==================== countdown_timer_ctrl
### Clock network drawn from the DEF, countdown_timer_ctrl

Bar = 20 um.
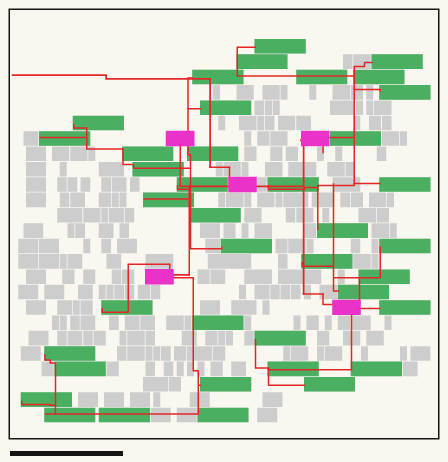

## config.mk

```make
export PLATFORM = sky130hd
export DESIGN_NAME = countdown_timer_ctrl
export DESIGN_NICKNAME = d
export VERILOG_FILES = /design/src/rtl/countdown_timer_ctrl.sv
export SDC_FILE = /design/constraint.sdc
export NUM_CORES = 1
export LEC_CHECK = 0
export ABC_CLOCK_PERIOD_IN_PS = 2670
export CORE_UTILIZATION = 41
export DETAILED_ROUTE_END_ITERATION = 6
export PLACE_DENSITY = 0.68
export SKIP_LAST_GASP = 1
export SYNTH_ARGS = -nofsm -noshare
export SYNTH_HDL_FRONTEND = slang
export SYNTH_SLANG_ARGS = --single-unit
```

## constraint.sdc

```tcl
create_clock -name clk -period 2.67 [get_ports clk]
set_input_delay 0.267 -clock clk [delete_from_list [all_inputs] [get_ports clk]]
set_output_delay 0.267 -clock clk [all_outputs]
set_load 0.05 [all_outputs]
```

## src/rtl/countdown_timer_ctrl.sv

```systemverilog
// Countdown timer controller: a 1-tick prescaler drives a down-counter through
// IDLE/RUN/PAUSE/DONE, with registered tick, done and alarm outputs.
module countdown_timer_ctrl #(
  parameter int TICK_DIV = 50_000_000,
  parameter int CNT_W    = 8
) (
  input  logic             clk,
  input  logic             rst,
  input  logic             start,
  input  logic             pause,
  input  logic             clear,
  input  logic [CNT_W-1:0] load_val,
  output logic [CNT_W-1:0] remain,
  output logic             tick_o,
  output logic             done_o,
  output logic             alarm_o,
  output logic [1:0]       state_o
);

  localparam int PRE_W = (TICK_DIV > 1) ? $clog2(TICK_DIV) : 1;
  localparam logic [PRE_W-1:0] PRE_MAX = PRE_W'(TICK_DIV - 1);

  typedef enum logic [1:0] {
    ST_IDLE  = 2'd0,
    ST_RUN   = 2'd1,
    ST_PAUSE = 2'd2,
    ST_DONE  = 2'd3
  } state_t;

  state_t             state_q, state_d;
  logic [CNT_W-1:0]   remain_q, remain_d;
  logic [PRE_W-1:0]   pre_cnt_q, pre_cnt_d;
  logic               tick_q, tick_d;
  logic               done_q, done_d;
  logic               alarm_q, alarm_d;
  logic               terminal;

  // Next-state, prescaler and counter update; clear dominates, then pause, then start.
  always_comb begin
    terminal  = (state_q == ST_RUN) && (pre_cnt_q == PRE_MAX);
    state_d   = state_q;
    remain_d  = remain_q;
    pre_cnt_d = pre_cnt_q;
    tick_d    = 1'b0;
    alarm_d   = 1'b0;

    case (state_q)
      ST_IDLE, ST_DONE: begin
        pre_cnt_d = '0;
        if (clear) begin
          state_d  = ST_IDLE;
          remain_d = '0;
        end else if (start) begin
          remain_d = load_val;
          if (load_val == '0) begin
            state_d = ST_DONE;
            alarm_d = 1'b1;
          end else begin
            state_d = ST_RUN;
          end
        end else begin
          state_d = state_q;
        end
      end

      ST_RUN: begin
        if (clear) begin
          state_d   = ST_IDLE;
          remain_d  = '0;
          pre_cnt_d = '0;
        end else if (terminal) begin
          // A tick coinciding with pause still lands; reaching zero wins over pause.
          pre_cnt_d = '0;
          remain_d  = remain_q - CNT_W'(1);
          tick_d    = 1'b1;
          if (remain_q == CNT_W'(1)) begin
            state_d = ST_DONE;
            alarm_d = 1'b1;
          end else if (pause) begin
            state_d = ST_PAUSE;
          end else begin
            state_d = ST_RUN;
          end
        end else begin
          pre_cnt_d = pre_cnt_q + PRE_W'(1);
          if (pause) begin
            state_d = ST_PAUSE;
          end else begin
            state_d = ST_RUN;
          end
        end
      end

      ST_PAUSE: begin
        if (clear) begin
          state_d   = ST_IDLE;
          remain_d  = '0;
          pre_cnt_d = '0;
        end else if (start) begin
          state_d = ST_RUN;
        end else begin
          state_d = ST_PAUSE;
        end
      end

      default: begin
        state_d   = ST_IDLE;
        remain_d  = '0;
        pre_cnt_d = '0;
      end
    endcase

    done_d = (state_d == ST_DONE);
  end

  // State and output registers with asynchronous reset.
  always_ff @(posedge clk or posedge rst) begin
    if (rst) begin
      state_q   <= ST_IDLE;
      remain_q  <= '0;
      pre_cnt_q <= '0;
      tick_q    <= 1'b0;
      done_q    <= 1'b0;
      alarm_q   <= 1'b0;
    end else begin
      state_q   <= state_d;
      remain_q  <= remain_d;
      pre_cnt_q <= pre_cnt_d;
      tick_q    <= tick_d;
      done_q    <= done_d;
      alarm_q   <= alarm_d;
    end
  end

  assign remain  = remain_q;
  assign tick_o  = tick_q;
  assign done_o  = done_q;
  assign alarm_o = alarm_q;
  assign state_o = state_q;

endmodule

```

==================== fifo_read_ctrl
`src/rtl/fifo_pkg.sv`:
```
// Shared definitions for the dual-clock FIFO: default sizing and the
// binary/Gray pointer conversions used by both the read and write sides.
package fifo_pkg;

    localparam int PTR_SZ_DEFAULT = 2;

    // Conversions work on a wide carrier vector.
    // Callers zero-extend their pointer into it and cast the result back.
    // Leading zeros are invariant under both transforms, so any pointer
    // width up to CODE_W is handled.
    localparam int CODE_W = 32;

    function automatic logic [CODE_W-1:0] bin2gray(input logic [CODE_W-1:0] b);
        return b ^ (b >> 1'b1);
    endfunction

    function automatic logic [CODE_W-1:0] gray2bin(input logic [CODE_W-1:0] g);
        logic [CODE_W-1:0] b;
        b[CODE_W-1] = g[CODE_W-1];
        for (int i = CODE_W - 2; i >= 0; i--) begin
            b[i] = b[i+1] ^ g[i];
        end
        return b;
    endfunction

endpackage

```
`src/rtl/fifo_read_ctrl_sync_ff_chain.sv`:
```
// Multi-stage flip-flop synchronizer for Gray-coded pointers crossing
// between the FIFO clock domains. No logic is placed between stages.
module sync_ff_chain #(
    parameter int WIDTH  = 3,
    parameter int STAGES = 2
) (
    input  logic             clk,
    input  logic             rst,
    input  logic [WIDTH-1:0] d,
    output logic [WIDTH-1:0] q
);

    (* ASYNC_REG = "TRUE" *) logic [WIDTH-1:0] r_stages [STAGES];

    // Shift the incoming pointer through the chain; reset clears every stage.
    always_ff @(posedge clk) begin
        if (rst) begin
            for (int i = 0; i < STAGES; i++) begin
                r_stages[i] <= '0;
            end
        end else begin
            r_stages[0] <= d;
            for (int i = 1; i < STAGES; i++) begin
                r_stages[i] <= r_stages[i-1];
            end
        end
    end

    assign q = r_stages[STAGES-1];

endmodule

```
`src/rtl/fifo_read_ctrl.sv`:
```
// Read-side pointer and flag control for the dual-clock FIFO.
// The block keeps the binary and Gray read pointers and brings the write
// pointer into the read domain. From these it derives the registered empty
// flag and a registered fill-level estimate. raddr and read_en are the only
// combinational outputs, and they never depend on wptr_gray.
module fifo_read_ctrl
    import fifo_pkg::*;
#(
    parameter int PTR_SZ      = PTR_SZ_DEFAULT,
    parameter int SYNC_STAGES = 2
) (
    input  logic              clk,
    input  logic              rst,
    input  logic              rinc,
    input  logic [PTR_SZ:0]   wptr_gray,
    output logic              rempty,
    output logic              read_en,
    output logic [PTR_SZ-1:0] raddr,
    output logic [PTR_SZ:0]   raddr_gray,
    output logic [PTR_SZ:0]   rlevel
);

    localparam int PTR_W = PTR_SZ + 1;

    logic [PTR_W-1:0] r_rbin;
    logic [PTR_W-1:0] r_rgray;
    logic             r_rempty;
    logic [PTR_W-1:0] r_rlevel;

    logic [PTR_W-1:0] w_rq_wptr;
    logic             w_rd;
    logic [PTR_W-1:0] w_rbin_next;
    logic [PTR_W-1:0] w_rgray_next;
    logic [PTR_W-1:0] w_wbin;
    logic [PTR_W-1:0] w_level_next;

    // The write pointer is Gray coded, so at most one bit is in flight per
    // write. This keeps the synchronized value either the old or the new
    // pointer.
    sync_ff_chain #(
        .WIDTH  (PTR_W),
        .STAGES (SYNC_STAGES)
    ) u_wptr_sync (
        .clk (clk),
        .rst (rst),
        .d   (wptr_gray),
        .q   (w_rq_wptr)
    );

    // A read only takes effect while the FIFO holds data.
    assign w_rd        = rinc & ~r_rempty;
    assign w_rbin_next = r_rbin + PTR_W'(w_rd);

    assign w_rgray_next = PTR_W'(bin2gray(CODE_W'(w_rbin_next)));
    assign w_wbin       = PTR_W'(gray2bin(CODE_W'(w_rq_wptr)));

    // The subtraction wraps modulo 2**PTR_W.
    // Depth itself shows up as MSBs differing with the low bits equal.
    assign w_level_next = w_wbin - w_rbin_next;

    // Advance the read pointers.
    // Empty is evaluated against the post-read pointer, so the edge that
    // consumes the last entry already raises rempty.
    always_ff @(posedge clk) begin
        if (rst) begin
            r_rbin   <= '0;
            r_rgray  <= '0;
            r_rempty <= 1'b1;
            r_rlevel <= '0;
        end else begin
            r_rbin   <= w_rbin_next;
            r_rgray  <= w_rgray_next;
            r_rempty <= (w_rgray_next == w_rq_wptr);
            r_rlevel <= w_level_next;
        end
    end

    assign rempty     = r_rempty;
    assign read_en    = w_rd;
    assign raddr      = r_rbin[PTR_SZ-1:0];
    assign raddr_gray = r_rgray;
    assign rlevel     = r_rlevel;

endmodule
```
`config.mk`:
```
export PLATFORM = sky130hd
export DESIGN_NAME = fifo_read_ctrl
export DESIGN_NICKNAME = d
export VERILOG_FILES = /design/src/rtl/fifo_pkg.sv /design/src/rtl/fifo_read_ctrl_sync_ff_chain.sv /design/src/rtl/fifo_read_ctrl.sv
export SDC_FILE = /design/constraint.sdc
export NUM_CORES = 1
export LEC_CHECK = 0
export CAP_MARGIN = 20
export CORE_UTILIZATION = 40
export CTS_BUF_LIST = sky130_fd_sc_hd__clkbuf_4 sky130_fd_sc_hd__clkbuf_8
export CTS_CLUSTER_SIZE = 12
export DETAILED_ROUTE_END_ITERATION = 8
export MAX_ROUTING_LAYER = met4
export PLACE_DENSITY = 0.75
export SLEW_MARGIN = 20
export SYNTH_ARGS = -nofsm -noshare
export SYNTH_HDL_FRONTEND = slang
export SYNTH_SLANG_ARGS = --single-unit
```
`constraint.sdc`:
```
create_clock -name clk -period 2.15 [get_ports clk]
set_clock_uncertainty 0.05 [all_clocks]
set_input_delay 0.43 -clock clk [delete_from_list [all_inputs] [get_ports clk]]
set_output_delay 0.43 -clock clk [all_outputs]
set_load 0.1 [all_outputs]
```
==================== l2_cache_control_flat
[src/rtl/l2_cache_pkg.sv]
// Shared types for the L2 cache controller: FSM state encoding, mux select
// encodings and the bundle of control strobes driven toward the arrays/pmem.
package l2_cache_pkg;

    typedef enum logic [2:0] {
        ST_IDLE      = 3'd0,
        ST_COMPARE   = 3'd1,
        ST_WRITEBACK = 3'd2,
        ST_FILL      = 3'd3,
        ST_REREAD    = 3'd4
    } l2_ctrl_state_t;

    localparam logic DATA_SEL_MEM    = 1'b0;  // upstream write data
    localparam logic DATA_SEL_PMEM   = 1'b1;  // pmem fill data
    localparam logic ADDR_SEL_REQ    = 1'b0;  // request address
    localparam logic ADDR_SEL_VICTIM = 1'b1;  // stored tag + index

    typedef struct packed {
        logic mem_resp;
        logic array_read;
        logic data_load;
        logic tag_load;
        logic valid_load;
        logic dirty_load;
        logic dirty_in;
        logic data_sel;
        logic addr_sel;
        logic pmem_read;
        logic pmem_write;
    } l2_ctrl_out_t;

endpackage

[src/rtl/l2_cache_control_if.sv]
// Controller-facing bus: upstream handshake, array strobes, pmem handshake, stats.
// master = the controller, slave = the datapath/environment around it.
interface l2_cache_control_if #(parameter int CNT_W = 16);
    logic             mem_read;
    logic             mem_write;
    logic             mem_resp;
    logic             hit;
    logic             dirty;
    logic             array_read;
    logic             data_load;
    logic             tag_load;
    logic             valid_load;
    logic             dirty_load;
    logic             dirty_in;
    logic             data_sel;
    logic             addr_sel;
    logic             pmem_read;
    logic             pmem_write;
    logic             pmem_resp;
    logic [CNT_W-1:0] hit_count;
    logic [CNT_W-1:0] miss_count;

    modport master (
        input  mem_read, mem_write, hit, dirty, pmem_resp,
        output mem_resp, array_read, data_load, tag_load, valid_load, dirty_load,
               dirty_in, data_sel, addr_sel, pmem_read, pmem_write,
               hit_count, miss_count
    );

    modport slave (
        output mem_read, mem_write, hit, dirty, pmem_resp,
        input  mem_resp, array_read, data_load, tag_load, valid_load, dirty_load,
               dirty_in, data_sel, addr_sel, pmem_read, pmem_write,
               hit_count, miss_count
    );
endinterface

[src/rtl/l2_sat_counter.sv]
// Saturating up-counter; holds at all-ones instead of wrapping.
module l2_sat_counter #(
    parameter int CNT_W = 16
) (
    input  logic             clk,
    input  logic             rst_n,
    input  logic             inc,
    output logic [CNT_W-1:0] count
);

    always_ff @(posedge clk or negedge rst_n) begin
        if (!rst_n)
            count <= '0;
        else if (inc && (count != {CNT_W{1'b1}}))
            count <= count + 1'b1;
    end

endmodule

[src/rtl/l2_cache_control.sv]
// L2 cache controller FSM: hit service, dirty-victim writeback, fill and reread,
// plus hit/miss statistics.
module l2_cache_control
    import l2_cache_pkg::*;
#(
    parameter int CNT_W = 16
) (
    input  logic               clk,
    input  logic               rst_n,
    l2_cache_control_if.master bus
);

    l2_ctrl_state_t state, state_nxt;
    l2_ctrl_out_t   out_c;
    logic           refilled;
    logic           hit_inc, miss_inc;

    always_comb begin
        out_c     = '0;
        state_nxt = state;
        unique case (state)
            ST_IDLE: begin
                if (bus.mem_read || bus.mem_write) begin
                    out_c.array_read = 1'b1;
                    state_nxt        = ST_COMPARE;
                end
            end
            ST_COMPARE: begin
                if (bus.hit) begin
                    out_c.mem_resp = 1'b1;
                    // write wins over read when both are asserted
                    if (bus.mem_write) begin
                        out_c.data_load  = 1'b1;
                        out_c.dirty_load = 1'b1;
                        out_c.dirty_in   = 1'b1;
                        out_c.data_sel   = DATA_SEL_MEM;
                    end
                    state_nxt = ST_IDLE;
                end else begin
                    state_nxt = bus.dirty ? ST_WRITEBACK : ST_FILL;
                end
            end
            ST_WRITEBACK: begin
                out_c.pmem_write = 1'b1;
                out_c.addr_sel   = ADDR_SEL_VICTIM;
                if (bus.pmem_resp) state_nxt = ST_FILL;
            end
            ST_FILL: begin
                out_c.pmem_read = 1'b1;
                out_c.addr_sel  = ADDR_SEL_REQ;
                if (bus.pmem_resp) begin
                    out_c.data_load  = 1'b1;
                    out_c.tag_load   = 1'b1;
                    out_c.valid_load = 1'b1;
                    out_c.dirty_load = 1'b1;
                    out_c.dirty_in   = 1'b0;
                    out_c.data_sel   = DATA_SEL_PMEM;
                    state_nxt        = ST_REREAD;
                end
            end
            ST_REREAD: begin
                out_c.array_read = 1'b1;
                state_nxt        = ST_COMPARE;
            end
            default: state_nxt = ST_IDLE;
        endcase
    end

    // Outputs are Mealy on held inputs, so mask them while reset is asserted.
    l2_ctrl_out_t out_g;
    assign out_g = rst_n ? out_c : '0;

    assign bus.mem_resp   = out_g.mem_resp;
    assign bus.array_read = out_g.array_read;
    assign bus.data_load  = out_g.data_load;
    assign bus.tag_load   = out_g.tag_load;
    assign bus.valid_load = out_g.valid_load;
    assign bus.dirty_load = out_g.dirty_load;
    assign bus.dirty_in   = out_g.dirty_in;
    assign bus.data_sel   = out_g.data_sel;
    assign bus.addr_sel   = out_g.addr_sel;
    assign bus.pmem_read  = out_g.pmem_read;
    assign bus.pmem_write = out_g.pmem_write;

    always_ff @(posedge clk or negedge rst_n) begin
        if (!rst_n) begin
            state    <= ST_IDLE;
            refilled <= 1'b0;
        end else begin
            state <= state_nxt;
            if (state == ST_FILL && bus.pmem_resp)
                refilled <= 1'b1;
            else if (state_nxt == ST_IDLE)
                refilled <= 1'b0;
        end
    end

    // The post-refill COMPARE hit belongs to the miss already counted.
    assign hit_inc  = (state == ST_COMPARE) &&  bus.hit && !refilled;
    assign miss_inc = (state == ST_COMPARE) && !bus.hit;

    l2_sat_counter #(.CNT_W(CNT_W)) u_hit_cnt (
        .clk   (clk),
        .rst_n (rst_n),
        .inc   (hit_inc),
        .count (bus.hit_count)
    );

    l2_sat_counter #(.CNT_W(CNT_W)) u_miss_cnt (
        .clk   (clk),
        .rst_n (rst_n),
        .inc   (miss_inc),
        .count (bus.miss_count)
    );

endmodule

[src/flat_wrapper.sv]
// flat-port wrapper written by rule: the top's interface ports become plain ports
module l2_cache_control_flat import l2_cache_pkg::*;
#(
    parameter int CNT_W = 16
)
  (clk, rst_n, bus_mem_read, bus_mem_write, bus_hit, bus_dirty, bus_pmem_resp, bus_mem_resp, bus_array_read, bus_data_load, bus_tag_load, bus_valid_load, bus_dirty_load, bus_dirty_in, bus_data_sel, bus_addr_sel, bus_pmem_read, bus_pmem_write, bus_hit_count, bus_miss_count);
  l2_cache_control_if #(.CNT_W(CNT_W)) bus_i ();
  input  logic clk;
  input  logic rst_n;
  input wire logic [$bits(bus_i.mem_read)-1:0] bus_mem_read;
  input wire logic [$bits(bus_i.mem_write)-1:0] bus_mem_write;
  input wire logic [$bits(bus_i.hit)-1:0] bus_hit;
  input wire logic [$bits(bus_i.dirty)-1:0] bus_dirty;
  input wire logic [$bits(bus_i.pmem_resp)-1:0] bus_pmem_resp;
  output wire logic [$bits(bus_i.mem_resp)-1:0] bus_mem_resp;
  output wire logic [$bits(bus_i.array_read)-1:0] bus_array_read;
  output wire logic [$bits(bus_i.data_load)-1:0] bus_data_load;
  output wire logic [$bits(bus_i.tag_load)-1:0] bus_tag_load;
  output wire logic [$bits(bus_i.valid_load)-1:0] bus_valid_load;
  output wire logic [$bits(bus_i.dirty_load)-1:0] bus_dirty_load;
  output wire logic [$bits(bus_i.dirty_in)-1:0] bus_dirty_in;
  output wire logic [$bits(bus_i.data_sel)-1:0] bus_data_sel;
  output wire logic [$bits(bus_i.addr_sel)-1:0] bus_addr_sel;
  output wire logic [$bits(bus_i.pmem_read)-1:0] bus_pmem_read;
  output wire logic [$bits(bus_i.pmem_write)-1:0] bus_pmem_write;
  output wire logic [$bits(bus_i.hit_count)-1:0] bus_hit_count;
  output wire logic [$bits(bus_i.miss_count)-1:0] bus_miss_count;
  assign bus_i.mem_read = bus_mem_read;
  assign bus_i.mem_write = bus_mem_write;
  assign bus_i.hit = bus_hit;
  assign bus_i.dirty = bus_dirty;
  assign bus_i.pmem_resp = bus_pmem_resp;
  assign bus_mem_resp = bus_i.mem_resp;
  assign bus_array_read = bus_i.array_read;
  assign bus_data_load = bus_i.data_load;
  assign bus_tag_load = bus_i.tag_load;
  assign bus_valid_load = bus_i.valid_load;
  assign bus_dirty_load = bus_i.dirty_load;
  assign bus_dirty_in = bus_i.dirty_in;
  assign bus_data_sel = bus_i.data_sel;
  assign bus_addr_sel = bus_i.addr_sel;
  assign bus_pmem_read = bus_i.pmem_read;
  assign bus_pmem_write = bus_i.pmem_write;
  assign bus_hit_count = bus_i.hit_count;
  assign bus_miss_count = bus_i.miss_count;
  l2_cache_control #(.CNT_W(CNT_W)) u_core (.clk(clk), .rst_n(rst_n), .bus(bus_i));
endmodule
[config.mk]
export PLATFORM = sky130hd
export DESIGN_NAME = l2_cache_control_flat
export DESIGN_NICKNAME = d
export VERILOG_FILES = /design/src/rtl/l2_cache_pkg.sv /design/src/rtl/l2_cache_control_if.sv /design/src/rtl/l2_sat_counter.sv /design/src/rtl/l2_cache_control.sv /design/src/flat_wrapper.sv
export SDC_FILE = /design/constraint.sdc
export NUM_CORES = 1
export LEC_CHECK = 0
export ABC_AREA = 1
export CAP_MARGIN = 20
export CORE_AREA = 3 3 97 99
export CTS_CLUSTER_DIAMETER = 40
export CTS_CLUSTER_SIZE = 25
export DETAILED_ROUTE_END_ITERATION = 8
export DIE_AREA = 0 0 100 102
export GPL_ROUTABILITY_DRIVEN = 1
export PLACE_DENSITY_LB_ADDON = 0.25
export SLEW_MARGIN = 30
export SYNTH_ARGS = -nofsm -noshare
export SYNTH_HDL_FRONTEND = slang
export SYNTH_SLANG_ARGS = --single-unit
[constraint.sdc]
create_clock -name clk -period 1.46 [get_ports clk]
set_clock_uncertainty 0.1 [all_clocks]
set_input_delay 0.219 -clock clk [delete_from_list [all_inputs] [get_ports clk]]
set_output_delay 0.219 -clock clk [all_outputs]
set_load 0.02 [all_outputs]
==================== axis_boxcar_decimator
File: config.mk
export PLATFORM = sky130hd
export DESIGN_NAME = axis_boxcar_decimator
export DESIGN_NICKNAME = d
export VERILOG_FILES = /design/src/rtl/axis_boxcar_decimator.sv
export SDC_FILE = /design/constraint.sdc
export NUM_CORES = 1
export LEC_CHECK = 0
export CAP_MARGIN = 20
export CORE_MARGIN = 5
export CORE_UTILIZATION = 53
export CTS_CLUSTER_SIZE = 40
export DETAILED_ROUTE_END_ITERATION = 8
export GPL_TIMING_DRIVEN = 0
export HOLD_SLACK_MARGIN = 0.08
export PLACE_DENSITY = 0.79
export SYNTH_ARGS = -nofsm -noshare
export SYNTH_HDL_FRONTEND = slang
export SYNTH_SLANG_ARGS = --single-unit
File: constraint.sdc
create_clock -name adc_clk -period 24.2 [get_ports adc_clk]
set_clock_uncertainty 0.15 [all_clocks]
set_input_delay 7.26 -clock adc_clk [delete_from_list [all_inputs] [get_ports adc_clk]]
set_output_delay 7.26 -clock adc_clk [all_outputs]
set_load 0.02 [all_outputs]
File: src/rtl/axis_boxcar_decimator.sv
// axis_boxcar_decimator
//   Dual-channel boxcar decimator for the 14-bit ADC stream. Each block sums
//   2^k valid beats per channel. It then emits either the rounded average or
//   the sum saturated to 16 bits.
//
// Ports
//   adc_clk               clock for all logic
//   adc_resetn            synchronous active-low reset
//   dec_shift[3:0]        k, decimation N = 2^k (clamped to MAX_DEC_SHIFT)
//   dec_mode              0 = rounded average, 1 = saturated sum
//   S_AXIS_SIGNAL_tdata   [13:0] X sample, [29:16] Y sample
//   S_AXIS_SIGNAL_tvalid  input beat qualifier (always accepted)
//   M_AXIS_S0_tdata/tvalid   X result, 1-clk valid pulse
//   M_AXIS_S1_tdata/tvalid   Y result, 1-clk valid pulse
//   M_AXIS_S01_tdata/tvalid/tready  packed {Y, X}, held until accepted
//   overrun               sticky, a result replaced an unaccepted S01 word
module axis_boxcar_decimator #(
    parameter int AXIS_SIGNAL_TDATA_WIDTH            = 32,
    parameter int AXIS_SIGNAL_DATA_WIDTH             = 16,
    parameter int AXIS_SIGNAL_SIGNIFICANT_DATA_WIDTH = 14,
    parameter int MAX_DEC_SHIFT                      = 8
) (
    input  logic                               adc_clk,
    input  logic                               adc_resetn,
    input  logic [3:0]                         dec_shift,
    input  logic                               dec_mode,
    input  logic [AXIS_SIGNAL_TDATA_WIDTH-1:0] S_AXIS_SIGNAL_tdata,
    input  logic                               S_AXIS_SIGNAL_tvalid,
    output logic [AXIS_SIGNAL_DATA_WIDTH-1:0]  M_AXIS_S0_tdata,
    output logic                               M_AXIS_S0_tvalid,
    output logic [AXIS_SIGNAL_DATA_WIDTH-1:0]  M_AXIS_S1_tdata,
    output logic                               M_AXIS_S1_tvalid,
    output logic [AXIS_SIGNAL_TDATA_WIDTH-1:0] M_AXIS_S01_tdata,
    output logic                               M_AXIS_S01_tvalid,
    input  logic                               M_AXIS_S01_tready,
    output logic                               overrun
);

    localparam int DW    = AXIS_SIGNAL_DATA_WIDTH;
    localparam int TW    = AXIS_SIGNAL_TDATA_WIDTH;
    localparam int SIG_W = AXIS_SIGNAL_SIGNIFICANT_DATA_WIDTH;
    localparam int ACC_W = SIG_W + MAX_DEC_SHIFT;
    localparam int CNT_W = (MAX_DEC_SHIFT > 0) ? MAX_DEC_SHIFT : 1;

    localparam logic signed [ACC_W-1:0] SAT_MAX = ACC_W'(2 ** (DW - 1) - 1);
    localparam logic signed [ACC_W-1:0] SAT_MIN = ACC_W'(-(2 ** (DW - 1)));

    function automatic logic [3:0] clamp_k(input logic [3:0] k);
        return (int'(k) > MAX_DEC_SHIFT) ? 4'(MAX_DEC_SHIFT) : k;
    endfunction

    // Round half toward +inf: add half an LSB of the result, then arithmetic shift.
    function automatic logic signed [DW-1:0] avg_round(input logic signed [ACC_W-1:0] s,
                                                       input logic [3:0]              k);
        logic signed [ACC_W-1:0] half;
        logic signed [ACC_W-1:0] t;
        if (k == 4'd0) begin
            t = s;
        end else begin
            half = ACC_W'(1) << (k - 4'd1);
            t    = s + half;
            t    = t >>> k;
        end
        return t[DW-1:0];
    endfunction

    function automatic logic signed [DW-1:0] sat_sum(input logic signed [ACC_W-1:0] s);
        if (s > SAT_MAX)      return SAT_MAX[DW-1:0];
        else if (s < SAT_MIN) return SAT_MIN[DW-1:0];
        else                  return s[DW-1:0];
    endfunction

    logic [CNT_W-1:0]        cnt_p0;
    logic [3:0]              k_act_p0;
    logic                    mode_act_p0;
    logic signed [ACC_W-1:0] acc_x_p0, acc_y_p0;

    logic signed [ACC_W-1:0] smp_x, smp_y, sum_x, sum_y;
    logic signed [DW-1:0]    res_x, res_y;
    logic [3:0]              k_cur;
    logic                    mode_cur, blk_start, blk_last;
    logic [CNT_W-1:0]        last_cnt;

    logic signed [DW-1:0]    res_x_p1, res_y_p1;
    logic                    vld_p1;
    logic [TW-1:0]           s01_data_p1;
    logic                    s01_vld_p1;
    logic                    ovr_p1;

    logic unused_bits;
    assign unused_bits = ^{S_AXIS_SIGNAL_tdata[DW-1:SIG_W], S_AXIS_SIGNAL_tdata[TW-1:DW+SIG_W]};

    always_comb begin
        smp_x     = {{(ACC_W-SIG_W){S_AXIS_SIGNAL_tdata[SIG_W-1]}}, S_AXIS_SIGNAL_tdata[SIG_W-1:0]};
        smp_y     = {{(ACC_W-SIG_W){S_AXIS_SIGNAL_tdata[DW+SIG_W-1]}},
                     S_AXIS_SIGNAL_tdata[DW+SIG_W-1:DW]};
        blk_start = (cnt_p0 == '0);
        // At a block start, the live config applies to the first beat, and that beat may also be the last.
        k_cur     = blk_start ? clamp_k(dec_shift) : k_act_p0;
        mode_cur  = blk_start ? dec_mode : mode_act_p0;
        last_cnt  = CNT_W'((32'd1 << k_cur) - 32'd1);
        blk_last  = S_AXIS_SIGNAL_tvalid && (cnt_p0 == last_cnt);
        sum_x     = blk_start ? smp_x : acc_x_p0 + smp_x;
        sum_y     = blk_start ? smp_y : acc_y_p0 + smp_y;
        res_x     = mode_cur ? sat_sum(sum_x) : avg_round(sum_x, k_cur);
        res_y     = mode_cur ? sat_sum(sum_y) : avg_round(sum_y, k_cur);
    end

    // Stage p0: beat counting and accumulation
    always_ff @(posedge adc_clk) begin
        if (!adc_resetn) begin
            cnt_p0      <= '0;
            k_act_p0    <= '0;
            mode_act_p0 <= 1'b0;
            acc_x_p0    <= '0;
            acc_y_p0    <= '0;
        end else if (S_AXIS_SIGNAL_tvalid) begin
            if (blk_start) begin
                k_act_p0    <= k_cur;
                mode_act_p0 <= mode_cur;
            end
            cnt_p0   <= blk_last ? '0 : cnt_p0 + 1'b1;
            acc_x_p0 <= sum_x;
            acc_y_p0 <= sum_y;
        end
    end

    // Stage p1: result registers and S01 handshake
    always_ff @(posedge adc_clk) begin
        if (!adc_resetn) begin
            res_x_p1    <= '0;
            res_y_p1    <= '0;
            vld_p1      <= 1'b0;
            s01_data_p1 <= '0;
            s01_vld_p1  <= 1'b0;
            ovr_p1      <= 1'b0;
        end else begin
            vld_p1 <= blk_last;
            if (blk_last) begin
                res_x_p1    <= res_x;
                res_y_p1    <= res_y;
                s01_data_p1 <= {res_y, res_x};
                s01_vld_p1  <= 1'b1;
                // A pending word taken in this same cycle is accepted, so it is not an overrun.
                if (s01_vld_p1 && !M_AXIS_S01_tready) ovr_p1 <= 1'b1;
            end else if (s01_vld_p1 && M_AXIS_S01_tready) begin
                s01_vld_p1 <= 1'b0;
            end
        end
    end

    assign M_AXIS_S0_tdata   = res_x_p1;
    assign M_AXIS_S1_tdata   = res_y_p1;
    assign M_AXIS_S0_tvalid  = vld_p1;
    assign M_AXIS_S1_tvalid  = vld_p1;
    assign M_AXIS_S01_tdata  = s01_data_p1;
    assign M_AXIS_S01_tvalid = s01_vld_p1;
    assign overrun           = ovr_p1;

endmodule

### Routed metal, one color a layer, axis_boxcar_decimator

Bar = 50 um. Two of the layers only.
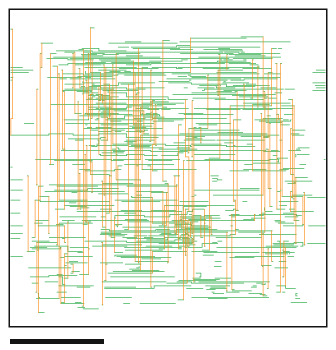
- M4: orange (wire length 4,860 um)
- M3: green (wire length 8,030 um)

==> flow_summary.ini, axis_boxcar_decimator <==
; generated from flow reports
[global_route]
grt_pass1_vias = 15520
busiest_layer = met2
grt_max_degree = 16
grt_usage_pct = 42.6

[logic_synthesis]
ys_cells = 1847
ys_sh_adder_pct = 6.03
logic_family = AND-OR/OR-AND gates
ys_sh_aoi_pct = 37.2
async_reset_ff_share_pct = 0
syn_inst = 1847

[flow_run]
maxCapViolations = 0

[layout]
layout-drive-gt1-share_pct = 9.11
n_antenna_cell = 0
final_cells = 2305
signal_buffers = 270

[run_status]
outcome = finished, final reports clean

[clock_tree]
cts.clk_slew.worst_paths_ns = 0.09
hold_buffers = 0

[floorplan]
initCoreUtil_pct = 53.2

[pwr]
pwr-share-clk_pct = 17.0
p_leak_nw = 5.85
irDropWorstVdd_v = 0.0000390

[timing]
slew_headroom_pct = 15.4
rsz0062_at_grt = no

[placed_design]
placed_area_um2 = 14800

[critical_path]
path_depth = 28
### Clock network drawn from the DEF, l2_cache_control_flat

Bar = 20 um.
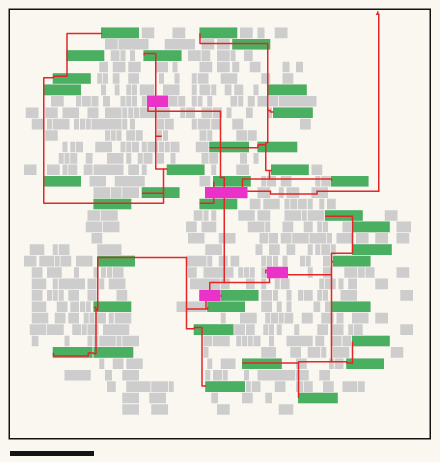
- clock wires: red (length 622 um)
- clock-net drivers: magenta (count 5)
- flip-flops: green (count 36)
- routed clock nets: 6

### Cells colored by class, l2_cache_control_flat

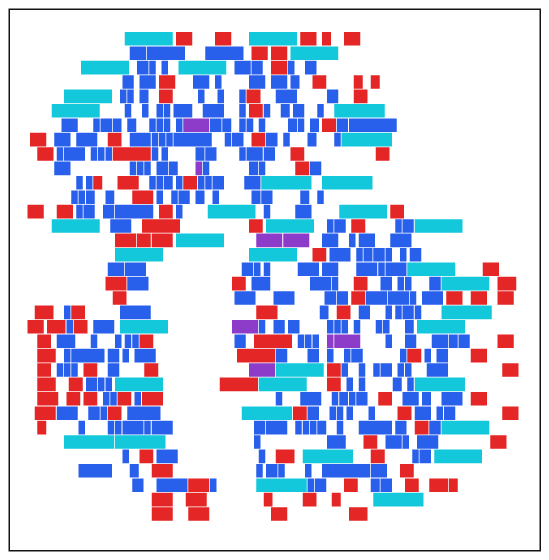
- sequential cells: cyan (cells 36)
- clock drivers and dummy loads: purple (cells 8)
- remaining logic cells: blue (cells 292)
- remaining buffers and delay cells: red (cells 109)
cell area after layout: 3920 um^2
Core Util, Final: 45.4%
Site Rows: 34

==> flow_summary.ini, l2_cache_control_flat <==
; generated from flow reports
[logic_synthesis]
ys_cells = 334

[layout]
flops = 36
seq_share_pct = 23.3
comb_cells = 258
fin_nets = 453

[timing]
final-setup-viol-count = 43
finalWorstSetupSlack_ns = -0.231
rsz0062_at_grt = yes

[placed_design]
dp.cells = 533
place_congestion = 0.881

[run_status]
violations = setup timing
outcome = complete, but fails checks

[clock_tree]
clock_latency_ns = 0.29

[pwr]
p_int_mw = 2.95

[flow_run]
warnings = 29
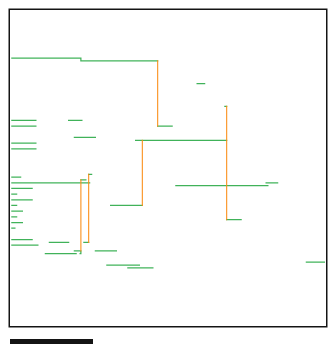
*Routed metal, one color a layer, countdown_timer_ctrl*
Bar = 20 um. Two of the layers only.
- M4: orange (wire length 91.8 um)
- M3: green (wire length 221 um)

Notes on 'Clock network drawn from the DEF' of countdown_timer_ctrl above:
- flip-flops: green (count 39)
- clock-net drivers: magenta (count 5)
- clock wires: red (length 525 um)
- routed clock nets: 6
- flops lie: widely spread
Clock power frac: 32.8%
Clock net power: 0.436 mW
clock skew: 0.00447 ns
later-pin clock latency in the skew report: 0.29 ns

==> flow_summary.ini, countdown_timer_ctrl <==
; generated from flow reports
[run_status]
outcome = finished, final reports clean

[layout]
comb_cells = 185
design_area_um2 = 2650
layout.area.comb_um2 = 1180
fillers = 483
syn_to_final_growth_pct = 18.8

[flow_run]
maxCapViolations = 0

[critical_path]
crit_chain = ha_1 > or4b_4 > nor4_4 > a21oi_2 > or2_1 > o21ai_1
path_buffers = 0
reg2reg_slack_ns = 0.19
rr_worst_depth = 6

[pwr]
p_leak_nw = 1.05
p_int_mw = 0.934

[floorplan]
initCoreUtil_pct = 43.2
die_width_um = 75.8
io_pins = 26
die_h_um = 75.8

[logic_synthesis]
yosys_warnings = 0
top_area_cell = dfrtp_1

[global_route]
grt_pass1_vias = 1797
met1_usage_pct = 25.4

[placed_design]
placed_area_um2 = 2550

[timing]
rsz0062_at_grt = no
drv_slew = 0
### PDN straps and rails, fifo_read_ctrl

Bar = 10 um. Pins as bars on the die edge. Tap cells in gray.
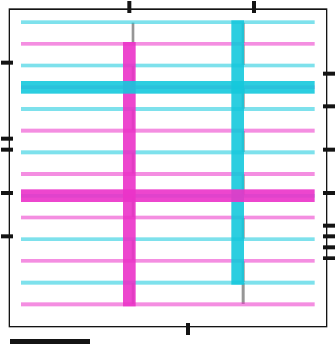
- VSS: magenta
- VDD: cyan
- met5 straps: 2
- met4 straps: 2
- tap cells: 15
- met1 rails: 14
Die H: 39.6 um
Die Wd: 39.6 um
VDD IR max: 0.000501 V

==> flow_summary.ini, fifo_read_ctrl <==
; generated from flow reports
[pwr]
switching_share_pct = 41.8
p_total_mw = 0.859

[layout]
comb_cells = 32
flops = 15
largestClassByArea = sequential cells
design_area_um2 = 831

[detailed_routing]
wl_met3_um = 60

[placed_design]
dpl.hpwl_um = 679
place_congestion = 0.761

[clock_tree]
clock_latency_ns = 0.27
cts.sinks = 15
hold_buffers = 0

[critical_path]
worstSetupPathType = in -> reg
path_delay_family = adder cells
crit_path_max_incr_delay_ns = 0.40

[logic_synthesis]
avgSynthCellArea_um2 = 11.1
synth.most_common_cell = dfxtp_1

[run_status]
outcome = finished, final reports clean

[global_route]
use_met2_pct = 23.0

[worst_hold_path]
hp-start = u_wptr_sync.r_stages[0][0]

[timing]
max_slew.worst_pin.slew_ns = 0.548

==> screenshots <==
The clock network.
(a)
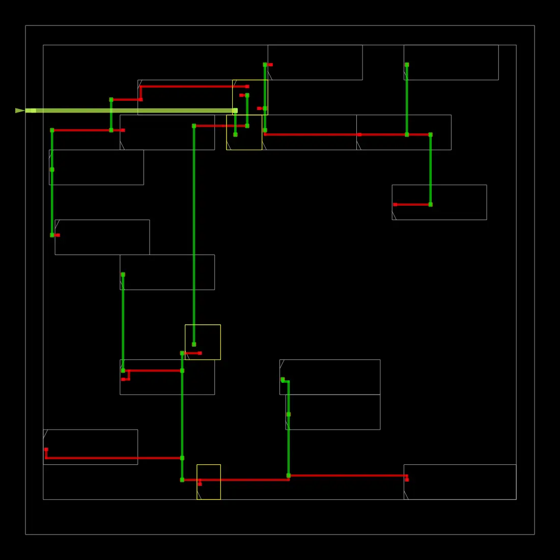
(b)
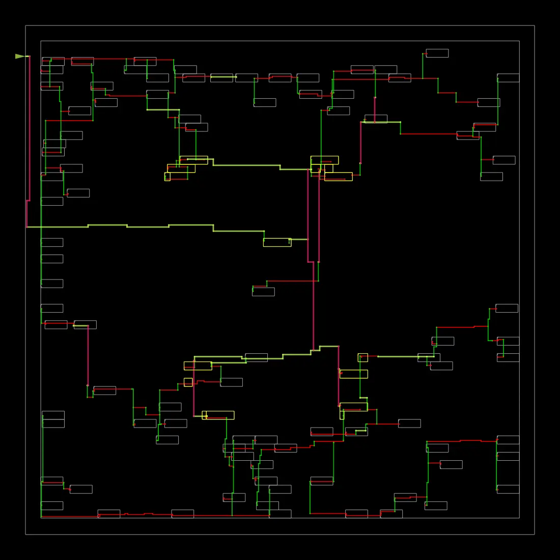
(c)
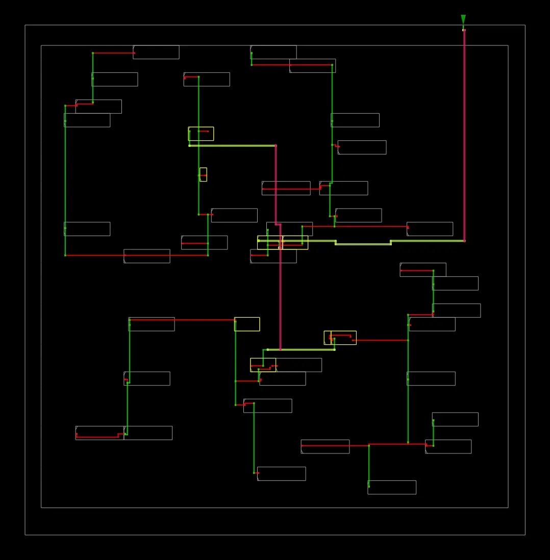
(d)
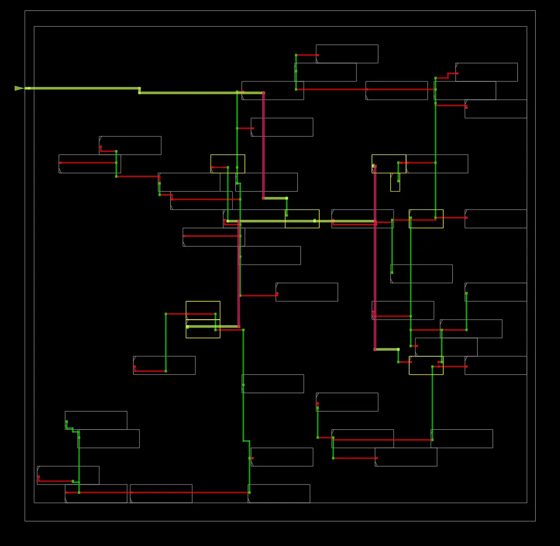
- (b) = axis_boxcar_decimator
- (a) = fifo_read_ctrl
- (c) = l2_cache_control_flat
- (d) = countdown_timer_ctrl
Of these, most sequential cells: (b)
Of these, fewest clock buffers: (a)


==================== calc_seq_ctrl_flat
### Cells colored by class, calc_seq_ctrl_flat

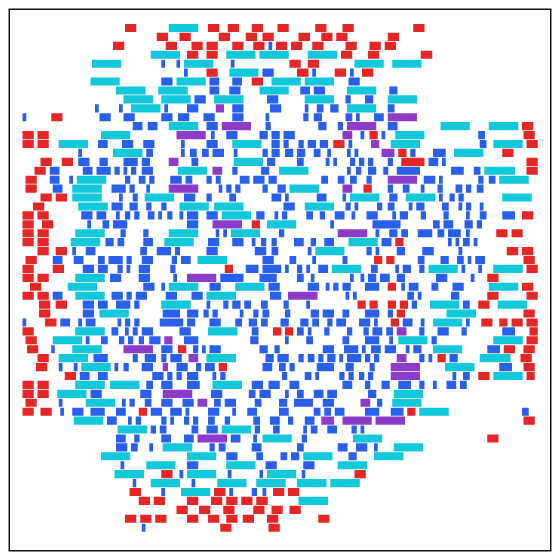

File: src/rtl/calc_seq_ctrl_if.sv
// Keypad / ALU / display signal bundle for the calculator sequencer.
// master = sequencer side, slave = keypad decoder, ALU and display driver side.
interface calc_seq_ctrl_if #(
    parameter int unsigned DIGIT_NUM = 8
);
    localparam int unsigned W = 4 * DIGIT_NUM;

    logic         key_valid;
    logic         key_type;
    logic [3:0]   key;
    logic [W-1:0] alu_result;
    logic         alu_result_sign;
    logic         alu_flag_ov;
    logic [W-1:0] operand0;
    logic [W-1:0] operand1;
    logic         operand0_sign;
    logic         operand1_sign;
    logic [2:0]   operation;
    logic [W-1:0] disp_num;
    logic         disp_sign;
    logic         disp_mode;
    logic         disp_latch;
    logic [3:0]   brightness;
    logic [3:0]   state_led;

    modport master (
        input  key_valid, key_type, key, alu_result, alu_result_sign, alu_flag_ov,
        output operand0, operand1, operand0_sign, operand1_sign, operation,
               disp_num, disp_sign, disp_mode, disp_latch, brightness, state_led
    );

    modport slave (
        output key_valid, key_type, key, alu_result, alu_result_sign, alu_flag_ov,
        input  operand0, operand1, operand0_sign, operand1_sign, operation,
               disp_num, disp_sign, disp_mode, disp_latch, brightness, state_led
    );
endinterface

File: src/rtl/calc_seq_ctrl.sv
// Calculator sequencer: BCD operand entry, op chaining, ALU wait, error and brightness menu.
// Define CALC_MEMORY_EN to add the store (E) / recall (D) memory register in the menu.
module calc_seq_ctrl #(
    parameter int unsigned DIGIT_NUM   = 8,
    parameter int unsigned ALU_LATENCY = 1,
    parameter int unsigned BRIGHT_RST  = 4
) (
    input  logic            clock,
    input  logic            reset,
    calc_seq_ctrl_if.master bus
);
    localparam int unsigned W  = 4 * DIGIT_NUM;
    localparam int unsigned CW = $clog2(DIGIT_NUM + 1);
    localparam int unsigned LW = (ALU_LATENCY > 1) ? $clog2(ALU_LATENCY) : 1;
    localparam logic [CW-1:0] CNT_FULL  = CW'(DIGIT_NUM);
    localparam logic [LW-1:0] WAIT_LAST = LW'(ALU_LATENCY - 1);
    localparam logic [3:0] K_A = 4'hA, K_B = 4'hB, K_C = 4'hC, K_D = 4'hD, K_E = 4'hE, K_F = 4'hF;
    localparam logic [2:0] OP_SUM = 3'b000, OP_SUB = 3'b001;

    typedef enum logic [2:0] {S_LOAD_OP0, S_LOAD_OP1, S_WAIT_ALU, S_MENU, S_ERROR} state_t;

    state_t        state, state_d;
    logic [W-1:0]  op0_q, op0_d, op1_q, op1_d, disp_num_q, disp_num_d;
    logic          sign0_q, sign0_d, sign1_q, sign1_d;
    logic [2:0]    oper_q, oper_d;
    logic [CW-1:0] cnt0_q, cnt0_d, cnt1_q, cnt1_d;
    logic [LW-1:0] wait_q, wait_d;
    logic          pend_q, pend_d, pend_sub_q, pend_sub_d, ret_op1_q, ret_op1_d;
    logic          armed_q;
    logic          disp_sign_q, disp_sign_d, disp_mode_q, disp_mode_d, latch_q, latch_d;
    logic [3:0]    bright_q, bright_d, led_q, led_d;
`ifdef CALC_MEMORY_EN
    logic [W-1:0]  mem_q, mem_d;
    logic          mem_sign_q, mem_sign_d;
`endif

    logic          accept, is_digit, sel_op1, clear_req;
    logic [W-1:0]  cur_op;
    logic [CW-1:0] cur_cnt;
    logic          cur_sign;

    assign bus.operand0      = op0_q;
    assign bus.operand1      = op1_q;
    assign bus.operand0_sign = sign0_q;
    assign bus.operand1_sign = sign1_q;
    assign bus.operation     = oper_q;
    assign bus.disp_num      = disp_num_q;
    assign bus.disp_sign     = disp_sign_q;
    assign bus.disp_mode     = disp_mode_q;
    assign bus.disp_latch    = latch_q;
    assign bus.brightness    = bright_q;
    assign bus.state_led     = led_q;

    // State register
    always_ff @(posedge clock or posedge reset) begin
        if (reset) state <= S_LOAD_OP0;
        else       state <= state_d;
    end

    // Next state, datapath updates and registered output values
    always_comb begin
        state_d     = state;
        op0_d       = op0_q;
        op1_d       = op1_q;
        sign0_d     = sign0_q;
        sign1_d     = sign1_q;
        oper_d      = oper_q;
        cnt0_d      = cnt0_q;
        cnt1_d      = cnt1_q;
        wait_d      = wait_q;
        pend_d      = pend_q;
        pend_sub_d  = pend_sub_q;
        ret_op1_d   = ret_op1_q;
        bright_d    = bright_q;
        latch_d     = 1'b0;
        clear_req   = 1'b0;
`ifdef CALC_MEMORY_EN
        mem_d       = mem_q;
        mem_sign_d  = mem_sign_q;
`endif
        accept      = bus.key_valid && armed_q;
        is_digit    = bus.key_type && (bus.key <= 4'd9);
        sel_op1     = (state == S_LOAD_OP1);
        cur_op      = sel_op1 ? op1_q : op0_q;
        cur_cnt     = sel_op1 ? cnt1_q : cnt0_q;
        cur_sign    = sel_op1 ? sign1_q : sign0_q;

        case (state)
            S_LOAD_OP0, S_LOAD_OP1: begin
                if (accept) begin
                    if (is_digit) begin
                        if (cur_cnt < CNT_FULL) begin
                            cur_op  = {cur_op[W-5:0], bus.key};
                            cur_cnt = cur_cnt + CW'(1);
                            latch_d = 1'b1;
                        end
                    end else if (!bus.key_type) begin
                        case (bus.key)
                            K_E: if (cur_cnt != '0) begin
                                cur_op  = {4'h0, cur_op[W-1:4]};
                                cur_cnt = cur_cnt - CW'(1);
                                latch_d = 1'b1;
                            end
                            K_A, K_B: begin
                                latch_d = 1'b1;
                                if (cur_op == '0) begin
                                    cur_sign = !cur_sign;
                                end else if (!sel_op1) begin
                                    oper_d  = (bus.key == K_B) ? OP_SUB : OP_SUM;
                                    state_d = S_LOAD_OP1;
                                end else begin
                                    pend_d     = 1'b1;
                                    pend_sub_d = (bus.key == K_B);
                                    wait_d     = '0;
                                    state_d    = S_WAIT_ALU;
                                end
                            end
                            K_D: if (sel_op1 && (cur_op != '0)) begin
                                pend_d  = 1'b0;
                                wait_d  = '0;
                                state_d = S_WAIT_ALU;
                                latch_d = 1'b1;
                            end
                            K_C: clear_req = 1'b1;
                            K_F: begin
                                ret_op1_d = sel_op1;
                                state_d   = S_MENU;
                                latch_d   = 1'b1;
                            end
                            default: ;
                        endcase
                    end
                end
                if (sel_op1) begin
                    op1_d = cur_op; cnt1_d = cur_cnt; sign1_d = cur_sign;
                end else begin
                    op0_d = cur_op; cnt0_d = cur_cnt; sign0_d = cur_sign;
                end
            end
            S_WAIT_ALU: begin
                if (wait_q == WAIT_LAST) begin
                    latch_d = 1'b1;
                    if (bus.alu_flag_ov) begin
                        state_d = S_ERROR;
                    end else begin
                        op0_d   = bus.alu_result;
                        sign0_d = bus.alu_result_sign;
                        cnt0_d  = CNT_FULL;
                        op1_d   = '0;
                        sign1_d = 1'b0;
                        cnt1_d  = '0;
                        pend_d  = 1'b0;
                        if (pend_q) begin
                            oper_d  = pend_sub_q ? OP_SUB : OP_SUM;
                            state_d = S_LOAD_OP1;
                        end else begin
                            state_d = S_LOAD_OP0;
                        end
                    end
                end else begin
                    wait_d = wait_q + LW'(1);
                end
            end
            S_MENU: begin
                if (accept) begin
                    if (is_digit && (bus.key <= 4'd7)) begin
                        bright_d = {bus.key[2:0], 1'b0};
                        latch_d  = 1'b1;
                    end else if (!bus.key_type && (bus.key == K_F)) begin
                        state_d = ret_op1_q ? S_LOAD_OP1 : S_LOAD_OP0;
                        latch_d = 1'b1;
                    end else if (!bus.key_type && (bus.key == K_C)) begin
                        clear_req = 1'b1;
`ifdef CALC_MEMORY_EN
                    end else if (!bus.key_type && (bus.key == K_E)) begin
                        mem_d      = op0_q;
                        mem_sign_d = sign0_q;
                        latch_d    = 1'b1;
                    end else if (!bus.key_type && (bus.key == K_D)) begin
                        if (ret_op1_q) begin
                            op1_d = mem_q; sign1_d = mem_sign_q; cnt1_d = CNT_FULL;
                        end else begin
                            op0_d = mem_q; sign0_d = mem_sign_q; cnt0_d = CNT_FULL;
                        end
                        latch_d = 1'b1;
`endif
                    end
                end
            end
            S_ERROR: begin
                if (accept && !bus.key_type && (bus.key == K_C)) clear_req = 1'b1;
            end
            default: state_d = S_LOAD_OP0;
        endcase

        // Clear leaves brightness (and memory) untouched
        if (clear_req) begin
            op0_d   = '0;
            op1_d   = '0;
            sign0_d = 1'b0;
            sign1_d = 1'b0;
            oper_d  = OP_SUM;
            cnt0_d  = '0;
            cnt1_d  = '0;
            pend_d  = 1'b0;
            state_d = S_LOAD_OP0;
            latch_d = 1'b1;
        end

        disp_mode_d = (state_d == S_ERROR);
        if (state_d == S_ERROR) begin
            disp_num_d  = '0;
            disp_sign_d = 1'b0;
        end else if (state_d == S_LOAD_OP1) begin
            disp_num_d  = op1_d;
            disp_sign_d = sign1_d;
        end else begin
            disp_num_d  = op0_d;
            disp_sign_d = sign0_d;
        end

        case (state_d)
            S_LOAD_OP0: led_d = 4'b0001;
            S_LOAD_OP1: led_d = 4'b0010;
            S_ERROR:    led_d = 4'b0100;
            S_MENU:     led_d = 4'b1000;
            default:    led_d = 4'b0000;
        endcase
    end

    // Datapath and output registers; armed_q clears while a key is held so a
    // key held through reset release needs a release before it is accepted
    always_ff @(posedge clock or posedge reset) begin
        if (reset) begin
            op0_q       <= '0;
            op1_q       <= '0;
            sign0_q     <= 1'b0;
            sign1_q     <= 1'b0;
            oper_q      <= OP_SUM;
            cnt0_q      <= '0;
            cnt1_q      <= '0;
            wait_q      <= '0;
            pend_q      <= 1'b0;
            pend_sub_q  <= 1'b0;
            ret_op1_q   <= 1'b0;
            armed_q     <= 1'b0;
            disp_num_q  <= '0;
            disp_sign_q <= 1'b0;
            disp_mode_q <= 1'b0;
            latch_q     <= 1'b0;
            bright_q    <= 4'(BRIGHT_RST);
            led_q       <= 4'b0001;
`ifdef CALC_MEMORY_EN
            mem_q       <= '0;
            mem_sign_q  <= 1'b0;
`endif
        end else begin
            op0_q       <= op0_d;
            op1_q       <= op1_d;
            sign0_q     <= sign0_d;
            sign1_q     <= sign1_d;
            oper_q      <= oper_d;
            cnt0_q      <= cnt0_d;
            cnt1_q      <= cnt1_d;
            wait_q      <= wait_d;
            pend_q      <= pend_d;
            pend_sub_q  <= pend_sub_d;
            ret_op1_q   <= ret_op1_d;
            armed_q     <= !bus.key_valid;
            disp_num_q  <= disp_num_d;
            disp_sign_q <= disp_sign_d;
            disp_mode_q <= disp_mode_d;
            latch_q     <= latch_d;
            bright_q    <= bright_d;
            led_q       <= led_d;
`ifdef CALC_MEMORY_EN
            mem_q       <= mem_d;
            mem_sign_q  <= mem_sign_d;
`endif
        end
    end
endmodule

File: src/flat_wrapper.sv
// flat-port wrapper written by rule: the top's interface ports become plain ports
module calc_seq_ctrl_flat 
#(
    parameter int unsigned DIGIT_NUM   = 8,
    parameter int unsigned ALU_LATENCY = 1,
    parameter int unsigned BRIGHT_RST  = 4
)
  (clock, reset, bus_key_valid, bus_key_type, bus_key, bus_alu_result, bus_alu_result_sign, bus_alu_flag_ov, bus_operand0, bus_operand1, bus_operand0_sign, bus_operand1_sign, bus_operation, bus_disp_num, bus_disp_sign, bus_disp_mode, bus_disp_latch, bus_brightness, bus_state_led);
  calc_seq_ctrl_if #(.DIGIT_NUM(DIGIT_NUM)) bus_i ();
  input  logic clock;
  input  logic reset;
  input wire logic [$bits(bus_i.key_valid)-1:0] bus_key_valid;
  input wire logic [$bits(bus_i.key_type)-1:0] bus_key_type;
  input wire logic [$bits(bus_i.key)-1:0] bus_key;
  input wire logic [$bits(bus_i.alu_result)-1:0] bus_alu_result;
  input wire logic [$bits(bus_i.alu_result_sign)-1:0] bus_alu_result_sign;
  input wire logic [$bits(bus_i.alu_flag_ov)-1:0] bus_alu_flag_ov;
  output wire logic [$bits(bus_i.operand0)-1:0] bus_operand0;
  output wire logic [$bits(bus_i.operand1)-1:0] bus_operand1;
  output wire logic [$bits(bus_i.operand0_sign)-1:0] bus_operand0_sign;
  output wire logic [$bits(bus_i.operand1_sign)-1:0] bus_operand1_sign;
  output wire logic [$bits(bus_i.operation)-1:0] bus_operation;
  output wire logic [$bits(bus_i.disp_num)-1:0] bus_disp_num;
  output wire logic [$bits(bus_i.disp_sign)-1:0] bus_disp_sign;
  output wire logic [$bits(bus_i.disp_mode)-1:0] bus_disp_mode;
  output wire logic [$bits(bus_i.disp_latch)-1:0] bus_disp_latch;
  output wire logic [$bits(bus_i.brightness)-1:0] bus_brightness;
  output wire logic [$bits(bus_i.state_led)-1:0] bus_state_led;
  assign bus_i.key_valid = bus_key_valid;
  assign bus_i.key_type = bus_key_type;
  assign bus_i.key = bus_key;
  assign bus_i.alu_result = bus_alu_result;
  assign bus_i.alu_result_sign = bus_alu_result_sign;
  assign bus_i.alu_flag_ov = bus_alu_flag_ov;
  assign bus_operand0 = bus_i.operand0;
  assign bus_operand1 = bus_i.operand1;
  assign bus_operand0_sign = bus_i.operand0_sign;
  assign bus_operand1_sign = bus_i.operand1_sign;
  assign bus_operation = bus_i.operation;
  assign bus_disp_num = bus_i.disp_num;
  assign bus_disp_sign = bus_i.disp_sign;
  assign bus_disp_mode = bus_i.disp_mode;
  assign bus_disp_latch = bus_i.disp_latch;
  assign bus_brightness = bus_i.brightness;
  assign bus_state_led = bus_i.state_led;
  calc_seq_ctrl #(.DIGIT_NUM(DIGIT_NUM), .ALU_LATENCY(ALU_LATENCY), .BRIGHT_RST(BRIGHT_RST)) u_core (.clock(clock), .reset(reset), .bus(bus_i));
endmodule
File: config.mk
export PLATFORM = sky130hd
export DESIGN_NAME = calc_seq_ctrl_flat
export DESIGN_NICKNAME = d
export VERILOG_FILES = /design/src/rtl/calc_seq_ctrl_if.sv /design/src/rtl/calc_seq_ctrl.sv /design/src/flat_wrapper.sv
export SDC_FILE = /design/constraint.sdc
export NUM_CORES = 1
export LEC_CHECK = 0
export CELL_PAD_IN_SITES_DETAIL_PLACEMENT = 1
export CELL_PAD_IN_SITES_GLOBAL_PLACEMENT = 1
export CORE_MARGIN = 3
export CORE_UTILIZATION = 30
export CTS_BUF_LIST = sky130_fd_sc_hd__clkbuf_16
export DETAILED_ROUTE_END_ITERATION = 7
export GPL_ROUTABILITY_DRIVEN = 1
export MAX_ROUTING_LAYER = met4
export PLACE_DENSITY = 0.67
export SLEW_MARGIN = 20
export SYNTH_ARGS = -nofsm -noshare
export SYNTH_HDL_FRONTEND = slang
export SYNTH_SLANG_ARGS = --single-unit
File: constraint.sdc
create_clock -name clock -period 5.15 [get_ports clock]
set_clock_uncertainty 0.05 [all_clocks]
set_input_delay 0.515 -clock clock [delete_from_list [all_inputs] [get_ports clock]]
set_output_delay 0.515 -clock clock [all_outputs]
set_load 0.005 [all_outputs]
==================== ram_slot_arbiter
[src/rtl/ram_slot_arbiter.sv]
// ram_slot_arbiter: shares one async SRAM between CPU, video fetch and DMA in fixed windows
// locked to the 2 MHz cpu_cycle strobe; idle CPU/video windows are backfilled by pending DMA.
module ram_slot_arbiter #(
    parameter int ADDR_W   = 15,
    parameter int ACC_CYC  = 4,
    parameter int VID_SLOT = 2,
    parameter int DMA_SLOT = 7,
    parameter int CPU_SLOT = 14
) (
    input  logic              clk_48m,
    input  logic              reset_n,
    input  logic              cpu_cycle,
    input  logic              cpu_clken,
    input  logic              cpu_ram,
    input  logic              cpu_we,
    input  logic [ADDR_W-1:0] cpu_addr,
    input  logic [7:0]        cpu_wdata,
    output logic [7:0]        cpu_rdata,
    input  logic              vid_req,
    input  logic [ADDR_W-1:0] vid_addr,
    output logic [7:0]        vid_rdata,
    output logic              vid_valid,
    input  logic              dma_req,
    input  logic              dma_we,
    input  logic [ADDR_W-1:0] dma_addr,
    input  logic [7:0]        dma_wdata,
    output logic              dma_ack,
    output logic [7:0]        dma_rdata,
    output logic [ADDR_W-1:0] sram_addr,
    output logic [7:0]        sram_dout,
    output logic              sram_doe,
    input  logic [7:0]        sram_din,
    output logic              sram_oe_n,
    output logic              sram_we_n,
    output logic              sync_lost
);
    localparam int CW = $clog2(ACC_CYC);
    localparam logic [4:0] PH_LAST = 5'd23;
    localparam logic [4:0] VS = 5'(VID_SLOT);
    localparam logic [4:0] DS = 5'(DMA_SLOT);
    localparam logic [4:0] CS = 5'(CPU_SLOT);
    localparam logic [CW-1:0] CNT_LAST = CW'(ACC_CYC - 2);
    localparam logic [1:0] OWN_NONE = 2'd0;
    localparam logic [1:0] OWN_VID  = 2'd1;
    localparam logic [1:0] OWN_DMA  = 2'd2;
    localparam logic [1:0] OWN_CPU  = 2'd3;

    typedef enum logic [1:0] {IDLE, ACCESS, LATCH} state_t;

    state_t            r_state;
    logic [1:0]        r_own;
    logic              r_we;
    logic [CW-1:0]     r_cnt;
    logic [4:0]        r_ph;
    logic              r_locked;
    logic              r_cpu_done;

    logic              w_resync;
    logic [4:0]        w_ph_nxt;
    logic              w_go;
    logic [1:0]        w_own;
    logic              w_we;
    logic [ADDR_W-1:0] w_addr;
    logic [7:0]        w_wdata;

    assign w_resync = cpu_cycle && r_locked && (r_ph != PH_LAST);
    assign w_ph_nxt = (cpu_cycle || r_ph == PH_LAST) ? 5'd0 : r_ph + 5'd1;
    // Decide one clock ahead so the pins are already driven in the slot's first phase;
    // the last (LATCH) clock of a window may hand over directly to the next one.
    assign w_go = r_locked && !w_resync && (r_state == IDLE || r_state == LATCH);
    assign w_own = !w_go ? OWN_NONE :
                   (w_ph_nxt == VS && vid_req) ? OWN_VID :
                   (w_ph_nxt == CS && cpu_ram && !r_cpu_done) ? OWN_CPU :
                   ((w_ph_nxt == VS || w_ph_nxt == DS || w_ph_nxt == CS) && dma_req) ? OWN_DMA :
                   OWN_NONE;
    assign w_we    = (w_own == OWN_CPU) ? cpu_we : (w_own == OWN_DMA) ? dma_we : 1'b0;
    assign w_addr  = (w_own == OWN_CPU) ? cpu_addr : (w_own == OWN_DMA) ? dma_addr : vid_addr;
    assign w_wdata = (w_own == OWN_CPU) ? cpu_wdata : dma_wdata;

    always_ff @(posedge clk_48m or negedge reset_n) begin
        if (!reset_n) begin
            r_state    <= IDLE;
            r_own      <= OWN_NONE;
            r_we       <= 1'b0;
            r_cnt      <= '0;
            r_ph       <= 5'd0;
            r_locked   <= 1'b0;
            r_cpu_done <= 1'b0;
            cpu_rdata  <= 8'h00;
            vid_rdata  <= 8'h00;
            vid_valid  <= 1'b0;
            dma_ack    <= 1'b0;
            dma_rdata  <= 8'h00;
            sram_addr  <= '0;
            sram_dout  <= 8'h00;
            sram_doe   <= 1'b0;
            sram_oe_n  <= 1'b1;
            sram_we_n  <= 1'b1;
            sync_lost  <= 1'b0;
        end else begin
            r_ph      <= w_ph_nxt;
            r_locked  <= r_locked || cpu_cycle;
            sync_lost <= w_resync;
            vid_valid <= 1'b0;
            dma_ack   <= 1'b0;
            if (cpu_clken)
                r_cpu_done <= 1'b0;
            if (w_resync) begin
                // off-phase strobe: drop the window without ack so requesters retry
                r_state   <= IDLE;
                sram_oe_n <= 1'b1;
                sram_we_n <= 1'b1;
                sram_doe  <= 1'b0;
            end else begin
                case (r_state)
                    ACCESS: begin
                        r_cnt <= r_cnt + CW'(1);
                        if (r_cnt == CNT_LAST) begin
                            r_state   <= LATCH;
                            sram_we_n <= 1'b1;
                            vid_valid <= (r_own == OWN_VID);
                            dma_ack   <= (r_own == OWN_DMA);
                            if (!r_we && r_own == OWN_CPU)
                                cpu_rdata <= sram_din;
                            if (!r_we && r_own == OWN_VID)
                                vid_rdata <= sram_din;
                            if (!r_we && r_own == OWN_DMA)
                                dma_rdata <= sram_din;
                        end else begin
                            sram_we_n <= !r_we;
                        end
                    end
                    LATCH: begin
                        r_state   <= IDLE;
                        sram_oe_n <= 1'b1;
                        sram_doe  <= 1'b0;
                        if (r_own == OWN_CPU)
                            r_cpu_done <= 1'b1;
                    end
                    default: ;
                endcase
                if (w_own != OWN_NONE) begin
                    r_state   <= ACCESS;
                    r_own     <= w_own;
                    r_we      <= w_we;
                    r_cnt     <= '0;
                    sram_addr <= w_addr;
                    sram_oe_n <= w_we;
                    sram_doe  <= w_we;
                    sram_we_n <= 1'b1;
                    if (w_we)
                        sram_dout <= w_wdata;
                end
            end
        end
    end
endmodule

[config.mk]
export PLATFORM = sky130hd
export DESIGN_NAME = ram_slot_arbiter
export DESIGN_NICKNAME = d
export VERILOG_FILES = /design/src/rtl/ram_slot_arbiter.sv
export SDC_FILE = /design/constraint.sdc
export NUM_CORES = 1
export LEC_CHECK = 0
export ABC_AREA = 1
export CORE_ASPECT_RATIO = 0.7
export CORE_MARGIN = 4
export CORE_UTILIZATION = 40
export DETAILED_ROUTE_END_ITERATION = 16
export GPL_TIMING_DRIVEN = 1
export MAX_ROUTING_LAYER = met4
export PLACE_DENSITY = 0.77
export RECOVER_POWER = 25
export SYNTH_ARGS = -nofsm -noshare
export SYNTH_HDL_FRONTEND = slang
export SYNTH_SLANG_ARGS = --single-unit
[constraint.sdc]
create_clock -name clk_48m -period 1.9 [get_ports clk_48m]
set_input_delay 0.19 -clock clk_48m [delete_from_list [all_inputs] [get_ports clk_48m]]
set_output_delay 0.19 -clock clk_48m [all_outputs]
set_load 0.05 [all_outputs]
==================== icache_line_refill
<file path="src/rtl/icache_line_refill.sv">
// Instruction-cache line refill: fetches an aligned 4 x 16-bit line and strobes it to the cache.
// Optional watchdog abort per beat is enabled by defining REFILL_TIMEOUT_EN.
module icache_line_refill #(
    parameter int unsigned TIMEOUT_CYCLES = 15
) (
    input  logic        clk,
    input  logic        rst_n,
    input  logic        miss,
    input  logic [15:0] miss_addr,
    output logic        mem_rd,
    output logic [15:0] mem_addr,
    input  logic [15:0] mem_data,
    input  logic        mem_ack,
    output logic [63:0] dataLine,
    output logic        line_valid,
    output logic [9:0]  line_tag,
    output logic        busy,
    output logic        err
);

    typedef enum logic [1:0] {IDLE, FETCH, DONE} state_t;

    state_t     state;
    logic [1:0] beat;

`ifdef REFILL_TIMEOUT_EN
    localparam int unsigned WAIT_W = (TIMEOUT_CYCLES < 2) ? 1 : $clog2(TIMEOUT_CYCLES);
    localparam logic [WAIT_W-1:0] WAIT_LIMIT = WAIT_W'(TIMEOUT_CYCLES - 1);

    logic [WAIT_W-1:0] wait_cnt;
`else
    assign err = 1'b0;
`endif

    always_ff @(posedge clk or negedge rst_n) begin
        if (!rst_n) begin
            state      <= IDLE;
            beat       <= '0;
            mem_rd     <= 1'b0;
            mem_addr   <= '0;
            dataLine   <= '0;
            line_valid <= 1'b0;
            line_tag   <= '0;
            busy       <= 1'b0;
`ifdef REFILL_TIMEOUT_EN
            wait_cnt   <= '0;
            err        <= 1'b0;
`endif
        end else begin
            line_valid <= 1'b0;
`ifdef REFILL_TIMEOUT_EN
            err        <= 1'b0;
`endif
            case (state)
                IDLE: begin
                    if (miss) begin
                        // mem_addr doubles as the latched base; it advances by one word per beat
                        mem_addr <= miss_addr & 16'hFFF8;
                        line_tag <= miss_addr[15:6];
                        beat     <= '0;
                        mem_rd   <= 1'b1;
                        busy     <= 1'b1;
                        state    <= FETCH;
`ifdef REFILL_TIMEOUT_EN
                        wait_cnt <= '0;
`endif
                    end
                end
                FETCH: begin
                    if (mem_ack) begin
                        // word 0 lands in the top 16 bits of the line
                        dataLine[{~beat, 4'b0000} +: 16] <= mem_data;
`ifdef REFILL_TIMEOUT_EN
                        wait_cnt <= '0;
`endif
                        if (beat == 2'd3) begin
                            mem_rd     <= 1'b0;
                            line_valid <= 1'b1;
                            state      <= DONE;
                        end else begin
                            beat     <= beat + 2'd1;
                            mem_addr <= mem_addr + 16'd2;
                        end
                    end
`ifdef REFILL_TIMEOUT_EN
                    else if (wait_cnt == WAIT_LIMIT) begin
                        err    <= 1'b1;
                        mem_rd <= 1'b0;
                        busy   <= 1'b0;
                        state  <= IDLE;
                    end else begin
                        wait_cnt <= wait_cnt + 1'b1;
                    end
`endif
                end
                DONE: begin
                    busy  <= 1'b0;
                    state <= IDLE;
                end
                default: state <= IDLE;
            endcase
        end
    end

endmodule

</file>
<file path="config.mk">
export PLATFORM = sky130hd
export DESIGN_NAME = icache_line_refill
export DESIGN_NICKNAME = d
export VERILOG_FILES = /design/src/rtl/icache_line_refill.sv
export SDC_FILE = /design/constraint.sdc
export NUM_CORES = 1
export LEC_CHECK = 0
export CAP_MARGIN = 40
export CORE_ASPECT_RATIO = 0.75
export CORE_UTILIZATION = 50
export CTS_CLUSTER_DIAMETER = 60
export DETAILED_ROUTE_END_ITERATION = 10
export HOLD_SLACK_MARGIN = 0.12
export PLACE_DENSITY_LB_ADDON = 0.25
export SYNTH_ARGS = -nofsm -noshare
export SYNTH_HDL_FRONTEND = slang
export SYNTH_SLANG_ARGS = --single-unit
</file>
<file path="constraint.sdc">
create_clock -name clk -period 4.5 [get_ports clk]
set_input_delay 0.45 -clock clk [delete_from_list [all_inputs] [get_ports clk]]
set_output_delay 0.45 -clock clk [all_outputs]
set_load 0.01 [all_outputs]
</file>
==================== spi_xfer_arbiter
## config.mk

```make
export PLATFORM = sky130hd
export DESIGN_NAME = spi_xfer_arbiter
export DESIGN_NICKNAME = d
export VERILOG_FILES = /design/src/rtl/spi_pkg.sv /design/src/rtl/rr_arbiter_spi.sv /design/src/rtl/spi_xfer_arbiter.sv
export SDC_FILE = /design/constraint.sdc
export NUM_CORES = 1
export LEC_CHECK = 0
export CAP_MARGIN = 20
export CELL_PAD_IN_SITES_DETAIL_PLACEMENT = 1
export CELL_PAD_IN_SITES_GLOBAL_PLACEMENT = 2
export CORE_UTILIZATION = 23
export CTS_CLUSTER_SIZE = 24
export DETAILED_ROUTE_END_ITERATION = 16
export GPL_ROUTABILITY_DRIVEN = 0
export PLACE_DENSITY = 0.88
export SYNTH_ARGS = -nofsm -noshare
export SYNTH_HDL_FRONTEND = slang
export SYNTH_SLANG_ARGS = --single-unit
```

## constraint.sdc

```tcl
create_clock -name clk -period 2.87 [get_ports clk]
set_clock_uncertainty 0.15 [all_clocks]
set_input_delay 0.574 -clock clk [delete_from_list [all_inputs] [get_ports clk]]
set_output_delay 0.574 -clock clk [all_outputs]
set_load 0.02 [all_outputs]
```

## src/rtl/spi_pkg.sv

```systemverilog
// Shared definitions for the SPI transfer arbiter: FSM encoding,
// APB direction values, default transfer timeout and width helper.
package spi_pkg;

    typedef enum logic [2:0] {
        S_IDLE      = 3'd0,
        S_WR_SETUP  = 3'd1,
        S_WR_ACCESS = 3'd2,
        S_WAIT_XFER = 3'd3,
        S_RD_SETUP  = 3'd4,
        S_RD_ACCESS = 3'd5,
        S_DONE      = 3'd6
    } xfer_state_t;

    localparam logic APB_WRITE = 1'b1;
    localparam logic APB_READ  = 1'b0;

    localparam int unsigned TIMEOUT_DEFAULT = 1023;

    function automatic int idx_w(input int n);
        return (n > 1) ? $clog2(n) : 1;
    endfunction

endpackage

```

## src/rtl/rr_arbiter_spi.sv

```systemverilog
// Round-robin one-hot pick: first set req bit at or above rr_ptr,
// wrapping past NREQ-1 back to requester 0.
module rr_arbiter_spi
    import spi_pkg::*;
#(
    parameter int NREQ = 2,
    parameter int PW   = idx_w(NREQ)
) (
    input  logic [NREQ-1:0] req,
    input  logic [PW-1:0]   rr_ptr,
    output logic [NREQ-1:0] gnt,
    output logic [PW-1:0]   gnt_idx,
    output logic            any
);

    logic [PW:0]   sum;
    logic [PW-1:0] sel;
    logic          found;

    always_comb begin
        gnt     = '0;
        gnt_idx = '0;
        found   = 1'b0;
        sum     = '0;
        sel     = '0;
        for (int i = 0; i < NREQ; i++) begin
            sum = {1'b0, rr_ptr} + (PW+1)'(i);
            if (sum >= (PW+1)'(NREQ)) begin
                sum = sum - (PW+1)'(NREQ);
            end
            sel = sum[PW-1:0];
            if (!found && req[sel]) begin
                gnt[sel] = 1'b1;
                gnt_idx  = sel;
                found    = 1'b1;
            end
        end
    end

    assign any = found;

endmodule

```

## src/rtl/spi_xfer_arbiter.sv

```systemverilog
// Shares one APB-attached SPI peripheral between NREQ requesters:
// round-robin grant, APB write, wait for irq edge, APB read back.
module spi_xfer_arbiter
    import spi_pkg::*;
#(
    parameter int          NREQ    = 2,
    parameter int unsigned TIMEOUT = TIMEOUT_DEFAULT
) (
    input  logic                 clk,
    input  logic                 rst,
    input  logic [NREQ-1:0]      req,
    input  logic [32*NREQ-1:0]   req_wdata,
    output logic [NREQ-1:0]      grant,
    output logic [NREQ-1:0]      done,
    output logic [31:0]          rdata,
    output logic                 err,
    output logic                 PSEL,
    output logic                 PENABLE,
    output logic                 PWRITE,
    output logic [31:0]          PWDATA,
    input  logic                 PREADY,
    input  logic [31:0]          PRDATA,
    input  logic                 spi_irq
);

    localparam int PW = idx_w(NREQ);
    localparam int TW = $clog2(TIMEOUT + 1);

    xfer_state_t   state;
    logic [PW-1:0] rr_ptr;
    logic [PW-1:0] grant_idx;
    logic [TW-1:0] timer;
    logic          irq_q;

    logic [NREQ-1:0] pick;
    logic [PW-1:0]   pick_idx;
    logic            pick_any;
    logic            irq_rise;

    rr_arbiter_spi #(
        .NREQ (NREQ),
        .PW   (PW)
    ) u_arb (
        .req     (req),
        .rr_ptr  (rr_ptr),
        .gnt     (pick),
        .gnt_idx (pick_idx),
        .any     (pick_any)
    );

    // A level already high on WAIT_XFER entry is filtered out here.
    assign irq_rise = spi_irq & ~irq_q;

    always_ff @(posedge clk or posedge rst) begin
        if (rst) begin
            state     <= S_IDLE;
            rr_ptr    <= '0;
            grant_idx <= '0;
            timer     <= '0;
            irq_q     <= 1'b0;
            grant     <= '0;
            done      <= '0;
            rdata     <= '0;
            err       <= 1'b0;
            PSEL      <= 1'b0;
            PENABLE   <= 1'b0;
            PWRITE    <= 1'b0;
            PWDATA    <= '0;
        end else begin
            irq_q <= spi_irq;
            done  <= '0;
            unique case (state)
                S_IDLE: begin
                    if (pick_any) begin
                        grant     <= pick;
                        grant_idx <= pick_idx;
                        PWDATA    <= req_wdata[32*pick_idx +: 32];
                        err       <= 1'b0;
                        state     <= S_WR_SETUP;
                    end
                end
                S_WR_SETUP: begin
                    if (PREADY) begin
                        PSEL    <= 1'b1;
                        PWRITE  <= APB_WRITE;
                        PENABLE <= 1'b0;
                        state   <= S_WR_ACCESS;
                    end
                end
                S_WR_ACCESS: begin
                    PENABLE <= 1'b1;
                    timer   <= '0;
                    state   <= S_WAIT_XFER;
                end
                S_WAIT_XFER: begin
                    PSEL    <= 1'b0;
                    PENABLE <= 1'b0;
                    PWRITE  <= 1'b0;
                    if (irq_rise) begin
                        PSEL   <= 1'b1;
                        PWRITE <= APB_READ;
                        state  <= S_RD_SETUP;
                    end else if (timer == TW'(TIMEOUT)) begin
                        err   <= 1'b1;
                        rdata <= '0;
                        done  <= grant;
                        state <= S_DONE;
                    end else begin
                        timer <= timer + 1'b1;
                    end
                end
                S_RD_SETUP: begin
                    PENABLE <= 1'b1;
                    state   <= S_RD_ACCESS;
                end
                S_RD_ACCESS: begin
                    if (PREADY) begin
                        rdata   <= PRDATA;
                        PSEL    <= 1'b0;
                        PENABLE <= 1'b0;
                        done    <= grant;
                        state   <= S_DONE;
                    end
                end
                S_DONE: begin
                    grant  <= '0;
                    rr_ptr <= (grant_idx == PW'(NREQ - 1)) ?
                              '0 : grant_idx + 1'b1;
                    state  <= S_IDLE;
                end
                default: begin
                    state <= S_IDLE;
                end
            endcase
        end
    end

endmodule

```

### Clock network drawn from the DEF, calc_seq_ctrl_flat

Bar = 50 um.
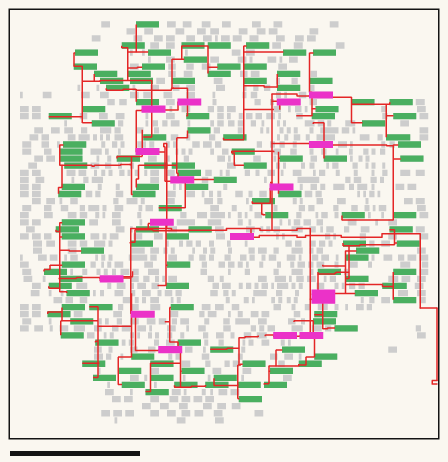
- flip-flops: green (count 124)
- clock-net drivers: magenta (count 17)
- clock wires: red (length 1,950 um)
- routed clock nets: 18
- flops lie: widely spread
later-pin clock latency in the skew report: 0.44 ns
Clock power frac: 21.5%
Clock net power: 1.15 mW

### Routed metal, one color a layer, calc_seq_ctrl_flat

Bar = 50 um. Two of the layers only.
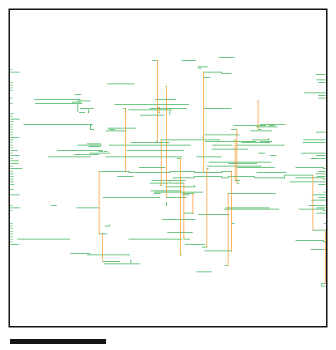
- M4: orange (wire length 588 um)
- M3: green (wire length 1,840 um)

Notes on 'Cells colored by class' of calc_seq_ctrl_flat above:
- remaining buffers and delay cells: red (cells 176)
- clock drivers and dummy loads: purple (cells 32)
- remaining logic cells: blue (cells 596)
- sequential cells: cyan (cells 124)
Core Region: 24,500 um^2
Core Util, Final: 40.3%
flop share of the area: 31.4%
cell area after layout: 9880 um^2
Site Rows: 57

==> flow_summary.ini, calc_seq_ctrl_flat <==
; generated from flow reports
[logic_synthesis]
top_area_share_pct = 40.5
ys_sh_adder_pct = 0.332
ys.flops = 124

[run_status]
outcome = finished, final reports clean

[detailed_routing]
top_layer = met4
met2_length_um = 14800
vias = 7264

[pwr]
power_frac_comb_pct = 48.3
seq-power_mw = 1.62

[timing]
finalWorstSetupSlack_ns = 1.22

[critical_path]
cp.required_ns = 5.46

[global_route]
grt_overflow = 0
use_met2_pct = 37.8

[layout]
fin_nets = 959
largestClassByArea = multi-input combinational cells

[clock_tree]
clk_path_buf_depth = 2
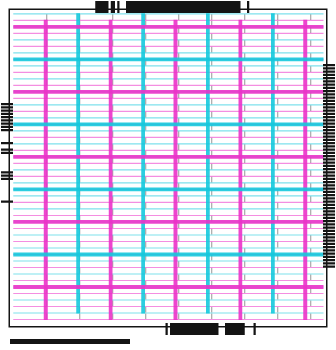
*PDN straps and rails, spi_xfer_arbiter*
Bar = 50 um. Pins as bars on the die edge. Tap cells in gray.
- VSS: magenta
- VDD: cyan
- tap cells: 220
- met5 straps: 9
- met4 straps: 9
- rows: 47
- met1 rails: 48
Core Region: 16,600 um^2
Die Wd: 132 um
VDD IR max: 0.000354 V
Die H: 132 um

==> flow_summary.ini, spi_xfer_arbiter <==
; generated from flow reports
[logic_synthesis]
ys_cells = 333
ys_sh_adder_pct = 0.321
ys_types = 51
ys.flop_type = dfrtp_1

[run_status]
outcome = finished, final reports clean

[detailed_routing]
wl_met1_um = 5000
avgRoutedWirePerCell_um = 16.2

[layout]
final_util_pct = 37.1
signal_buffers = 178

[global_route]
met1_usage_pct = 17.1
grt_pass1_vias = 3620

[critical_path]
r2r_start = timer[0]
cp.required_ns = 2.15

[floorplan]
rows = 47
chipArea_um2 = 17500

[worst_hold_path]
whs_path_depth = 1

[placed_design]
dp_slack_ns = 0.438
io_buffers = 173

[clock_tree]
clock_latency_ns = 0.34
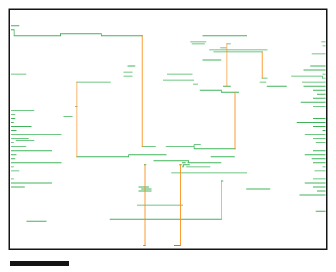
*Routed metal, one color a layer, icache_line_refill*
Bar = 20 um. Two of the layers only.
- M4: orange (wire length 172 um)
- M3: green (wire length 660 um)
drt wl/cell: 16.7 um
Vias: 3,591

==> flow_summary.ini, icache_line_refill <==
; generated from flow reports
[run_status]
outcome = finished, final reports clean

[pwr]
p_comb_mw = 1.70
seq-power_mw = 1.43
p_total_mw = 3.72
pwr-share-clk_pct = 16.1
p_clk_mw = 0.600

[logic_synthesis]
top_cells_by_count = nand2_1 (141), dfrtp_1 (96), o21ai_0 (56)
syn_inst = 428
synthMuxAreaShare_pct = 0
logic_family = simple AND/OR/NAND/NOR gates
ys_sh_adder_pct = 1.83

[layout]
signal_buffers = 132

[detailed_routing]
drt_iter0_markers = 189

[critical_path]
r2r_start = state[0]
cp_slowest_cell = dfrtp_1
path_depth = 5

[timing]
rsz0062_at_grt = no
hold_viol_final = 0

[global_route]
use_met2_pct = 42.2
### Routed metal, one color a layer, ram_slot_arbiter

Bar = 20 um. Two of the layers only.
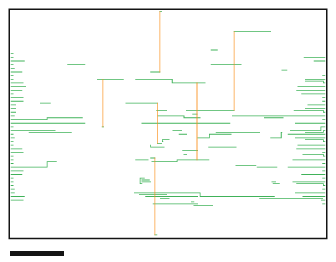
- M3: green (wire length 912 um)
- M4: orange (wire length 141 um)

==> flow_summary.ini, ram_slot_arbiter <==
; generated from flow reports
[run_status]
outcome = complete, but fails checks
violations = setup timing

[worst_hold_path]
hp-start = sram_din[6]
min_to = cpu_rdata[6]

[pwr]
seq-power_mw = 2.21
p_int_mw = 4.22

[logic_synthesis]
top_area_share_pct = 48.6
synthMuxAreaShare_pct = 0

[layout]
fillers = 596

[timing]
finalWorstSetupSlack_ns = -0.362
final-setup-viol-count = 46

[global_route]
use_met2_pct = 37.7
busiest_layer = met2

[detailed_routing]
drc_errors = 0
vias = 3628

[clock_tree]
post_cts_buffers = 10
cts.clk_slew.worst_paths_ns = 0.06

[critical_path]
crit_chain = ha_4 > nand2_4 > nand2_2 > nor2_4 > nand2_1 > nor2_2 > nand3_2 > nand2_2 > nor2_2 > nor2_4 > nor2_4 > buf_12 > nand2_4 > nand2_4 > nand2_1 > nand2_1

==> layout pictures side by side <==
Cells colored by class.
panel A
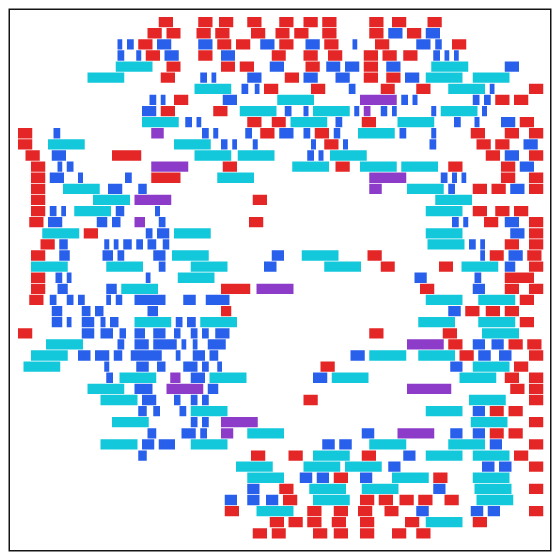
panel B
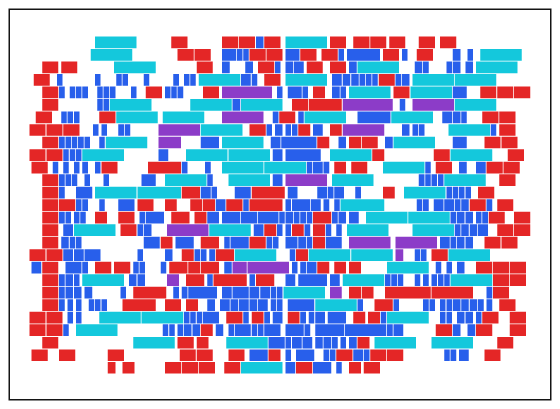
panel C
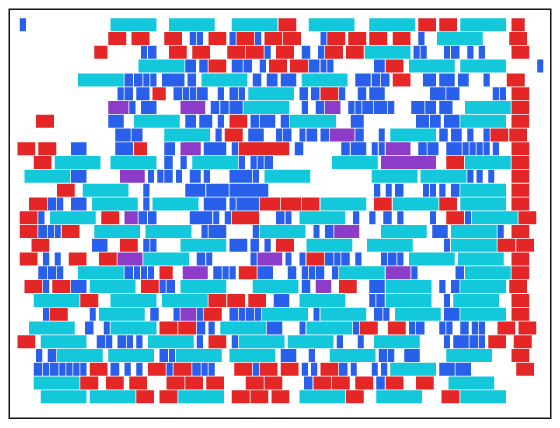
ram_slot_arbiter: panel B
icache_line_refill: panel C
spi_xfer_arbiter: panel A

Key to panel B:
- sequential cells: cyan (cells 67)
- remaining logic cells: blue (cells 354)
- clock drivers and dummy loads: purple (cells 16)
- remaining buffers and delay cells: red (cells 185)



==> gallery <==
Routed metal, one color a layer.
picture 1
Bar = 10 um. Two of the layers only.
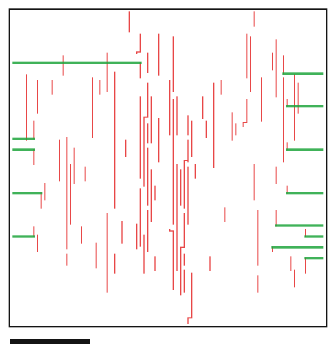
picture 2
Bar = 20 um. Two of the layers only.
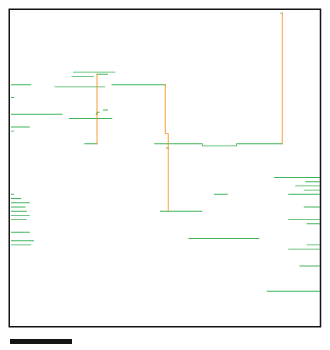
picture 3
Bar = 50 um. Two of the layers only.
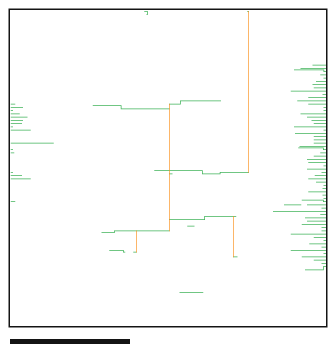
Picture 3 is spi_xfer_arbiter.
Picture 2 is l2_cache_control_flat.
Picture 1 is fifo_read_ctrl.


==> layout pictures side by side <==
Clock network drawn from the DEF.
shot_01.png
Bar = 20 um.
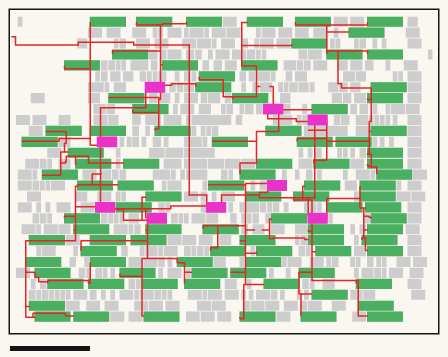
shot_02.png
Bar = 50 um.
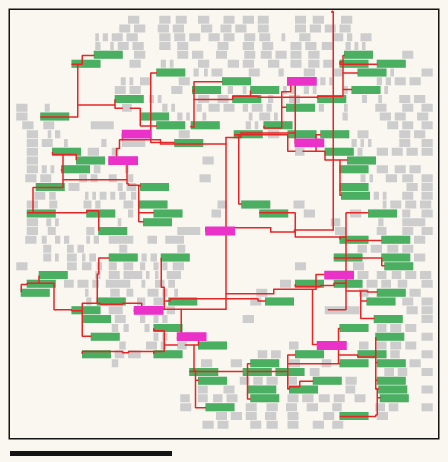
shot_03.png
Bar = 10 um.
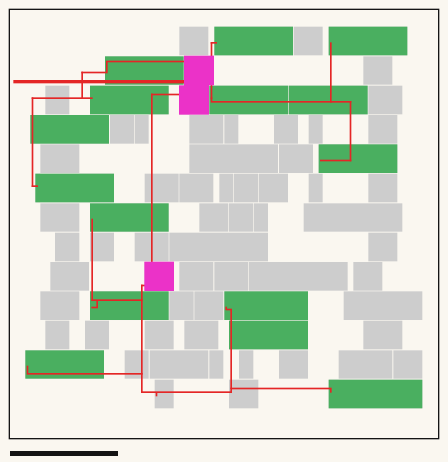
shot_04.png
Bar = 20 um.
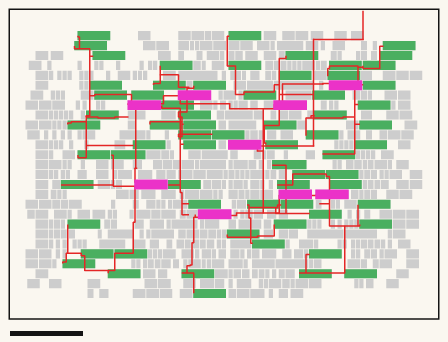
shot_05.png
Bar = 50 um.
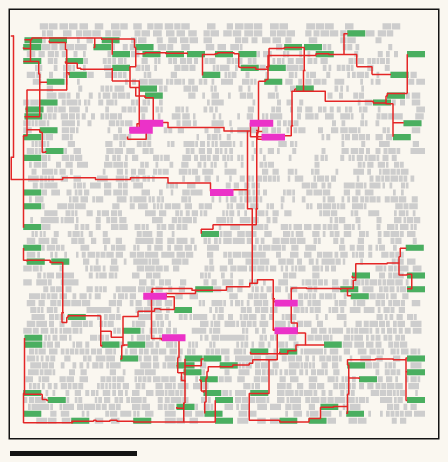
The one with the fewest sequential cells is shot_03.png.
The one with the largest die is shot_05.png.
ram_slot_arbiter: shot_04.png
axis_boxcar_decimator: shot_05.png
fifo_read_ctrl: shot_03.png
spi_xfer_arbiter: shot_02.png
icache_line_refill: shot_01.png

Key to shot_05.png:
- clock wires: red (length 1,840 um)
- flip-flops: green (count 92)
- clock-net drivers: magenta (count 9)
- routed clock nets: 10

Power and IR drop assume default switching activity.
